######## block 1 ########
block_1/drive_strength.png
The bar under the picture is 20 um long.
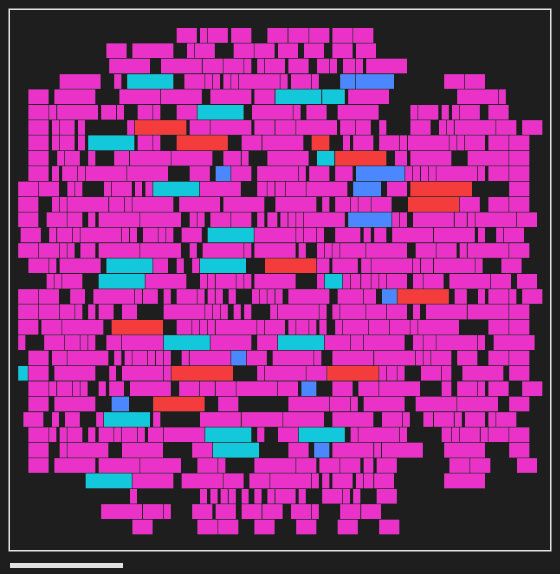

### src/rtl/fs32_pkg.sv
// Shared types and default sizing for the sequential 32-bit subtractor.
// NSLICE/CNT_W describe the default configuration; the top derives its own from its parameters.
package fs32_pkg;

   localparam int unsigned DEF_WIDTH = 32;
   localparam int unsigned DEF_SLICE = 4;
   localparam int unsigned NSLICE    = DEF_WIDTH / DEF_SLICE;
   localparam int unsigned CNT_W     = $clog2(NSLICE);

   typedef enum logic [1:0] {
      IDLE,
      RUN,
      DONE
   } state_e;

endpackage

### src/rtl/fa_slice.sv
// SLICE-bit combinational ripple-carry full adder, reused once per cycle by fs32_seq.
module fa_slice
   import fs32_pkg::*;
#(
   parameter int unsigned SLICE = DEF_SLICE
) (
   input  logic [SLICE-1:0] a,
   input  logic [SLICE-1:0] b,
   input  logic             cin,
   output logic [SLICE-1:0] sum,
   output logic             cout
);

   logic [SLICE:0] c;

   assign c[0] = cin;

   for (genvar i = 0; i < SLICE; i++) begin : g_bit
      assign sum[i]   = a[i] ^ b[i] ^ c[i];
      assign c[i+1]   = (a[i] & b[i]) | (c[i] & (a[i] ^ b[i]));
   end

   assign cout = c[SLICE];

endmodule

### src/rtl/fs32_seq.sv
// Sequential subtractor: diff = a - b - bin computed as a + ~b + ~bin, SLICE bits per clock,
// with valid/ready handshakes on both sides. WIDTH must be a multiple of SLICE.
module fs32_seq
   import fs32_pkg::*;
#(
   parameter int unsigned WIDTH = DEF_WIDTH,
   parameter int unsigned SLICE = DEF_SLICE
) (
   input  logic             clk,
   input  logic             rst_n,
   input  logic             in_valid,
   output logic             in_ready,
   input  logic [WIDTH-1:0] a,
   input  logic [WIDTH-1:0] b,
   input  logic             bin,
   output logic             out_valid,
   input  logic             out_ready,
   output logic [WIDTH-1:0] diff,
   output logic             bout,
   output logic             ovf
);

   localparam int unsigned NS = WIDTH / SLICE;
   localparam int unsigned CW = (NS > 1) ? $clog2(NS) : 1;
   localparam logic [CW-1:0] LAST = CW'(NS - 1);

   state_e           state_q, state_d;
   logic [WIDTH-1:0] a_q, a_d;
   logic [WIDTH-1:0] nb_q, nb_d;
   logic             carry_q, carry_d;
   logic [CW-1:0]    cnt_q, cnt_d;
   logic [WIDTH-1:0] diff_q, diff_d;
   logic             bout_q, bout_d;
   logic             ovf_q, ovf_d;

   logic [SLICE-1:0] a_sl, nb_sl, sum_sl;
   logic             cout_sl;

   assign a_sl  = a_q[cnt_q*SLICE +: SLICE];
   assign nb_sl = nb_q[cnt_q*SLICE +: SLICE];

   fa_slice #(
      .SLICE(SLICE)
   ) u_fa_slice (
      .a   (a_sl),
      .b   (nb_sl),
      .cin (carry_q),
      .sum (sum_sl),
      .cout(cout_sl)
   );

   always_comb begin
      state_d = state_q;
      a_d     = a_q;
      nb_d    = nb_q;
      carry_d = carry_q;
      cnt_d   = cnt_q;
      diff_d  = diff_q;
      bout_d  = bout_q;
      ovf_d   = ovf_q;
      unique case (state_q)
         IDLE: begin
            if (in_valid) begin
               a_d     = a;
               nb_d    = ~b;
               carry_d = ~bin;
               cnt_d   = '0;
               state_d = RUN;
            end
         end
         RUN: begin
            diff_d[cnt_q*SLICE +: SLICE] = sum_sl;
            carry_d = cout_sl;
            if (cnt_q == LAST) begin
               // Final carry is the inverted borrow; a and ~b having equal MSBs means a, b differ.
               bout_d  = ~cout_sl;
               ovf_d   = (a_q[WIDTH-1] == nb_q[WIDTH-1]) && (sum_sl[SLICE-1] != a_q[WIDTH-1]);
               state_d = DONE;
            end else begin
               cnt_d = cnt_q + CW'(1);
            end
         end
         DONE: begin
            if (out_ready) begin
               state_d = IDLE;
            end
         end
         default: state_d = IDLE;
      endcase
   end

   always_ff @(posedge clk) begin
      if (!rst_n) begin
         state_q <= IDLE;
         a_q     <= '0;
         nb_q    <= '0;
         carry_q <= 1'b0;
         cnt_q   <= '0;
         diff_q  <= '0;
         bout_q  <= 1'b0;
         ovf_q   <= 1'b0;
      end else begin
         state_q <= state_d;
         a_q     <= a_d;
         nb_q    <= nb_d;
         carry_q <= carry_d;
         cnt_q   <= cnt_d;
         diff_q  <= diff_d;
         bout_q  <= bout_d;
         ovf_q   <= ovf_d;
      end
   end

   assign in_ready  = (state_q == IDLE);
   assign out_valid = (state_q == DONE);
   assign diff      = diff_q;
   assign bout      = bout_q;
   assign ovf       = ovf_q;

endmodule

### config.mk
export PLATFORM = sky130hd
export DESIGN_NAME = fs32_seq
export DESIGN_NICKNAME = d
export VERILOG_FILES = /design/src/rtl/fs32_pkg.sv /design/src/rtl/fa_slice.sv /design/src/rtl/fs32_seq.sv
export SDC_FILE = /design/constraint.sdc
export NUM_CORES = 1
export LEC_CHECK = 0
export CAP_MARGIN = 20
export CORE_UTILIZATION = 54
export CTS_BUF_LIST = sky130_fd_sc_hd__clkbuf_16
export DETAILED_ROUTE_END_ITERATION = 16
export PLACE_DENSITY = 0.95
export RECOVER_POWER = 100
export SETUP_SLACK_MARGIN = 0.15
export SYNTH_ARGS = -nofsm -noshare
export SYNTH_HDL_FRONTEND = slang
export SYNTH_HIERARCHICAL = 1
export SYNTH_SLANG_ARGS = --single-unit
### constraint.sdc
create_clock -name clk -period 9.96 [get_ports clk]
set_clock_uncertainty 0.15 [all_clocks]
set_input_delay 2.49 -clock clk [delete_from_list [all_inputs] [get_ports clk]]
set_output_delay 2.49 -clock clk [all_outputs]
set_load 0.01 [all_outputs]
######## block 2 ########
<file path="src/rtl/uart_rx.sv">
// UART receiver with majority-vote bit sampling at a selectable oversampling ratio.
// Reports each frame as a data_valid, parity_error or stop_error pulse.
module uart_rx #(
    parameter int unsigned DATA_WIDTH = 8
) (
    input  logic                  clk,
    input  logic                  rst,
    input  logic                  RX_IN,
    input  logic [5:0]            Prescale,
    input  logic                  parity_enable,
    input  logic                  Parity_Type,
    output logic [DATA_WIDTH-1:0] P_DATA,
    output logic                  data_valid,
    output logic                  parity_error,
    output logic                  stop_error
);

    localparam int unsigned BitW = (DATA_WIDTH > 1) ? $clog2(DATA_WIDTH) : 1;
    localparam logic [BitW-1:0] LastBit = BitW'(DATA_WIDTH - 1);

    typedef enum logic [2:0] {
        StIdle,
        StStart,
        StData,
        StParity,
        StStop
    } state_e;

    state_e                state_q, state_d;
    logic [5:0]            cnt_q, cnt_d;
    logic [BitW-1:0]       bit_q, bit_d;
    logic                  armed_q, armed_d;
    logic [2:0]            samp_q, samp_d;
    logic [DATA_WIDTH-1:0] shift_q, shift_d;
    logic                  par_err_q, par_err_d;
    logic [5:0]            pres_q, pres_d;
    logic                  pen_q, pen_d;
    logic                  ptype_q, ptype_d;
    logic [DATA_WIDTH-1:0] pdata_q, pdata_d;
    logic                  dv_q, dv_d;
    logic                  pe_q, pe_d;
    logic                  se_q, se_d;

    logic [5:0]            eff_prescale;
    logic [5:0]            half;
    logic                  bit_end;
    logic                  maj;
    logic [DATA_WIDTH:0]   shift_in;

    // Unsupported ratios fall back to 8.
    always_comb begin
        eff_prescale = 6'd8;
        case (Prescale)
            6'd8, 6'd16, 6'd32: eff_prescale = Prescale;
            default:            eff_prescale = 6'd8;
        endcase
    end

    assign half     = {1'b0, pres_q[5:1]};
    assign bit_end  = (cnt_q == pres_q - 6'd1);
    assign maj      = (samp_q[0] & samp_q[1]) | (samp_q[0] & samp_q[2]) |
                      (samp_q[1] & samp_q[2]);
    assign shift_in = {maj, shift_q};

    always_comb begin
        state_d   = state_q;
        cnt_d     = cnt_q;
        bit_d     = bit_q;
        armed_d   = armed_q;
        samp_d    = samp_q;
        shift_d   = shift_q;
        par_err_d = par_err_q;
        pres_d    = pres_q;
        pen_d     = pen_q;
        ptype_d   = ptype_q;
        pdata_d   = pdata_q;
        dv_d      = 1'b0;
        pe_d      = 1'b0;
        se_d      = 1'b0;

        if (state_q == StIdle) begin
            if (RX_IN) begin
                armed_d = 1'b1;
            end else if (armed_q) begin
                // This edge is edge 0 of the start bit; frame config is frozen here.
                state_d   = StStart;
                cnt_d     = 6'd1;
                bit_d     = '0;
                armed_d   = 1'b0;
                par_err_d = 1'b0;
                pres_d    = eff_prescale;
                pen_d     = parity_enable;
                ptype_d   = Parity_Type;
            end
        end else begin
            cnt_d = bit_end ? 6'd0 : cnt_q + 6'd1;
            if (cnt_q == half - 6'd1) samp_d[0] = RX_IN;
            if (cnt_q == half)        samp_d[1] = RX_IN;
            if (cnt_q == half + 6'd1) samp_d[2] = RX_IN;

            if (bit_end) begin
                case (state_q)
                    StStart: begin
                        state_d = maj ? StIdle : StData;
                        bit_d   = '0;
                    end
                    StData: begin
                        shift_d = shift_in[DATA_WIDTH:1];
                        if (bit_q == LastBit) begin
                            state_d = pen_q ? StParity : StStop;
                        end else begin
                            bit_d = bit_q + 1'b1;
                        end
                    end
                    StParity: begin
                        if (maj != ((^shift_q) ^ ptype_q)) par_err_d = 1'b1;
                        state_d = StStop;
                    end
                    StStop: begin
                        state_d = StIdle;
                        se_d    = ~maj;
                        pe_d    = par_err_q;
                        // A good stop bit means the line is high: re-arm at once so a
                        // start bit directly after the stop bit is not missed.
                        armed_d = maj;
                        if (maj && !par_err_q) begin
                            dv_d    = 1'b1;
                            pdata_d = shift_q;
                        end
                    end
                    default: state_d = StIdle;
                endcase
            end
        end
    end

    always_ff @(posedge clk or posedge rst) begin
        if (rst) begin
            state_q   <= StIdle;
            cnt_q     <= '0;
            bit_q     <= '0;
            armed_q   <= 1'b0;
            samp_q    <= '0;
            shift_q   <= '0;
            par_err_q <= 1'b0;
            pres_q    <= 6'd8;
            pen_q     <= 1'b0;
            ptype_q   <= 1'b0;
            pdata_q   <= '0;
            dv_q      <= 1'b0;
            pe_q      <= 1'b0;
            se_q      <= 1'b0;
        end else begin
            state_q   <= state_d;
            cnt_q     <= cnt_d;
            bit_q     <= bit_d;
            armed_q   <= armed_d;
            samp_q    <= samp_d;
            shift_q   <= shift_d;
            par_err_q <= par_err_d;
            pres_q    <= pres_d;
            pen_q     <= pen_d;
            ptype_q   <= ptype_d;
            pdata_q   <= pdata_d;
            dv_q      <= dv_d;
            pe_q      <= pe_d;
            se_q      <= se_d;
        end
    end

    assign P_DATA       = pdata_q;
    assign data_valid   = dv_q;
    assign parity_error = pe_q;
    assign stop_error   = se_q;

endmodule

</file>
<file path="config.mk">
export PLATFORM = sky130hd
export DESIGN_NAME = uart_rx
export DESIGN_NICKNAME = d
export VERILOG_FILES = /design/src/rtl/uart_rx.sv
export SDC_FILE = /design/constraint.sdc
export NUM_CORES = 1
export LEC_CHECK = 0
export ABC_AREA = 1
export ABC_CLOCK_PERIOD_IN_PS = 2400
export CAP_MARGIN = 10
export CORE_MARGIN = 10
export CORE_UTILIZATION = 50
export DETAILED_ROUTE_END_ITERATION = 12
export PLACE_DENSITY_LB_ADDON = 0.3
export SLEW_MARGIN = 20
export SYNTH_ARGS = -nofsm -noshare
export SYNTH_HDL_FRONTEND = slang
export SYNTH_SLANG_ARGS = --single-unit
</file>
<file path="constraint.sdc">
create_clock -name clk -period 2.4 [get_ports clk]
set_input_delay 0.48 -clock clk [delete_from_list [all_inputs] [get_ports clk]]
set_output_delay 0.48 -clock clk [all_outputs]
set_load 0.05 [all_outputs]
</file>
######## block 3 ########
<file path="src/rtl/ccr_unit.sv">
// Condition code register: holds the {V,C,N,Z} flags, applies ALU updates and
// jump-taken clears, and saves/restores flags through a LIFO for nested interrupts.
module ccr_unit #(
    parameter  int DEPTH = 4,
    localparam int CW    = $clog2(DEPTH + 1)
) (
    input  logic          clk,
    input  logic          rst,
    input  logic          stall,
    input  logic          z_en,
    input  logic          n_en,
    input  logic          c_en,
    input  logic          v_en,
    input  logic          alu_z,
    input  logic          alu_n,
    input  logic          alu_c,
    input  logic          alu_v,
    input  logic          jz_taken,
    input  logic          jn_taken,
    input  logic          jc_taken,
    input  logic          jv_taken,
    input  logic          int_save,
    input  logic          rti_restore,
    output logic [3:0]    flags,
    output logic [CW-1:0] depth_count,
    output logic          stack_full,
    output logic          stack_empty,
    output logic          ovf_err,
    output logic          unf_err
);

    // Per-bit update then clear; a taken jump's clear wins over a same-cycle load.
    function automatic logic [3:0] next_flags(
        input logic [3:0] cur,
        input logic [3:0] en,
        input logic [3:0] alu,
        input logic [3:0] clr
    );
        logic [3:0] upd;
        upd = (en & alu) | (~en & cur);
        return upd & ~clr;
    endfunction

    logic [3:0]    flags_r;
    logic [3:0]    stack_r [0:DEPTH-1];
    logic [CW-1:0] depth_r;
    logic          ovf_r;
    logic          unf_r;

    logic [3:0]    en_s;
    logic [3:0]    alu_s;
    logic [3:0]    clr_s;
    logic [3:0]    norm_s;
    logic [3:0]    top_s;
    logic [3:0]    flags_nxt_s;
    logic [CW-1:0] depth_nxt_s;
    logic          full_s;
    logic          empty_s;
    logic          push_req_s;
    logic          pop_req_s;
    logic          push_ok_s;
    logic          pop_ok_s;

    assign en_s       = {v_en, c_en, n_en, z_en};
    assign alu_s      = {alu_v, alu_c, alu_n, alu_z};
    assign clr_s      = {jv_taken, jc_taken, jn_taken, jz_taken};
    assign norm_s     = next_flags(flags_r, en_s, alu_s, clr_s);
    assign full_s     = (depth_r == CW'(DEPTH));
    assign empty_s    = (depth_r == CW'(0));
    // Simultaneous save and restore cancel each other: no stack op, no error.
    assign push_req_s = int_save & ~rti_restore;
    assign pop_req_s  = rti_restore & ~int_save;
    assign push_ok_s  = push_req_s & ~full_s;
    assign pop_ok_s   = pop_req_s & ~empty_s;

    // Select the top-of-stack entry (index depth-1) without a wide array index.
    always_comb begin
        top_s = 4'b0000;
        for (int i = 0; i < DEPTH; i++) begin
            top_s = (depth_r == CW'(i + 1)) ? stack_r[i] : top_s;
        end
    end

    // Next flag value and next stack occupancy.
    always_comb begin
        flags_nxt_s = norm_s;
        depth_nxt_s = depth_r;
        if (pop_ok_s) begin
            flags_nxt_s = top_s;
            depth_nxt_s = depth_r - CW'(1);
        end else if (push_ok_s) begin
            flags_nxt_s = norm_s;
            depth_nxt_s = depth_r + CW'(1);
        end else begin
            flags_nxt_s = norm_s;
            depth_nxt_s = depth_r;
        end
    end

    // State registers: reset wins over stall; stall freezes everything.
    always_ff @(posedge clk) begin
        if (rst) begin
            flags_r <= 4'b0000;
            depth_r <= CW'(0);
            ovf_r   <= 1'b0;
            unf_r   <= 1'b0;
            for (int i = 0; i < DEPTH; i++) begin
                stack_r[i] <= 4'b0000;
            end
        end else if (!stall) begin
            flags_r <= flags_nxt_s;
            depth_r <= depth_nxt_s;
            ovf_r   <= ovf_r | (push_req_s & full_s);
            unf_r   <= unf_r | (pop_req_s & empty_s);
            for (int i = 0; i < DEPTH; i++) begin
                if (push_ok_s && (depth_r == CW'(i))) begin
                    stack_r[i] <= norm_s;
                end
            end
        end
    end

    assign flags       = flags_r;
    assign depth_count = depth_r;
    assign stack_full  = full_s;
    assign stack_empty = empty_s;
    assign ovf_err     = ovf_r;
    assign unf_err     = unf_r;

endmodule

</file>
<file path="config.mk">
export PLATFORM = sky130hd
export DESIGN_NAME = ccr_unit
export DESIGN_NICKNAME = d
export VERILOG_FILES = /design/src/rtl/ccr_unit.sv
export SDC_FILE = /design/constraint.sdc
export NUM_CORES = 1
export LEC_CHECK = 0
export ABC_AREA = 1
export CAP_MARGIN = 25
export CORE_UTILIZATION = 45
export CTS_CLUSTER_DIAMETER = 30
export DETAILED_ROUTE_END_ITERATION = 12
export HOLD_SLACK_MARGIN = 0.03
export PLACE_DENSITY = 0.72
export SETUP_SLACK_MARGIN = 0.1
export SLEW_MARGIN = 30
export SYNTH_ARGS = -nofsm -noshare
export SYNTH_HDL_FRONTEND = slang
export SYNTH_SLANG_ARGS = --single-unit
</file>
<file path="constraint.sdc">
create_clock -name clk -period 1.8 [get_ports clk]
set_input_delay 0.36 -clock clk [delete_from_list [all_inputs] [get_ports clk]]
set_output_delay 0.36 -clock clk [all_outputs]
set_load 0.01 [all_outputs]
</file>
######## block 4 ########
==> config.mk <==
export PLATFORM = sky130hd
export DESIGN_NAME = branch_history_table_flat
export DESIGN_NICKNAME = d
export VERILOG_FILES = /design/src/rtl/branch_history_table_pkg.sv /design/src/rtl/branch_history_table_if.sv /design/src/rtl/branch_history_table_sat_counter2.sv /design/src/rtl/branch_history_table.sv /design/src/flat_wrapper.sv
export SDC_FILE = /design/constraint.sdc
export NUM_CORES = 1
export LEC_CHECK = 0
export CORE_ASPECT_RATIO = 0.75
export CORE_MARGIN = 2
export CORE_UTILIZATION = 50
export CTS_CLUSTER_DIAMETER = 120
export CTS_CLUSTER_SIZE = 28
export DETAILED_ROUTE_END_ITERATION = 10
export GPL_ROUTABILITY_DRIVEN = 0
export PLACE_DENSITY_LB_ADDON = 0.15
export SYNTH_ARGS = -nofsm -noshare
export SYNTH_HDL_FRONTEND = slang
export SYNTH_SLANG_ARGS = --single-unit
==> constraint.sdc <==
create_clock -name clk -period 2.45 [get_ports clk]
set_input_delay 0.49 -clock clk [delete_from_list [all_inputs] [get_ports clk]]
set_output_delay 0.49 -clock clk [all_outputs]
set_load 0.05 [all_outputs]
==> src/rtl/branch_history_table_pkg.sv <==
// Shared types and constants for the branch history table.
// Holds the 2-bit saturating counter type, its encodings and the step function.
package bht_pkg;

    typedef logic [1:0] bht_cnt_t;

    localparam bht_cnt_t BHT_SNT   = 2'b00;
    localparam bht_cnt_t BHT_WNT   = 2'b01;
    localparam bht_cnt_t BHT_WT    = 2'b10;
    localparam bht_cnt_t BHT_ST    = 2'b11;
    localparam bht_cnt_t BHT_RESET = BHT_WNT;

    // One training step: move towards ST on taken, towards SNT on not-taken,
    // holding at either end.
    function automatic bht_cnt_t bht_step(input bht_cnt_t cnt, input logic inc);
        bht_cnt_t nxt;
        nxt = cnt;
        if (inc) begin
            if (cnt != BHT_ST) nxt = cnt + 2'd1;
        end else begin
            if (cnt != BHT_SNT) nxt = cnt - 2'd1;
        end
        return nxt;
    endfunction

endpackage

==> src/rtl/branch_history_table_if.sv <==
// Fetch/execute-side signal bundle of the branch history table.
// master = core side (drives PCs and resolved outcomes), slave = predictor.
interface branch_history_table_if;

    logic [31:0] pred_pc;
    logic        pred_taken;
    logic        upd_valid;
    logic [31:0] upd_pc;
    logic        upd_taken;
    logic        upd_pred;
    logic        mispredict;
    logic [31:0] stat_branches;
    logic [31:0] stat_mispredicts;

    modport master (
        output pred_pc, upd_valid, upd_pc, upd_taken, upd_pred,
        input  pred_taken, mispredict, stat_branches, stat_mispredicts
    );

    modport slave (
        input  pred_pc, upd_valid, upd_pc, upd_taken, upd_pred,
        output pred_taken, mispredict, stat_branches, stat_mispredicts
    );

endinterface

==> src/rtl/branch_history_table_sat_counter2.sv <==
// One 2-bit saturating direction counter; resets to weakly not-taken.
module sat_counter2
    import bht_pkg::*;
(
    input  logic     clk,
    input  logic     rst,
    input  logic     en,
    input  logic     inc,
    output bht_cnt_t cnt
);

    bht_cnt_t cnt_reg;

    // Counter state: reset wins over a concurrent training step.
    always_ff @(posedge clk) begin
        if (rst) begin
            cnt_reg <= BHT_RESET;
        end else if (en) begin
            cnt_reg <= bht_step(cnt_reg, inc);
        end
    end

    assign cnt = cnt_reg;

endmodule

==> src/rtl/branch_history_table.sv <==
// Direct-mapped table of 2-bit saturating counters indexed by PC[IDX_W+1:2].
// Lookup is combinational; training lands on the next clock edge with no
// write-to-read bypass. Optional statistics counters are built only when
// the macro BHT_STATS_EN is defined; otherwise the stat ports read zero.
module branch_history_table
    import bht_pkg::*;
#(
    parameter int ENTRIES = 64
) (
    input  logic                   clk,
    input  logic                   rst,
    branch_history_table_if.slave  bus
);

    localparam int IDX_W = $clog2(ENTRIES);

    logic [IDX_W-1:0] pred_idx;
    logic [IDX_W-1:0] upd_idx;
    bht_cnt_t         cnt_arr [ENTRIES];
    logic             mispredict_w;

    assign pred_idx = bus.pred_pc[IDX_W+1:2];
    assign upd_idx  = bus.upd_pc[IDX_W+1:2];

    // Byte-offset bits and bits above the index are deliberately ignored
    // (aliasing is allowed); fold them here so they are visibly consumed.
    logic unused_pc_bits;
    assign unused_pc_bits = ^{bus.pred_pc[31:IDX_W+2], bus.pred_pc[1:0],
                              bus.upd_pc[31:IDX_W+2],  bus.upd_pc[1:0]};

    // Counter array: only the entry whose index matches the update PC trains.
    for (genvar gi = 0; gi < ENTRIES; gi++) begin : g_entry
        logic entry_en;
        assign entry_en = bus.upd_valid && (upd_idx == IDX_W'(gi));

        sat_counter2 u_cnt (
            .clk (clk),
            .rst (rst),
            .en  (entry_en),
            .inc (bus.upd_taken),
            .cnt (cnt_arr[gi])
        );
    end

    // Prediction is the MSB of the addressed counter (pre-update value).
    assign bus.pred_taken = cnt_arr[pred_idx][1];

    // Mispredict looks only at the resolved outcome vs. the issued guess.
    assign mispredict_w   = bus.upd_valid & (bus.upd_taken != bus.upd_pred);
    assign bus.mispredict = mispredict_w;

`ifdef BHT_STATS_EN
    logic [31:0] stat_branches_reg;
    logic [31:0] stat_mispredicts_reg;

    // Saturating event counters for resolved branches and mispredicts.
    always_ff @(posedge clk) begin
        if (rst) begin
            stat_branches_reg    <= 32'd0;
            stat_mispredicts_reg <= 32'd0;
        end else begin
            if (bus.upd_valid && (stat_branches_reg != 32'hFFFF_FFFF)) begin
                stat_branches_reg <= stat_branches_reg + 32'd1;
            end
            if (mispredict_w && (stat_mispredicts_reg != 32'hFFFF_FFFF)) begin
                stat_mispredicts_reg <= stat_mispredicts_reg + 32'd1;
            end
        end
    end

    assign bus.stat_branches    = stat_branches_reg;
    assign bus.stat_mispredicts = stat_mispredicts_reg;
`else
    assign bus.stat_branches    = 32'd0;
    assign bus.stat_mispredicts = 32'd0;
`endif

endmodule

==> src/flat_wrapper.sv <==
// flat-port wrapper written by rule: the top's interface ports become plain ports
module branch_history_table_flat import bht_pkg::*;
#(
    parameter int ENTRIES = 64
)
  (clk, rst, bus_pred_pc, bus_upd_valid, bus_upd_pc, bus_upd_taken, bus_upd_pred, bus_pred_taken, bus_mispredict, bus_stat_branches, bus_stat_mispredicts);
  branch_history_table_if bus_i ();
  input  logic clk;
  input  logic rst;
  input wire logic [$bits(bus_i.pred_pc)-1:0] bus_pred_pc;
  input wire logic [$bits(bus_i.upd_valid)-1:0] bus_upd_valid;
  input wire logic [$bits(bus_i.upd_pc)-1:0] bus_upd_pc;
  input wire logic [$bits(bus_i.upd_taken)-1:0] bus_upd_taken;
  input wire logic [$bits(bus_i.upd_pred)-1:0] bus_upd_pred;
  output wire logic [$bits(bus_i.pred_taken)-1:0] bus_pred_taken;
  output wire logic [$bits(bus_i.mispredict)-1:0] bus_mispredict;
  output wire logic [$bits(bus_i.stat_branches)-1:0] bus_stat_branches;
  output wire logic [$bits(bus_i.stat_mispredicts)-1:0] bus_stat_mispredicts;
  assign bus_i.pred_pc = bus_pred_pc;
  assign bus_i.upd_valid = bus_upd_valid;
  assign bus_i.upd_pc = bus_upd_pc;
  assign bus_i.upd_taken = bus_upd_taken;
  assign bus_i.upd_pred = bus_upd_pred;
  assign bus_pred_taken = bus_i.pred_taken;
  assign bus_mispredict = bus_i.mispredict;
  assign bus_stat_branches = bus_i.stat_branches;
  assign bus_stat_mispredicts = bus_i.stat_mispredicts;
  branch_history_table #(.ENTRIES(ENTRIES)) u_core (.clk(clk), .rst(rst), .bus(bus_i));
endmodule
######## block 5 ########
==> src/rtl/aw_push_ctrl.sv <==
// aw_push_ctrl: AXI AW channel front end for the write side of an async AW FIFO.
// A two-entry in-order buffer (main + skid) decouples awready_o from the FIFO
// full flag, and an outstanding-write counter limits in-flight writes to MAX_OUT.
// Optional feature: define AW_4K_CHECK_EN to enable the sticky 4KB-crossing
// error flag for INCR bursts; without it err_4k_o is tied to 0.
module aw_push_ctrl #(
    parameter int MAX_OUT = 4
) (
    input  logic        w_clk,
    input  logic        w_rst,
    input  logic [3:0]  awid_i,
    input  logic [31:0] awaddr_i,
    input  logic [3:0]  awlen_i,
    input  logic [2:0]  awsize_i,
    input  logic [1:0]  awburst_i,
    input  logic        awvalid_i,
    output logic        awready_o,
    input  logic        bvalid_i,
    input  logic        bready_i,
    output logic        fifo_push_o,
    output logic [44:0] fifo_data_o,
    input  logic        fifo_full_i,
    output logic [3:0]  outstanding_o,
    output logic        err_4k_o
);

    localparam logic [3:0] MAX_CNT = 4'(MAX_OUT);

    logic        main_valid;
    logic [44:0] main_data;
    logic        skid_valid;
    logic [44:0] skid_data;
    logic [3:0]  count;

    logic        accept;
    logic        drain;
    logic        b_take;
    logic [44:0] aw_word;

    // Ready depends only on registered state, so there is no combinational
    // path from awvalid_i or fifo_full_i to awready_o.
    assign awready_o     = !skid_valid && (count < MAX_CNT);
    assign accept        = awvalid_i && awready_o;
    // Push is masked while reset is held so no word leaves during the reset cycle.
    assign fifo_push_o   = main_valid && !w_rst;
    assign fifo_data_o   = main_data;
    assign drain         = fifo_push_o && !fifo_full_i;
    assign b_take        = bvalid_i && bready_i && (count != 4'd0);
    assign outstanding_o = count;
    assign aw_word       = {awid_i, awaddr_i, awlen_i, awsize_i, awburst_i};

    // Main/skid buffer: keeps acceptance order while the FIFO back-pressures.
    // NOTE: sequential state uses non-blocking assignments so every register
    // samples the pre-edge values; blocking here would create order races.
    always_ff @(posedge w_clk) begin
        if (w_rst) begin
            main_valid <= 1'b0;
            skid_valid <= 1'b0;
            // NOTE: data registers are reset only because fifo_data_o must read
            // 0 after reset; payload storage normally needs no reset.
            main_data  <= '0;
            skid_data  <= '0;
        end else if (drain) begin
            if (skid_valid) begin
                // Skid is full so awready_o was low; no accept can coincide.
                main_data  <= skid_data;
                skid_valid <= 1'b0;
            end else if (accept) begin
                main_data  <= aw_word;
            end else begin
                main_valid <= 1'b0;
            end
        end else if (accept) begin
            if (main_valid) begin
                skid_data  <= aw_word;
                skid_valid <= 1'b1;
            end else begin
                main_data  <= aw_word;
                main_valid <= 1'b1;
            end
        end
    end

    // Outstanding counter: +1 per AW accept, -1 per B handshake, saturating at 0.
    always_ff @(posedge w_clk) begin
        if (w_rst) begin
            count <= 4'd0;
        end else if (accept && !b_take) begin
            count <= count + 4'd1;
        end else if (b_take && !accept) begin
            count <= count - 4'd1;
        end
    end

`ifdef AW_4K_CHECK_EN
    logic [31:0] burst_bytes;
    logic [31:0] last_addr;
    logic        crosses_4k;

    assign burst_bytes = (32'(awlen_i) + 32'd1) << awsize_i;
    assign last_addr   = awaddr_i + burst_bytes - 32'd1;
    assign crosses_4k  = (awburst_i == 2'b01) && (awaddr_i[31:12] != last_addr[31:12]);

    logic err_4k;

    // Sticky flag set one cycle after accepting an INCR burst that crosses 4KB.
    always_ff @(posedge w_clk) begin
        if (w_rst) begin
            err_4k <= 1'b0;
        end else if (accept && crosses_4k) begin
            err_4k <= 1'b1;
        end
    end

    assign err_4k_o = err_4k;
`else
    assign err_4k_o = 1'b0;
`endif

endmodule

==> config.mk <==
export PLATFORM = sky130hd
export DESIGN_NAME = aw_push_ctrl
export DESIGN_NICKNAME = d
export VERILOG_FILES = /design/src/rtl/aw_push_ctrl.sv
export SDC_FILE = /design/constraint.sdc
export NUM_CORES = 1
export LEC_CHECK = 0
export ABC_AREA = 1
export CAP_MARGIN = 40
export CORE_MARGIN = 2
export CORE_UTILIZATION = 35
export DETAILED_ROUTE_END_ITERATION = 6
export GPL_TIMING_DRIVEN = 0
export MAX_ROUTING_LAYER = met4
export PLACE_DENSITY = 0.59
export SLEW_MARGIN = 30
export SYNTH_ARGS = -nofsm -noshare
export SYNTH_HDL_FRONTEND = slang
export SYNTH_SLANG_ARGS = --single-unit
==> constraint.sdc <==
create_clock -name w_clk -period 3.6 [get_ports w_clk]
set_clock_uncertainty 0.1 [all_clocks]
set_input_delay 0.36 -clock w_clk [delete_from_list [all_inputs] [get_ports w_clk]]
set_output_delay 0.36 -clock w_clk [all_outputs]
set_load 0.02 [all_outputs]
block_2/drive_strength.png
The bar under the picture is 20 um long.
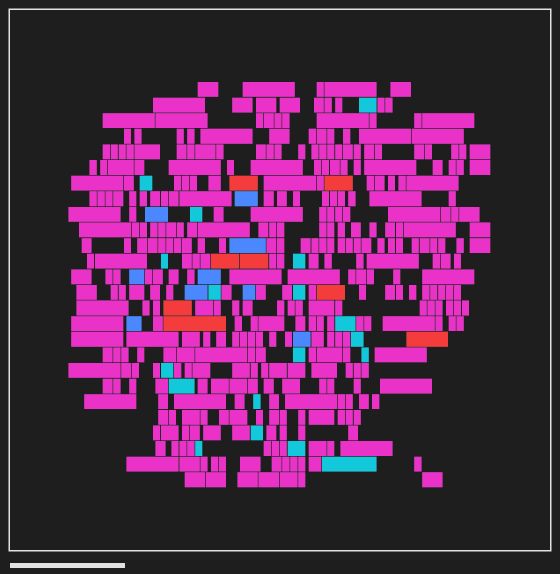
legend:
  red:
    size: drive 6 and up
    cells: 8
    share: 2.0%
  cyan:
    size: drive 2
    cells: 18
    share: 4.4%
  magenta:
    size: drive 1 or less
    cells: 374
    share: 91%
  blue:
    size: drive 3 to 4
    cells: 9
    share: 2.2%

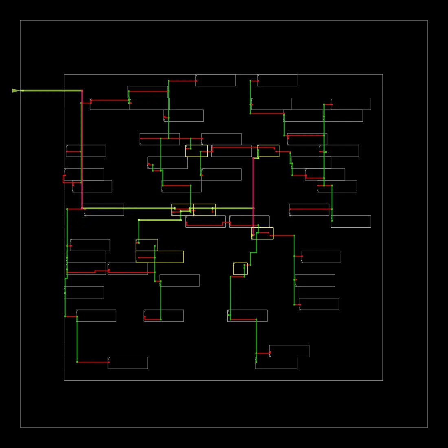
block_2/final_clocks.png
clock sinks: 44
Latency at later pin: 290 ps
flip-flops: 44
cts bufs inserted: 5

==> flow_summary.yaml, block 2 <==
# flow metrics
pwr:
  leakage_nw: 1.68
outcome:
  outcome: "completed"
placement:
  dp.cells: 471
floorplan:
  coreArea_um2: 5200
route:
  wirelength_um: 5630
setup_path:
  r2r_end: "P_DATA[2]"
  critPathMaxFanout: 16
  worstSetupStartpoint: "pres_q[2]"
  r2r_slack_ps: 380
finish:
  finish.utilization: 0.605
logic_synthesis:
  mux_share: 0
  most_common_cell: "nand2_1"
global_routing:
  use_met2: 0.227
  grt_overflow: 0
  grt_max_degree: 29
sta:
  tightest_slew_ps: 648
==> block 2: placed cells by master (no fill, tap or decap), types with 5 or more instances in the layout <==
master,n
inv_1,61
ha_1,7
xor2_1,12
nor3_1,11
a21oi_1,5
nand2_1,116
o21ai_1,9
nor2_1,34
clkdlybuf4s50_1,21
clkbuf_8,6
dfrtp_1,43
o21ai_0,23
nand3_1,20
==> block 2: critical path, cell delays in order, from the launching register on <==
cell     delay (ps)
dfrtp_1         480
inv_2           130
ha_1            240
nand2_1          90
nor2_2          110
nand3_1          80
nand2_1          60
nand2_1          60
inv_1            60
nand2_2          80
inv_4            90
nand3_4         170
o21ai_1         200
inv_1            50
==> block 2: area by class of cell <==
type,instances,share of cell area
Multi-Input combinational cell,266,0.425
Sequential cell,44,0.350
Inverter,67,0.0807
Timing Repair Buffer,24,0.0779
Tap cell,70,0.0278
Clock buffer,6,0.0262
Clock inverter,2,0.0123
==> block 2: where the power goes <==
part           internal [W]  switching, W
Clock              0.000341      0.000261
Combinational     0.0000245     0.0000338
Sequential         0.000743    0.00000119
Total               0.00111      0.000296
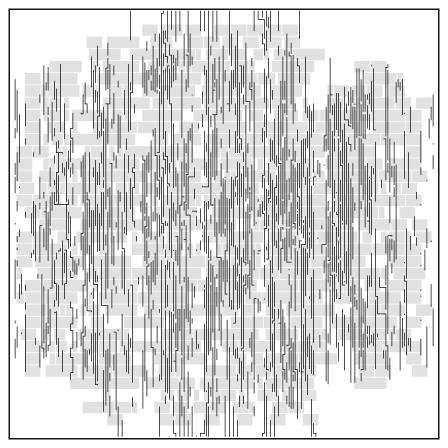
block_1/met2.png
Cells faint in the background.
wire length on this layer: 6080 um
main direction: vertical
nets with wire on the layer: 590

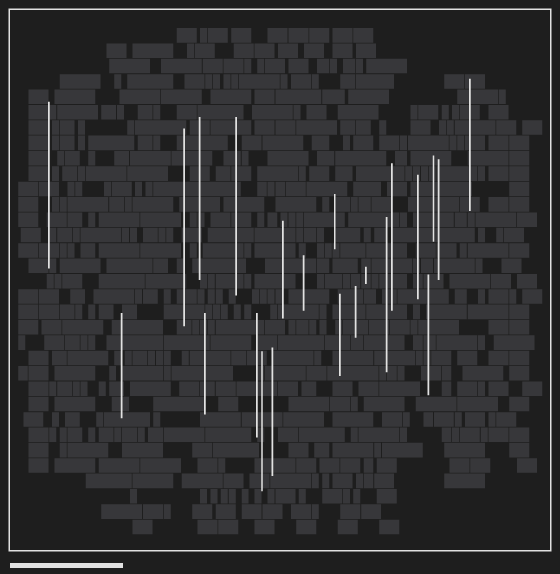
block_1/met4.png
The bar under the picture is 20 um long. Cells faint in the background.
main direction: vertical
share of all routed wire: 3.9%
nets with wire on the layer: 19
wire length on this layer: 445 um

Notes on block_1/drive_strength.png above:
legend:
  blue:
    size: drive 3 to 4
    cells: 11
    share: 1.9%
  magenta:
    size: drive 1 or less
    cells: 546
    share: 93%
  cyan:
    size: drive 2
    cells: 20
    share: 3.4%
  red:
    size: drive 6 and up
    cells: 12
    share: 2.0%

==> flow_summary.yaml, block 1 <==
# flow metrics
outcome:
  outcome: "complete, but fails checks"
  violations: "capacitance limit, slew limit"
logic_synthesis:
  synth_seq_share: 0.440
  synth_nets: 583
  synth.distinct_cells: 35
  yosys.area_share.aoi: 0.133
  ys_sh_xor: 0
  top_cell_area_share: 0.440
cts:
  cts_tree: "built"
  cts.root.buffer_cell: "clkbuf_16"
  cts_buffers: 9
  postCtsSetupBuffers: 0
finish:
  n_all_inverters: 14
  lay_top_cells: "nand2_1, dfxtp_1, clkdlybuf4s50_1"
  finish.utilization: 0.731
  regArea_um2: 2080
  multi_input_comb_cells: 346
  comb_share: 0.400
  fin_area_um2: 6100
sta:
  drv_slew: 113
  rsz0062_at_grt: "false"
  hold_ws_ps: 313
route:
  ant_nets: 0
  wirelength_um: 11500
setup_path:
  max_stage_delay_ps: 2960
  cp.arrival_ps: 6870
run:
  maxCapViolations: 1
floorplan:
  fp_util: 0.567
pwr:
  ir_drop_mv: 0.129
  power_density_nw_per_um2: 157
block 1: worst paths after layout:
path | startpoint | endpoint | slack (ps)
min | diff[7] | diff[7] | 310
max reg2reg | cnt_q[0] | ovf | 5440
max | rst_n | diff[21] | 3200
min reg2reg | diff[7] | diff[7] | 310
block 1: metal layers:
metal | GRT usage | up-vias | part of all wire | routed length (um)
met4 | 0.150 | 0 | 0.039 | 445
li1 | - | 1873 | - | -
met2 | 0.488 | 164 | 0.53 | 6080
met3 | 0.0654 | 47 | 0.051 | 583
met5 | 0 | - | 0 | 0
met1 | 0.280 | 1886 | 0.38 | 4420
block 1: power by group:
part           total, W  switching [W]  internal (W)
combinational  0.000132      0.0000651     0.0000666
clock          0.000378       0.000157      0.000221
sequential     0.000449      0.0000140      0.000435
block 1: cell usage after synthesis (2+ instances only):
cell and instances:
ha_1 7, nand3_1 8, dfxtp_1 104, or4b_1 3
mux4_2 16, inv_1 13, buf_2 3, nand4_1 4
a21oi_1 2, mux2i_1 33, fa_1 4, nand2b_1 2
clkbuf_1 27, or3b_2 2, a21boi_0 32, buf_4 2
and3b_1 2, o22ai_1 3, nor3_1 4, buf_1 6
o211a_1 34, nor2b_1 5, nand2_1 172, nor2_1 4
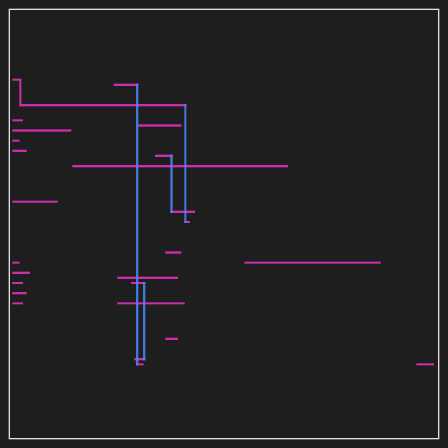
block_3/metal_stack.png
Only two layers are drawn.
legend:
  blue:
    layer: met4
    wire_length: 70.7 um
  magenta:
    layer: met3
    wire_length: 135 um

==> flow_summary.yaml, block 3 <==
# flow metrics
sta:
  setup_viol: 0
  final_hold_viol_count: 0
finish:
  syn_to_final_growth_pct: 32.7
  clock_buffers: 3
  final_nets: 240
  layout.area.comb_um2: 637
  seq_share: 0.366
  fillers: 254
route:
  drc: 0
cts:
  clkLatencyLatePin_ps: 320
floorplan:
  fp_util: 0.486
outcome:
  outcome: "completed"
logic_synthesis:
  synth_area_um2: 1370
  top_cells_by_count: "nor2_1, nand2_1, inv_1"
hold_path:
  worstHoldEndpoint: "unf_err"
## block 3: flip-flops by register name, indices dropped and copies added (netlist names)
register,flops
stack_r,16
flags,4
depth_count,3
ovf_err,1
unf_err,1
## block 3: routing by layer
| layer | GRT usage | up-vias | wire length [um] |
|---|---|---|---|
| li1 | - | 643 | - |
| met1 | 0.292 | 527 | 1420 |
| met2 | 0.350 | 33 | 1490 |
| met3 | 0.0295 | 8 | 135 |
| met4 | 0.0801 | 0 | 70 |
| met5 | 0 | - | 0 |
## block 3: where the power goes
part / internal (W) / switching [W] / total, W
Sequential: 0.000630 / 0.00000998 / 0.000640
Combinational: 0.0000981 / 0.0000996 / 0.000198
Clock: 0.0000832 / 0.000174 / 0.000257
## block 3: worst register-to-register path, delay by kind of cell (launching register included)
family	cells	cell delay [ps]
and+or+nand+nor	5	330
DFF	1	350
buffers and inverters	3	330
AOI/OAI and AO/OA	1	60
adders and majority gates	2	430
## block 3: cell families (layout without fill, tap and decap cells)
logic type | after synthesis | in the layout
AOI/OAI and AO/OA | 24 | 24
adders and majority gates | 6 | 6
and+or+nand+nor | 92 | 92
buffers and inverters | 25 | 67
xor gates and xnor gates | 2 | 2
DFF | 25 | 25
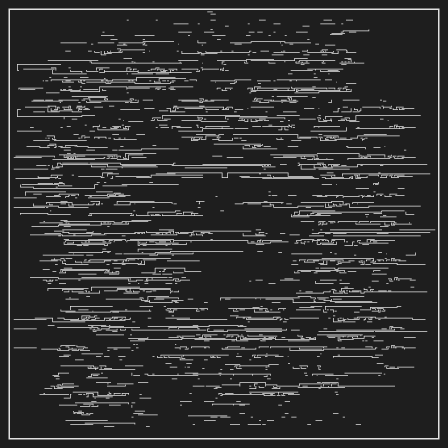
block_5/met1.png
longest straight run: 31.7 um
main direction: horizontal
wire length on this layer: 5810 um
nets with wire on the layer: 861

==> flow_summary.yaml, block 5 <==
# flow metrics
setup_path:
  cp.arrival_ps: 2460
  r2r_slack_ps: 1320
  cp-start-kind: "input port"
  timing.reg2reg.worst_path_depth: 12
  critPathTopFamily: "buffers and inverters"
cts:
  cts_buffers: 9
  clock_path_buffers: 2
floorplan:
  chipArea_um2: 14900
  taps: 180
  coreArea_um2: 13800
finish:
  clock_buffers: 11
  largestClassByArea: "logic gates"
  fillers: 1505
  layout.area.comb_um2: 2220
  lay_top_cells: "nand2_1, nor2_1, inv_1"
pwr:
  seq_power_share: 0.353
  swShare: 0.365
logic_synthesis:
  synth_warnings: 0
  avgSynthCellArea_um2: 6.23
  synth.distinct_cells: 26
  synthAdderAreaFrac: 0.0144
sta:
  hold_ws_ps: 172
  tightest_slew_ps: 500
outcome:
  outcome: "completed"
run:
  warnings: 26
## block 5: metrics by stage
stage,power (W),instances,utilization
after global placement,0.00321,1063,0.443
after floorplan,0.00260,783,-
after CTS,0.00419,1078,0.464
final,0.00412,1078,0.464
after global routing,0.00446,1078,0.464
after detailed placement,0.00322,1063,0.443
## block 5: metal layers
metal  track usage  part of all wire
met1         0.210              0.48
met2         0.292              0.46
met3        0.0449             0.049
met4        0.0453            0.0082
met5             -                 0
## block 5: cells in the mapped netlist (all sizes together) (2+ instances only)
| library cell | instances |
|---|---|
| clkbuf | 4 |
| nor2 | 188 |
| dfxtp | 96 |
| nand2 | 287 |
| a21oi | 2 |
| buf | 39 |
| inv | 104 |
| o21ai | 4 |
| xor2 | 2 |
| ha | 4 |
| nand3 | 46 |
## block 5: sequential cells by signal (all words and copies together), names as in the netlist
register and flops:
fifo_data_o 45, skid_data 45, outstanding_o 4, main_valid 1, skid_valid 1
## block 5: logic make-up (layout without fill, tap and decap cells)
kind of cell	Yosys count	after routing
DFF	96	96
xor gates and xnor gates	2	2
and+or+nand+nor	523	523
AOI/OAI and AO/OA	9	9
other	1	1
buffers and inverters	147	262
adders and majority gates	5	5
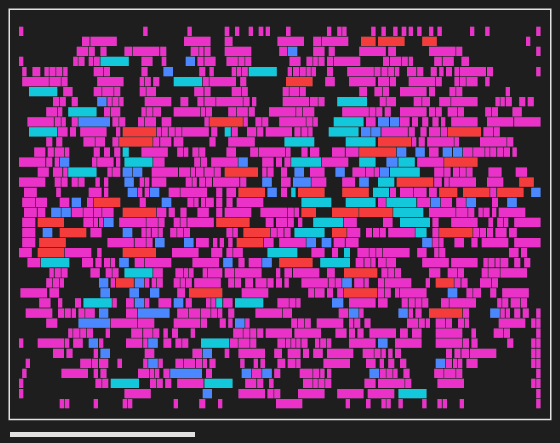
block_4/drive_strength.png
The bar under the picture is 50 um long.
legend:
  red:
    size: drive 6 and up
    cells: 42
    share: 4.2%
  cyan:
    size: drive 2
    cells: 42
    share: 4.2%
  blue:
    size: drive 3 to 4
    cells: 76
    share: 7.5%
  magenta:
    size: drive 1 or less
    cells: 850
    share: 84%

==> flow_summary.yaml, block 4 <==
# flow metrics
pwr:
  p_comb_frac: 0.168
  power_switching_w: 0.00176
  seq_power_share: 0.423
sta:
  final_hold_viol_count: 0
  setup_ws_ps: -94.7
  slew_headroom: 0.664
  fin_skew_ps: 7.72
  hold_ws_ps: 481
  setup_viol: 1
floorplan:
  taps: 200
  chipArea_um2: 16100
finish:
  seq_cells: 128
  syn_to_final_growth_pct: 17.2
  buf_share: 0.114
  num-nonclk-buffers: 98
setup_path:
  cp_slowest_cell: "mux4_2"
  r2r_slack_ps: 1410
  r2r-start: "u_core.g_entry[49].u_cnt.cnt[1]"
  crit_type: "flip-flop to output pin"
cts:
  postCtsSetupBuffers: 3
  clock_path_buffers: 2
placement:
  dpl_cell_area_um2: 8140
  port_buffers: 18
logic_synthesis:
  synth_warnings: 0
  synth.distinct_cells: 47
  avgSynthCellArea_um2: 7.86
route:
  drc: 0
  wl_met3_um: 1470
outcome:
  violations: "setup timing"
  outcome: "complete, but fails checks"
global_routing:
  grt_use_met1: 0.390
==> block 4: cells in the mapped netlist, types with 5 or more instances <==
cell / number / share of area
o21bai_1: 6 / 0.0060
mux4_2: 16 / 0.048
buf_4: 65 / 0.065
nor2_1: 114 / 0.057
dfxtp_1: 128 / 0.34
a21oi_1: 93 / 0.062
clkbuf_1: 65 / 0.032
o22ai_1: 6 / 0.0050
nand3_1: 29 / 0.019
a211o_1: 31 / 0.036
nand2b_1: 28 / 0.023
mux2i_1: 12 / 0.016
and3_1: 7 / 0.0058
nor3_1: 73 / 0.048
o31a_1: 5 / 0.0058
a21o_1: 29 / 0.029
o221ai_1: 22 / 0.025
nand2_1: 37 / 0.018
buf_2: 9 / 0.0060
o31ai_1: 32 / 0.032
o21ai_0: 103 / 0.068
==> block 4: kinds of logic (layout without fill, tap and decap cells) <==
kind of cell	Yosys count	count (layout)	synth area share
DFF	128	128	0.339
muxes	28	28	0.0636
buffers and inverters	145	131	0.106
and+or+nand+nor	326	326	0.217
other	1	64	0.000496
AOI/OAI and AO/OA	332	332	0.272
xor gates and xnor gates	1	1	0.00116

######## block 6 ########
block_6/metal_stack.png
Only two layers are drawn.
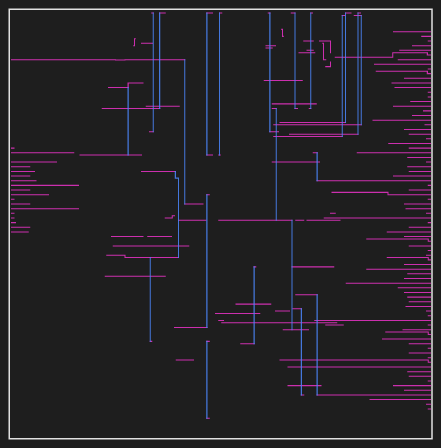

File: src/rtl/wb_picorv32_master.sv
// wb_picorv32_master
// Bridges the picorv32 native memory bus onto single-beat Wishbone B4
// pipelined cycles, one transaction in flight at a time. Responder errors
// and watchdog aborts finish the CPU access with ERR_DATA and are counted.
//
// Handshakes:
//   CPU side: the core holds i_mem_valid and the request fields steady until
//   it sees o_mem_ready. o_mem_ready is a one-cycle pulse, and o_mem_rdata is
//   meaningful only in that cycle. A new request is sampled no earlier than
//   the cycle after the pulse.
//   Wishbone side: the request is accepted on an edge where o_wb_stb=1 and
//   i_wb_stall=0. Completion is the first edge with CYC=1 and i_wb_ack or
//   i_wb_err high. That edge may be the acceptance edge itself. Only while
//   stalled is ack/err ignored.
module wb_picorv32_master #(
    parameter int unsigned TIMEOUT_CYCLES = 256,
    parameter logic [31:0] ERR_DATA       = 32'hDEADBEEF
) (
    input  logic        i_clk,
    input  logic        i_reset,
    input  logic        i_mem_valid,
    input  logic        i_mem_instr,
    input  logic [31:0] i_mem_addr,
    input  logic [31:0] i_mem_wdata,
    input  logic [3:0]  i_mem_wstrb,
    output logic        o_mem_ready,
    output logic [31:0] o_mem_rdata,
    output logic        o_wb_cyc,
    output logic        o_wb_stb,
    output logic        o_wb_we,
    output logic [31:0] o_wb_addr,
    output logic [31:0] o_wb_data,
    output logic [3:0]  o_wb_sel,
    input  logic        i_wb_stall,
    input  logic        i_wb_ack,
    input  logic [31:0] i_wb_data,
    input  logic        i_wb_err,
    output logic        o_bus_err,
    output logic [7:0]  o_err_count,
    output logic [1:0]  o_dbg_state
);

    typedef enum logic [1:0] {
        S_IDLE = 2'd0,
        S_REQ  = 2'd1,
        S_WAIT = 2'd2,
        S_DONE = 2'd3
    } state_t;

    // Watchdog fires on the last of TIMEOUT_CYCLES cycles with CYC high.
    localparam logic [31:0] WD_LAST = TIMEOUT_CYCLES - 1;

    state_t      r_state;
    state_t      w_next;
    logic [31:0] r_addr;
    logic [31:0] r_wdata;
    logic [3:0]  r_sel;
    logic        r_we;
    logic [31:0] r_rdata;
    logic        r_err;
    logic [7:0]  r_err_count;
    logic [31:0] r_wdog;

    logic        w_accept;
    logic        w_complete;
    logic        w_fail;
    logic        w_timeout;

    // The fetch flag carries no meaning for the bus.
    logic        w_unused_instr;
    assign w_unused_instr = i_mem_instr;

    // State register.
    always_ff @(posedge i_clk) begin
        if (i_reset) begin
            r_state <= S_IDLE;
        end else begin
            r_state <= w_next;
        end
    end

    // Next-state decode, completion classification and bus-facing outputs.
    always_comb begin
        w_next      = r_state;
        w_accept    = 1'b0;
        w_complete  = 1'b0;
        w_fail      = 1'b0;
        w_timeout   = (TIMEOUT_CYCLES != 0) && (r_wdog == WD_LAST);
        o_wb_cyc    = 1'b0;
        o_wb_stb    = 1'b0;
        o_mem_ready = 1'b0;
        o_mem_rdata = 32'h0;
        o_bus_err   = 1'b0;
        case (r_state)
            S_IDLE: begin
                if (i_mem_valid) begin
                    w_accept = 1'b1;
                    w_next   = S_REQ;
                end
            end
            S_REQ: begin
                o_wb_cyc = 1'b1;
                o_wb_stb = 1'b1;
                if (!i_wb_stall && (i_wb_ack || i_wb_err)) begin
                    // Accepted and answered on the same edge.
                    w_complete = 1'b1;
                    w_fail     = i_wb_err;
                end else if (w_timeout) begin
                    w_complete = 1'b1;
                    w_fail     = 1'b1;
                end else if (!i_wb_stall) begin
                    w_next = S_WAIT;
                end
                if (w_complete) begin
                    w_next = S_DONE;
                end
            end
            S_WAIT: begin
                o_wb_cyc = 1'b1;
                if (i_wb_ack || i_wb_err) begin
                    w_complete = 1'b1;
                    w_fail     = i_wb_err;
                end else if (w_timeout) begin
                    w_complete = 1'b1;
                    w_fail     = 1'b1;
                end
                if (w_complete) begin
                    w_next = S_DONE;
                end
            end
            S_DONE: begin
                o_mem_ready = 1'b1;
                o_mem_rdata = r_rdata;
                o_bus_err   = r_err;
                w_next      = S_IDLE;
            end
            default: begin
                w_next = S_IDLE;
            end
        endcase
    end

    // Request latch, response capture, watchdog and error counter.
    always_ff @(posedge i_clk) begin
        if (i_reset) begin
            r_addr      <= 32'h0;
            r_wdata     <= 32'h0;
            r_sel       <= 4'h0;
            r_we        <= 1'b0;
            r_rdata     <= 32'h0;
            r_err       <= 1'b0;
            r_err_count <= 8'h0;
            r_wdog      <= 32'h0;
        end else begin
            if (w_accept) begin
                r_addr  <= i_mem_addr;
                r_wdata <= i_mem_wdata;
                r_sel   <= (i_mem_wstrb == 4'b0000) ? 4'b1111 : i_mem_wstrb;
                r_we    <= (i_mem_wstrb != 4'b0000);
            end
            if (o_wb_cyc && !w_complete) begin
                r_wdog <= r_wdog + 32'd1;
            end else begin
                r_wdog <= 32'h0;
            end
            if (w_complete) begin
                r_err <= w_fail;
                if (w_fail) begin
                    r_rdata <= ERR_DATA;
                end else if (r_we) begin
                    r_rdata <= 32'h0;
                end else begin
                    r_rdata <= i_wb_data;
                end
                if (w_fail && (r_err_count != 8'hFF)) begin
                    r_err_count <= r_err_count + 8'd1;
                end
            end
        end
    end

    assign o_wb_addr   = r_addr;
    assign o_wb_data   = r_wdata;
    assign o_wb_sel    = r_sel;
    assign o_wb_we     = r_we;
    assign o_err_count = r_err_count;
    assign o_dbg_state = r_state;

endmodule

File: config.mk
export PLATFORM = sky130hd
export DESIGN_NAME = wb_picorv32_master
export DESIGN_NICKNAME = d
export VERILOG_FILES = /design/src/rtl/wb_picorv32_master.sv
export SDC_FILE = /design/constraint.sdc
export NUM_CORES = 1
export LEC_CHECK = 0
export CORE_AREA = 5 5 118 120
export CTS_BUF_LIST = sky130_fd_sc_hd__clkbuf_8
export DETAILED_ROUTE_END_ITERATION = 6
export DIE_AREA = 0 0 123 125
export GPL_TIMING_DRIVEN = 0
export PLACE_DENSITY = 0.89
export SKIP_LAST_GASP = 1
export SYNTH_ARGS = -nofsm -noshare
export SYNTH_HDL_FRONTEND = slang
export SYNTH_SLANG_ARGS = --single-unit
File: constraint.sdc
create_clock -name i_clk -period 4.3 [get_ports i_clk]
set_clock_uncertainty 0.05 [all_clocks]
set_input_delay 0.86 -clock i_clk [delete_from_list [all_inputs] [get_ports i_clk]]
set_output_delay 0.86 -clock i_clk [all_outputs]
set_load 0.01 [all_outputs]
######## block 7 ########
--- src/rtl/seg7_result_display.sv ---
// Four-digit multiplexed seven-segment driver showing the adder result byte,
// carry-out and byte-select, refreshed one digit per REFRESH_DIV clocks.
module seg7_result_display #(
    parameter logic [15:0] REFRESH_DIV = 16'd50000
) (
    input  logic       clk,
    input  logic       rst,
    input  logic [7:0] out,
    input  logic       cout,
    input  logic [1:0] select,
    input  logic       blank,
    output logic [3:0] an,
    output logic [6:0] seg,
    output logic       dp
);

    logic [15:0] cnt;
    logic        tick;
    logic [1:0]  idx;
    logic [1:0]  idx_next;
    logic [7:0]  shadow_out;
    logic        shadow_cout;
    logic [1:0]  shadow_select;
    logic [3:0]  digit_val;
    logic [6:0]  seg_next;
    logic [3:0]  an_next;

    function automatic logic [6:0] hex7(input logic [3:0] v);
        logic [6:0] s;
        s = 7'b1111111;
        case (v)
            4'h0: s = 7'b1000000;
            4'h1: s = 7'b1111001;
            4'h2: s = 7'b0100100;
            4'h3: s = 7'b0110000;
            4'h4: s = 7'b0011001;
            4'h5: s = 7'b0010010;
            4'h6: s = 7'b0000010;
            4'h7: s = 7'b1111000;
            4'h8: s = 7'b0000000;
            4'h9: s = 7'b0010000;
            4'hA: s = 7'b0001000;
            4'hB: s = 7'b0000011;
            4'hC: s = 7'b1000110;
            4'hD: s = 7'b0100001;
            4'hE: s = 7'b0000110;
            default: s = 7'b0001110;
        endcase
        return s;
    endfunction

    always_comb begin
        tick     = (cnt == REFRESH_DIV - 16'd1);
        idx_next = idx + 2'd1;
        digit_val = '0;
        case (idx_next)
            // Digit 0 takes the live inputs, which are being captured on this same tick.
            2'd0:    digit_val = out[3:0];
            2'd1:    digit_val = shadow_out[7:4];
            2'd2:    digit_val = {3'b000, shadow_cout};
            default: digit_val = {2'b00, shadow_select};
        endcase
        seg_next = hex7(digit_val);
        an_next  = ~(4'b0001 << idx_next);
    end

    always_ff @(posedge clk) begin
        if (rst) begin
            cnt           <= '0;
            idx           <= 2'd3;
            shadow_out    <= '0;
            shadow_cout   <= 1'b0;
            shadow_select <= '0;
            an            <= '1;
            seg           <= '1;
            dp            <= 1'b1;
        end else begin
            cnt <= tick ? '0 : cnt + 16'd1;
            if (tick) begin
                idx <= idx_next;
                seg <= seg_next;
                if (idx == 2'd3) begin
                    shadow_out    <= out;
                    shadow_cout   <= cout;
                    shadow_select <= select;
                end
            end
            // Blank overrides anodes immediately; they only come back on a tick.
            if (blank) begin
                an <= '1;
                dp <= 1'b1;
            end else if (tick) begin
                an <= an_next;
                dp <= (idx_next != 2'd2);
            end
        end
    end

endmodule

--- config.mk ---
export PLATFORM = sky130hd
export DESIGN_NAME = seg7_result_display
export DESIGN_NICKNAME = d
export VERILOG_FILES = /design/src/rtl/seg7_result_display.sv
export SDC_FILE = /design/constraint.sdc
export NUM_CORES = 1
export LEC_CHECK = 0
export ABC_AREA = 1
export CELL_PAD_IN_SITES_DETAIL_PLACEMENT = 0
export CELL_PAD_IN_SITES_GLOBAL_PLACEMENT = 1
export CORE_MARGIN = 2
export CORE_UTILIZATION = 40
export CTS_BUF_LIST = sky130_fd_sc_hd__clkbuf_8
export CTS_CLUSTER_SIZE = 25
export DETAILED_ROUTE_END_ITERATION = 16
export PLACE_DENSITY = 0.87
export SLEW_MARGIN = 20
export SYNTH_ARGS = -nofsm -noshare
export SYNTH_HDL_FRONTEND = slang
export SYNTH_SLANG_ARGS = --single-unit
--- constraint.sdc ---
create_clock -name clk -period 2.6 [get_ports clk]
set_input_delay 0.52 -clock clk [delete_from_list [all_inputs] [get_ports clk]]
set_output_delay 0.52 -clock clk [all_outputs]
set_load 0.02 [all_outputs]
######## block 8 ########
<file path="src/rtl/counter_pkg.sv">
// -----------------------------------------------------------------------------
// counter_pkg
// Shared definitions for the counter sequencer slice.
//   DEFAULT_WIDTH : default bit width of limit, count and laps
//   state_e       : sequencer state encoding (IDLE, RUN)
// -----------------------------------------------------------------------------
package counter_pkg;

    localparam int DEFAULT_WIDTH = 8;

    typedef enum logic [0:0] {
        IDLE = 1'b0,
        RUN  = 1'b1
    } state_e;

endpackage

</file>
<file path="src/rtl/sync_counter.sv">
// -----------------------------------------------------------------------------
// sync_counter
// WIDTH-bit synchronous up-counter. clr has priority over en; with neither
// asserted the value holds. Counting wraps modulo 2^WIDTH.
// Ports:
//   CLK   : rising-edge clock
//   RST   : asynchronous active-high reset (count -> 0)
//   clr   : synchronous clear to 0
//   en    : increment enable
//   count : registered count value
// -----------------------------------------------------------------------------
module sync_counter #(
    parameter int WIDTH = counter_pkg::DEFAULT_WIDTH
) (
    input  logic             CLK,
    input  logic             RST,
    input  logic             clr,
    input  logic             en,
    output logic [WIDTH-1:0] count
);

    localparam logic [WIDTH-1:0] ONE = {{(WIDTH-1){1'b0}}, 1'b1};

    logic [WIDTH-1:0] count_d;
    logic [WIDTH-1:0] count_q;

    // Next-count selection: clear, increment or hold.
    always_comb begin
        count_d = count_q;
        if (clr) begin
            count_d = {WIDTH{1'b0}};
        end else if (en) begin
            count_d = count_q + ONE;
        end else begin
            count_d = count_q;
        end
    end

    // Count register.
    always_ff @(posedge CLK or posedge RST) begin
        if (RST) begin
            count_q <= {WIDTH{1'b0}};
        end else begin
            count_q <= count_d;
        end
    end

    assign count = count_q;

endmodule

</file>
<file path="src/rtl/counter_sequencer.sv">
// -----------------------------------------------------------------------------
// counter_sequencer
// Sequences a count from 0 up to a latched limit under a start/busy/done
// handshake, with one-shot or auto-reload operation, pause and abort.
// Ports:
//   CLK    : rising-edge clock
//   RST    : asynchronous active-high reset
//   start  : run request, honoured only in IDLE with limit != 0
//   pause  : hold count/laps while high (RUN only)
//   abort  : terminate immediately; highest priority
//   reload : auto-reload mode, latched with start
//   limit  : terminal count, latched with start
//   count  : current count (registered)
//   busy   : high while in RUN (registered)
//   done   : one-cycle pulse after a terminal edge (registered)
//   laps   : completed laps in current/last run, saturating (registered)
// -----------------------------------------------------------------------------
module counter_sequencer
    import counter_pkg::*;
#(
    parameter int WIDTH = DEFAULT_WIDTH
) (
    input  logic             CLK,
    input  logic             RST,
    input  logic             start,
    input  logic             pause,
    input  logic             abort,
    input  logic             reload,
    input  logic [WIDTH-1:0] limit,
    output logic [WIDTH-1:0] count,
    output logic             busy,
    output logic             done,
    output logic [WIDTH-1:0] laps
);

    localparam logic [WIDTH-1:0] ONE  = {{(WIDTH-1){1'b0}}, 1'b1};
    localparam logic [WIDTH-1:0] ZERO = {WIDTH{1'b0}};
    localparam logic [WIDTH-1:0] ONES = {WIDTH{1'b1}};

    // Lap counter sticks at all-ones instead of wrapping.
    function automatic logic [WIDTH-1:0] sat_inc(input logic [WIDTH-1:0] v);
        if (v == ONES) begin
            return v;
        end else begin
            return v + ONE;
        end
    endfunction

    state_e           state_d,  state_q;
    logic [WIDTH-1:0] limit_d,  limit_q;
    logic             reload_d, reload_q;
    logic [WIDTH-1:0] laps_d,   laps_q;
    logic             busy_d,   busy_q;
    logic             done_d,   done_q;
    logic             cnt_clr_s;
    logic             cnt_en_s;
    logic [WIDTH-1:0] count_s;

    sync_counter #(
        .WIDTH (WIDTH)
    ) u_count (
        .CLK   (CLK),
        .RST   (RST),
        .clr   (cnt_clr_s),
        .en    (cnt_en_s),
        .count (count_s)
    );

    // Next-state and output decode. Pause is checked ahead of the terminal
    // compare so a paused run sitting on its limit neither ends nor pulses done.
    always_comb begin
        state_d   = state_q;
        limit_d   = limit_q;
        reload_d  = reload_q;
        laps_d    = laps_q;
        busy_d    = busy_q;
        done_d    = 1'b0;
        cnt_clr_s = 1'b0;
        cnt_en_s  = 1'b0;
        case (state_q)
            IDLE: begin
                if (abort) begin
                    cnt_clr_s = 1'b1;
                end else if (start && (limit != ZERO)) begin
                    limit_d   = limit;
                    reload_d  = reload;
                    laps_d    = ZERO;
                    busy_d    = 1'b1;
                    cnt_clr_s = 1'b1;
                    state_d   = RUN;
                end else begin
                    busy_d = 1'b0;
                end
            end
            RUN: begin
                if (abort) begin
                    cnt_clr_s = 1'b1;
                    busy_d    = 1'b0;
                    state_d   = IDLE;
                end else if (pause) begin
                    busy_d = 1'b1;
                end else if (count_s == limit_q) begin
                    done_d = 1'b1;
                    laps_d = sat_inc(laps_q);
                    if (reload_q) begin
                        cnt_clr_s = 1'b1;
                    end else begin
                        busy_d  = 1'b0;
                        state_d = IDLE;
                    end
                end else begin
                    cnt_en_s = 1'b1;
                end
            end
            default: begin
                cnt_clr_s = 1'b1;
                busy_d    = 1'b0;
                state_d   = IDLE;
            end
        endcase
    end

    // State, latched run parameters and registered outputs.
    always_ff @(posedge CLK or posedge RST) begin
        if (RST) begin
            state_q  <= IDLE;
            limit_q  <= ZERO;
            reload_q <= 1'b0;
            laps_q   <= ZERO;
            busy_q   <= 1'b0;
            done_q   <= 1'b0;
        end else begin
            state_q  <= state_d;
            limit_q  <= limit_d;
            reload_q <= reload_d;
            laps_q   <= laps_d;
            busy_q   <= busy_d;
            done_q   <= done_d;
        end
    end

    assign count = count_s;
    assign busy  = busy_q;
    assign done  = done_q;
    assign laps  = laps_q;

endmodule

</file>
<file path="config.mk">
export PLATFORM = sky130hd
export DESIGN_NAME = counter_sequencer
export DESIGN_NICKNAME = d
export VERILOG_FILES = /design/src/rtl/counter_pkg.sv /design/src/rtl/sync_counter.sv /design/src/rtl/counter_sequencer.sv
export SDC_FILE = /design/constraint.sdc
export NUM_CORES = 1
export LEC_CHECK = 0
export CAP_MARGIN = 20
export CORE_ASPECT_RATIO = 1.4
export CORE_MARGIN = 2
export CORE_UTILIZATION = 50
export DETAILED_ROUTE_END_ITERATION = 10
export HOLD_SLACK_MARGIN = 0.08
export PLACE_DENSITY = 0.81
export SLEW_MARGIN = 20
export SYNTH_ARGS = -nofsm -noshare
export SYNTH_HDL_FRONTEND = slang
export SYNTH_SLANG_ARGS = --single-unit
</file>
<file path="constraint.sdc">
create_clock -name CLK -period 2.1 [get_ports CLK]
set_clock_uncertainty 0.05 [all_clocks]
set_input_delay 0.21 -clock CLK [delete_from_list [all_inputs] [get_ports CLK]]
set_output_delay 0.21 -clock CLK [all_outputs]
set_load 0.02 [all_outputs]
</file>
block_8/metal_stack.png
Only two layers are drawn.
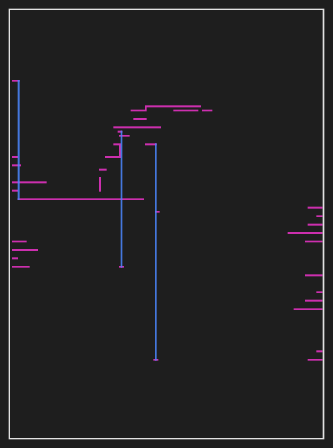
legend:
  blue:
    layer: met4
    wire_length: 75.5 um
  magenta:
    layer: met3
    wire_length: 102 um

==> flow_summary.yaml, block 8 <==
# flow metrics
outcome:
  outcome: "completed"
placement:
  dpl_cell_area_um2: 1990
  port_buffers: 31
  dp.cells: 225
sta:
  drv_slew: 0
  hold_ws_ps: 235
  setup_ws_ps: 132
route:
  met2_length_um: 1990
  wl_met1_um: 1360
  wl_per_cell_um: 15.4
  top_layer_used: "met4"
  drc: 0
  wirelength_um: 3530
finish:
  clock_buffers: 4
  final_nets: 209
  seq_share: 0.342
  seq_cells: 28
  fin_area_um2: 2050
  regArea_um2: 701
  num_antenna_cells: 0
logic_synthesis:
  ys_ff: 28
  top_cell_area_share: 0.466
  synth_seq_share: 0.466
  synth-edff-count: 0
setup_path:
  cp-start-kind: "flip-flop"
  cp_data_required_time_ps: 2220
  crit_type: "flip-flop to flip-flop"
cts:
  cts_htree_levels: 1
  clkLatencyLatePin_ps: 280
  hold_buffers: 0
  cts.sinks: 28
pwr:
  power_density_nw_per_um2: 560
  ir_drop_mv: 0.512
  power_switching_w: 0.000288
run:
  warnings: 26
floorplan:
  taps: 37
  die_w_um: 50.3
  chipArea_um2: 3470
global_routing:
  grt_overflow: 0
  use_met2: 0.442
block 8: cells by family (layout without fill, tap and decap cells):
kind of cell               count (synthesis)  after routing  synth area share
muxes                                     14             14             0.102
buffers and inverters                     10             60            0.0350
AOI/OAI and AO/OA                         28             28             0.116
xor gates and xnor gates                  15             15            0.0874
DFF                                       28             28             0.466
adders and majority gates                  2              2            0.0167
and+or+nand+nor                           45             45             0.177
block 8: layout by cell type (no fill, tap or decap), types with 3 or more instances in the layout:
master	synthesis	routed
nand4_1	4	4
clkbuf_8	0	4
nor2_1	13	13
a21oi_1	6	6
inv_1	5	5
o21ai_0	9	9
a211oi_1	4	4
nand3_1	4	4
xnor2_1	10	10
xor2_1	5	5
mux2i_1	3	3
clkdlybuf4s50_1	0	31
mux2_2	11	11
nand2_1	6	6
dfrtp_1	28	28
buf_4	1	19
a31oi_1	3	3
block 8: final timing paths:
| kind | startpoint | cells past startpoint | endpoint |
|---|---|---|---|
| setup / recovery | u_count.count[6] | 5 | laps[5] |
| hold / removal | RST | 3 | laps[5] |
| setup reg to reg | u_count.count[6] | 5 | laps[5] |
| hold reg to reg | laps[0] | 1 | laps[0] |
| max in group asynchronous | RST | 3 | busy |
| min in group CLK | laps[0] | 1 | laps[0] |
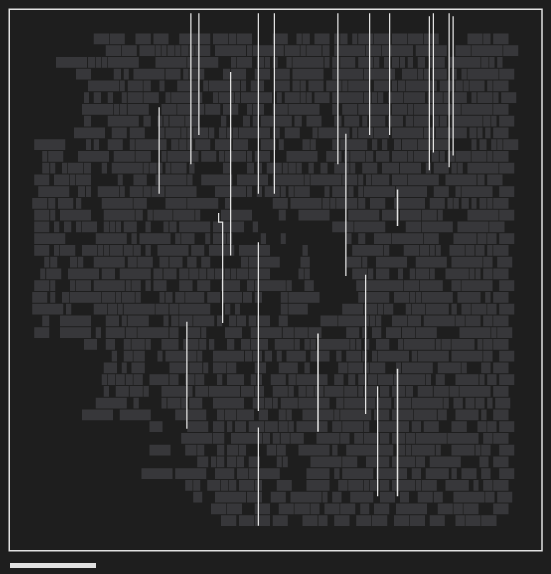
block_6/met4.png
The bar under the picture is 20 um long. Cells faint in the background.
longest straight run: 42.2 um
nets with wire on the layer: 19
share of all routed wire: 3.8%
main direction: vertical

About block_6/metal_stack.png:
legend:
  blue:
    layer: met4
    wire_length: 694 um
  magenta:
    layer: met3
    wire_length: 1490 um

==> flow_summary.yaml, block 6 <==
# flow metrics
setup_path:
  r2r_end: "r_rdata[30]"
  cp-start-kind: "flip-flop"
  cp_data_required_time_ps: 3390
  end_kind: "output pin"
  crit_type: "flip-flop to output pin"
route:
  wirelength_um: 18500
  drc: 0
  drtIter0Drc: 340
  top_layer_used: "met4"
cts:
  cts.sinks: 144
logic_synthesis:
  synth-area-yosys_um2: 6250
  avgSynthCellArea_um2: 8.54
  synth_warnings: 0
  yosys.area_share.simple: 0.256
sta:
  final_hold_viol_count: 0
  period_needed_ps: 3230
global_routing:
  grt_usage: 0.238
  grt_use_met1: 0.267
floorplan:
  die_h_um: 125
outcome:
  outcome: "completed"
pwr:
  leakage_nw: 3.19
  power_density_nw_per_um2: 460
finish:
  final_nets: 1084
[block 6: cells in the mapped netlist, types with 3 or more instances]
library cell	n
nand2_1	153
dfxtp_1	144
a21oi_1	78
inv_1	41
and2_1	38
nor2_1	34
clkbuf_1	33
nand2b_1	26
a221oi_2	20
xor2_1	18
nand3_1	14
nand4_1	11
and3_1	10
xnor2_1	9
and4_1	8
o21ai_0	8
o32ai_1	8
ha_1	7
buf_1	6
nor4_2	6
o221a_2	5
o31ai_1	5
or4_1	5
a221oi_1	4
buf_2	4
or3_1	4
buf_6	3
nor3_1	3
[block 6: worst max path at each step]
stage          cells past startpoint      startpoint  slack [ps]              to
2_1_floorplan                      6        i_wb_err        2040     r_rdata[10]
3_3_place_gp                       7     i_mem_valid        1260    o_wb_data[4]
3_5_place_dp                       7     i_mem_valid        1240   o_wb_addr[25]
4_1_cts                            4  o_dbg_state[1]        1040  o_mem_rdata[1]
5_1_grt                            4  o_dbg_state[1]         880  o_mem_rdata[1]
6_report                           4  o_dbg_state[1]        1070  o_mem_rdata[1]
[block 6: worst min-delay path, stage by stage, from the launching register on]
cell,delay (ps)
dfxtp_1,310
nand2_1,50
a21oi_1,50
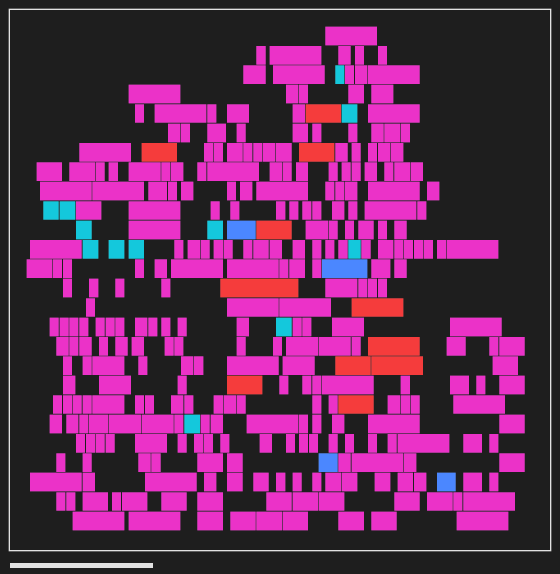
block_7/drive_strength.png
The bar under the picture is 20 um long.
legend:
  cyan:
    size: drive 2
    cells: 12
    share: 3.7%
  blue:
    size: drive 3 to 4
    cells: 4
    share: 1.2%
  red:
    size: drive 6 and up
    cells: 11
    share: 3.4%
  magenta:
    size: drive 1 or less
    cells: 294
    share: 92%

==> flow_summary.yaml, block 7 <==
# flow metrics
finish:
  fin_area_um2: 2490
  final_layout_size_suffix_gt1_frac: 0.0841
  finish.utilization: 0.494
  seq_cells: 36
  largestRegisters: "cnt: 16 flops, seg: 7 flops, shadow_out: 4 flops"
  layout.area.comb_um2: 1180
  regArea_um2: 721
pwr:
  p_comb_frac: 0.066
  power_switching_w: 0.000249
  pwr-share-clk: 0.460
  leakage_nw: 1.02
route:
  vias: 1911
  dr.pass1.iters: 4
  viasPerCell: 4.89
outcome:
  outcome: "completed"
logic_synthesis:
  synth_seq_share: 0.350
  top_cells_by_count: "nand2_1, nor2_1, dfxtp_1"
  synth-edff-count: 0
setup_path:
  cp_data_required_time_ps: 2820
  cp.arrival_ps: 2350
  max_stage_delay_ps: 410
run:
  maxCapViolations: 0
## block 7: metal layers
layer | up-vias | routed length, um | global-route usage
li1 | 1005 | - | -
met3 | 6 | 157 | 0.0410
met1 | 866 | 2230 | 0.222
met5 | - | 0 | 0
met4 | 0 | 68 | 0.0565
met2 | 34 | 2000 | 0.279
## block 7: logic make-up (layout without fill, tap and decap cells)
family          after synthesis  count (layout)  synth area share
compound gates               27              27            0.0718
xor+xnor                      4               4            0.0170
fa+ha+maj                    12              12            0.0730
buf+inv                      35              64            0.0748
flops                        36              36             0.350
simple gates                178             178             0.413
## block 7: stage by stage
step                      setup WS [ps]  cells  total power, W  hold slack [ps]
after floorplan                     783    292        0.000619              417
after CTS                           475    391         0.00119              459
after global placement              404    383        0.000649              431
final                               473    391         0.00118              453
after global routing                229    391         0.00122              493
after detailed placement            328    383        0.000649              443
## block 7: worst register-to-register path: stages, from the launching register on
cell	delay, ps
dfxtp_1	410
inv_1	110
ha_1	210
inv_1	150
nand2_1	80
nor2_1	200
nor2_1	130
inv_1	140
ha_1	260
o211ai_1	170
nand2_1	80
a21oi_1	120

## Gallery

The clock network.
image #1
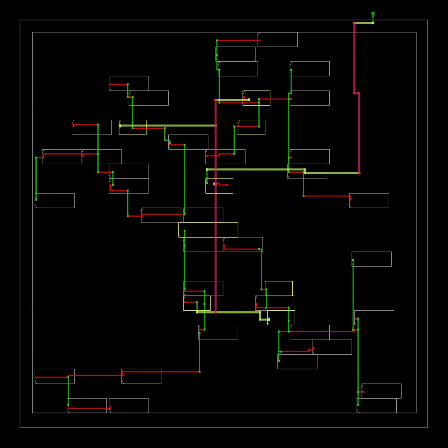
image #2
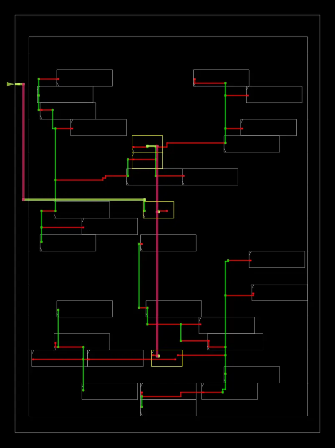
image #3
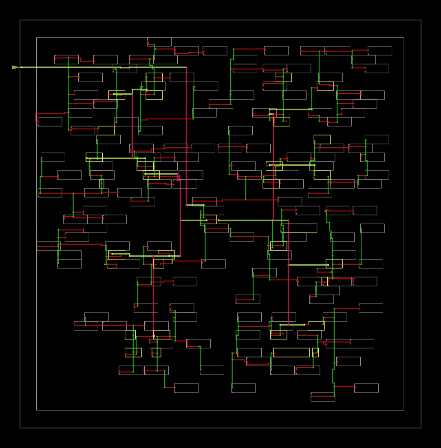
Image #1 is block 7.
Image #3 is block 6.
Image #2 is block 8.
The one with the fewest sequential cells is image #2.
The one with the most clock buffers is image #3.


######## block 9 ########
block_9/final_clocks.png
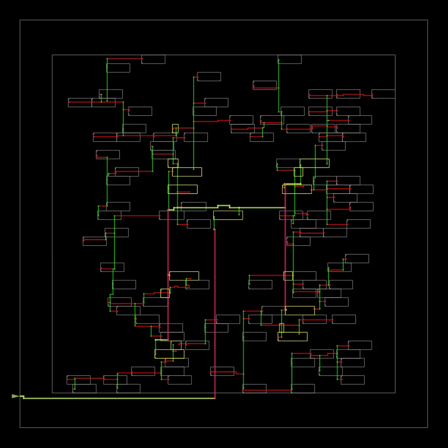
<file path="src/rtl/imem_arb_pkg.sv">
// Shared encodings for the instruction-memory arbiter: FSM states and access owner.
package imem_arb_pkg;

  typedef enum logic [1:0] {
    IDLE = 2'd0,
    WAIT = 2'd1,
    RESP = 2'd2
  } arb_state_e;

  typedef enum logic {
    OWN_F = 1'b0,
    OWN_D = 1'b1
  } owner_e;

endpackage

</file>
<file path="src/rtl/imem_arb_starve.sv">
// Priority select for the arbiter: fetch wins unless debug has waited through
// STARVE_MAX consecutive fetch grants, in which case debug is forced through.
module imem_arb_starve
  import imem_arb_pkg::*;
#(
  parameter int unsigned STARVE_MAX = 4
) (
  input  logic clk,
  input  logic rst,
  input  logic f_req,
  input  logic d_req,
  input  logic grant_en,
  output logic sel_d
);

  localparam int unsigned CW = $clog2(STARVE_MAX + 1);
  localparam logic [CW-1:0] CNT_MAX = CW'(STARVE_MAX);

  logic [CW-1:0] cnt_q, cnt_d;

  always_comb begin
    sel_d = d_req && (!f_req || (cnt_q == CNT_MAX));
    cnt_d = cnt_q;
    if (!d_req || (grant_en && sel_d)) begin
      cnt_d = '0;
    end else if (grant_en && f_req && (cnt_q != CNT_MAX)) begin
      cnt_d = cnt_q + 1'b1;
    end
  end

  always_ff @(posedge clk) begin
    if (rst) begin
      cnt_q <= '0;
    end else begin
      cnt_q <= cnt_d;
    end
  end

endmodule

</file>
<file path="src/rtl/imem_arbiter.sv">
// Two-requester (fetch/debug) arbiter for a combinational instruction-memory port.
// Optional alignment check enabled by defining IMEM_ARB_ALIGN_CHK_EN (adds f_err/d_err).
module imem_arbiter
  import imem_arb_pkg::*;
#(
  parameter int unsigned ADDR_W     = 32,
  parameter int unsigned DATA_W     = 32,
  parameter int unsigned MEM_LAT    = 1,
  parameter int unsigned STARVE_MAX = 4
) (
  input  logic              clk,
  input  logic              rst,
  input  logic              f_req,
  input  logic [ADDR_W-1:0] f_addr,
  output logic              f_gnt,
  output logic              f_rvalid,
  output logic [DATA_W-1:0] f_rdata,
  input  logic              d_req,
  input  logic [ADDR_W-1:0] d_addr,
  output logic              d_gnt,
  output logic              d_rvalid,
  output logic [DATA_W-1:0] d_rdata,
  output logic [ADDR_W-1:0] m_addr,
  input  logic [DATA_W-1:0] m_rdata
`ifdef IMEM_ARB_ALIGN_CHK_EN
  ,
  output logic              f_err,
  output logic              d_err
`endif
);

  localparam int unsigned CW = $clog2(MEM_LAT + 1);
  localparam logic [CW-1:0] LAT_LAST = CW'(MEM_LAT - 1);

  arb_state_e        state_q, state_d;
  logic [CW-1:0]     cnt_q, cnt_d;
  owner_e            owner_q, owner_d;
  logic [ADDR_W-1:0] m_addr_q, m_addr_d;
  logic [DATA_W-1:0] f_rdata_q, f_rdata_d;
  logic [DATA_W-1:0] d_rdata_q, d_rdata_d;
`ifdef IMEM_ARB_ALIGN_CHK_EN
  logic              err_q, err_d;
`endif

  logic              grant_en;
  logic              sel_d;
  logic              any_req;
  logic [ADDR_W-1:0] gnt_addr;

  assign grant_en = !rst && (state_q != WAIT);
  assign any_req  = f_req || d_req;
  assign gnt_addr = sel_d ? d_addr : f_addr;

  imem_arb_starve #(
    .STARVE_MAX(STARVE_MAX)
  ) u_starve (
    .clk     (clk),
    .rst     (rst),
    .f_req   (f_req),
    .d_req   (d_req),
    .grant_en(grant_en),
    .sel_d   (sel_d)
  );

  always_ff @(posedge clk) begin
    if (rst) begin
      state_q   <= IDLE;
      cnt_q     <= '0;
      owner_q   <= OWN_F;
      m_addr_q  <= '0;
      f_rdata_q <= '0;
      d_rdata_q <= '0;
`ifdef IMEM_ARB_ALIGN_CHK_EN
      err_q     <= 1'b0;
`endif
    end else begin
      state_q   <= state_d;
      cnt_q     <= cnt_d;
      owner_q   <= owner_d;
      m_addr_q  <= m_addr_d;
      f_rdata_q <= f_rdata_d;
      d_rdata_q <= d_rdata_d;
`ifdef IMEM_ARB_ALIGN_CHK_EN
      err_q     <= err_d;
`endif
    end
  end

  always_comb begin
    state_d   = state_q;
    cnt_d     = cnt_q;
    owner_d   = owner_q;
    m_addr_d  = m_addr_q;
    f_rdata_d = f_rdata_q;
    d_rdata_d = d_rdata_q;
`ifdef IMEM_ARB_ALIGN_CHK_EN
    err_d     = err_q;
`endif
    unique case (state_q)
      IDLE, RESP: begin
        if (any_req) begin
          owner_d  = sel_d ? OWN_D : OWN_F;
          cnt_d    = '0;
          state_d  = WAIT;
          m_addr_d = gnt_addr;
`ifdef IMEM_ARB_ALIGN_CHK_EN
          // Misaligned grant bypasses memory: zero data is staged now so it lands with rvalid.
          err_d = (gnt_addr[1:0] != 2'b00);
          if (err_d) begin
            state_d  = RESP;
            m_addr_d = m_addr_q;
            if (sel_d) d_rdata_d = '0;
            else       f_rdata_d = '0;
          end
`endif
        end else begin
          state_d = IDLE;
        end
      end
      WAIT: begin
        cnt_d = cnt_q + 1'b1;
        if (cnt_q == LAT_LAST) begin
          state_d = RESP;
          if (owner_q == OWN_D) d_rdata_d = m_rdata;
          else                  f_rdata_d = m_rdata;
        end
      end
      default: state_d = IDLE;
    endcase
  end

  always_comb begin
    f_gnt    = grant_en && f_req && !sel_d;
    d_gnt    = grant_en && sel_d;
    f_rvalid = !rst && (state_q == RESP) && (owner_q == OWN_F);
    d_rvalid = !rst && (state_q == RESP) && (owner_q == OWN_D);
    f_rdata  = f_rdata_q;
    d_rdata  = d_rdata_q;
    m_addr   = m_addr_q;
`ifdef IMEM_ARB_ALIGN_CHK_EN
    f_err    = f_rvalid && err_q;
    d_err    = d_rvalid && err_q;
`endif
  end

endmodule

</file>
<file path="config.mk">
export PLATFORM = sky130hd
export DESIGN_NAME = imem_arbiter
export DESIGN_NICKNAME = d
export VERILOG_FILES = /design/src/rtl/imem_arb_pkg.sv /design/src/rtl/imem_arb_starve.sv /design/src/rtl/imem_arbiter.sv
export SDC_FILE = /design/constraint.sdc
export NUM_CORES = 1
export LEC_CHECK = 0
export ABC_AREA = 1
export CAP_MARGIN = 0
export CORE_MARGIN = 10
export CORE_UTILIZATION = 38
export CTS_BUF_LIST = sky130_fd_sc_hd__clkbuf_16
export DETAILED_ROUTE_END_ITERATION = 10
export GPL_TIMING_DRIVEN = 1
export PLACE_DENSITY = 0.77
export SETUP_SLACK_MARGIN = 0.02
export SYNTH_ARGS = -nofsm -noshare
export SYNTH_HDL_FRONTEND = slang
export SYNTH_SLANG_ARGS = --single-unit
</file>
<file path="constraint.sdc">
create_clock -name clk -period 1.5 [get_ports clk]
set_input_delay 0.375 -clock clk [delete_from_list [all_inputs] [get_ports clk]]
set_output_delay 0.375 -clock clk [all_outputs]
set_load 0.005 [all_outputs]
</file>
==> flow_summary.yaml <==
# flow metrics
pwr:
  leakage_nw: 3.27
  powerSeq_w: 0.00298
  ir_drop_mv: 0.506
  power_density_nw_per_um2: 936
global_routing:
  met3_usage: 0.0877
  antenna_found_initial: 0
  grt_overflow: 0
  grt_usage: 0.179
  grt_pass1_wl_um: 24200
  grt_use_met1: 0.205
outcome:
  outcome: "complete, but fails checks"
  violations: "setup timing"
route:
  drtIter0Drc: 422
  dr.pass1.iters: 5
  wirelength_um: 15200
sta:
  min_period_over_period: 1.16
  setup_ws_ps: -235
  tightest_slew_ps: 529
  fmaxAchievable_ghz: 0.576
  setup_viol: 5
logic_synthesis:
  synth.distinct_cells: 20
  top_cells_by_count: "nand2_1, nand3_1, dfxtp_1"
  ff_type: "dfxtp_1"
  synth_area_um2: 4430
  synth_nets: 722
  ys_sh_xor: 0
  netlist_top_cells_area: "dfxtp_1, nand3_1, nand2_1, a21oi_1, inv_1"
  synthAdderAreaFrac: 0.00565
setup_path:
  cp_data_required_time_ps: 1120
  critPathMaxFanout: 3
  cp-start-kind: "flip-flop"
  r2r_slack_ps: -80
run:
  maxCapViolations: 0
finish:
  fin_area_um2: 6880
cts:
  hold_buffers: 0
floorplan:
  fp_util: 0.388
hold_path:
  worstHoldPathCells: 2
placement:
  hpwl_um: 11400
## Picture notes: block_9/final_clocks.png
Latency at later pin: 330 ps
cts bufs inserted: 9
Max Clock Skew: 7.56 ps
Clock net power: 0.00215 W
CLK BUF: 9

[worst max-delay path, cell delays in order, from the launching register on]
cell     delay (ps)
dfxtp_2         330
inv_2            70
ha_4            130
nand2_4          50
nand2_4          70
nand2_4          50
buf_4           150
nor2_4           70
buf_6           100
[final cells by class]
class	count	share of cell area
flip-flops and latches	103	0.300
multi-input cells	394	0.272
inverters	77	0.0420
clock inverters	7	0.00709
repair buffers	231	0.320
clock buffers	9	0.0327
well taps	143	0.0260
[cells in the final DEF, fill, tap and decap left out, types with 4 or more instances in the layout]
master           netlist  routed
nand2_1              145     144
nand3_1              133     133
a21oi_1              102     102
dfxtp_1              103      99
dlygate4sd2_1          0      97
clkdlybuf4s50_1        0      96
inv_1                 74      71
buf_4                  8      23
clkbuf_16              0       9
buf_12                 0       8
inv_2                  3       6
dfxtp_2                0       4
[repair_timing]
item                                    CTS  global route
endpoints found under the setup margin  138            26
resized                                 128             7
buffers inserted                          3             0
pin swaps                                 6             3
[stage by stage]
stage / instances / hold slack [ps] / TNS (ps)
after floorplan: 620 / 456 / 0
after global placement: 945 / 448 / -25270
after detailed placement: 945 / 453 / -26630
after CTS: 964 / 460 / -640
after global routing: 964 / 481 / -1230
final: 964 / 460 / -666


==> notes/layouts.md <==
Pictures saved along the way, in no particular order.

Met1 routing.
(a)
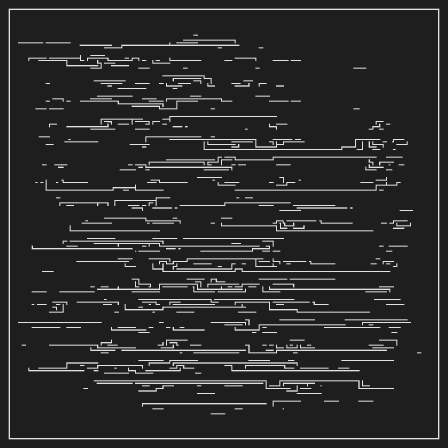
(b)
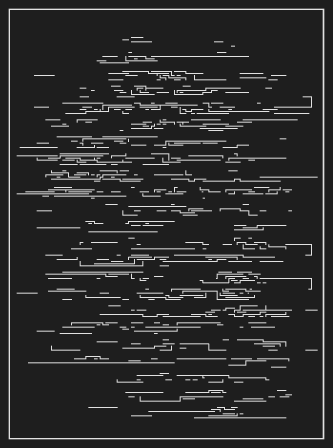
(c)
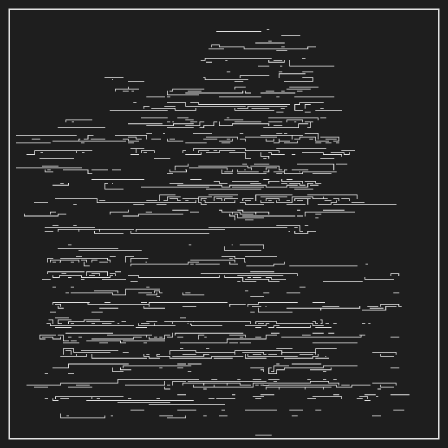
(d)
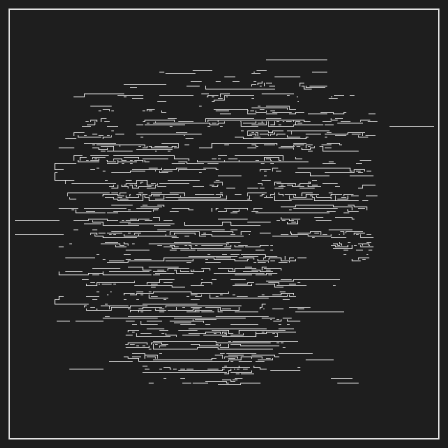
block 8 -> (b)
block 2 -> (d)
block 7 -> (c)
block 3 -> (a)

Key to (a):
share of all routed wire: 45%
nets with wire on the layer: 219
main direction: horizontal
wire length on this layer: 1420 um


==> layout pictures side by side <==
The clock network.
Plate I
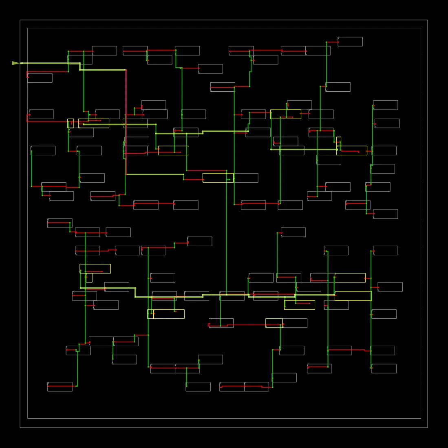
Plate II
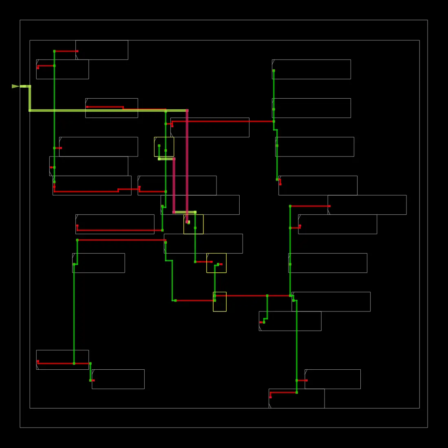
Plate III
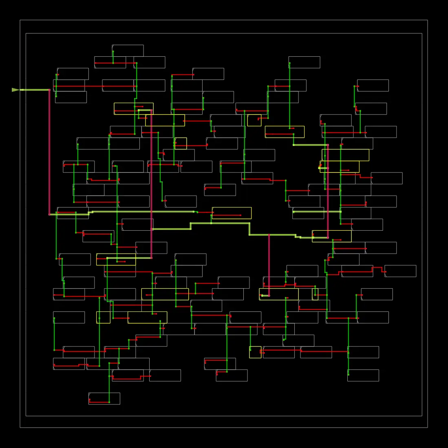
Plate IV
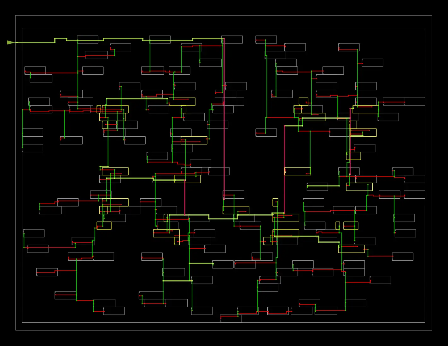
Plate IV is block 4.
Plate III is block 1.
Plate II is block 3.
Plate I is block 5.
The one with the fewest sequential cells is Plate II.
The one with the most sequential cells is Plate IV.

Power and IR drop assume default switching activity.
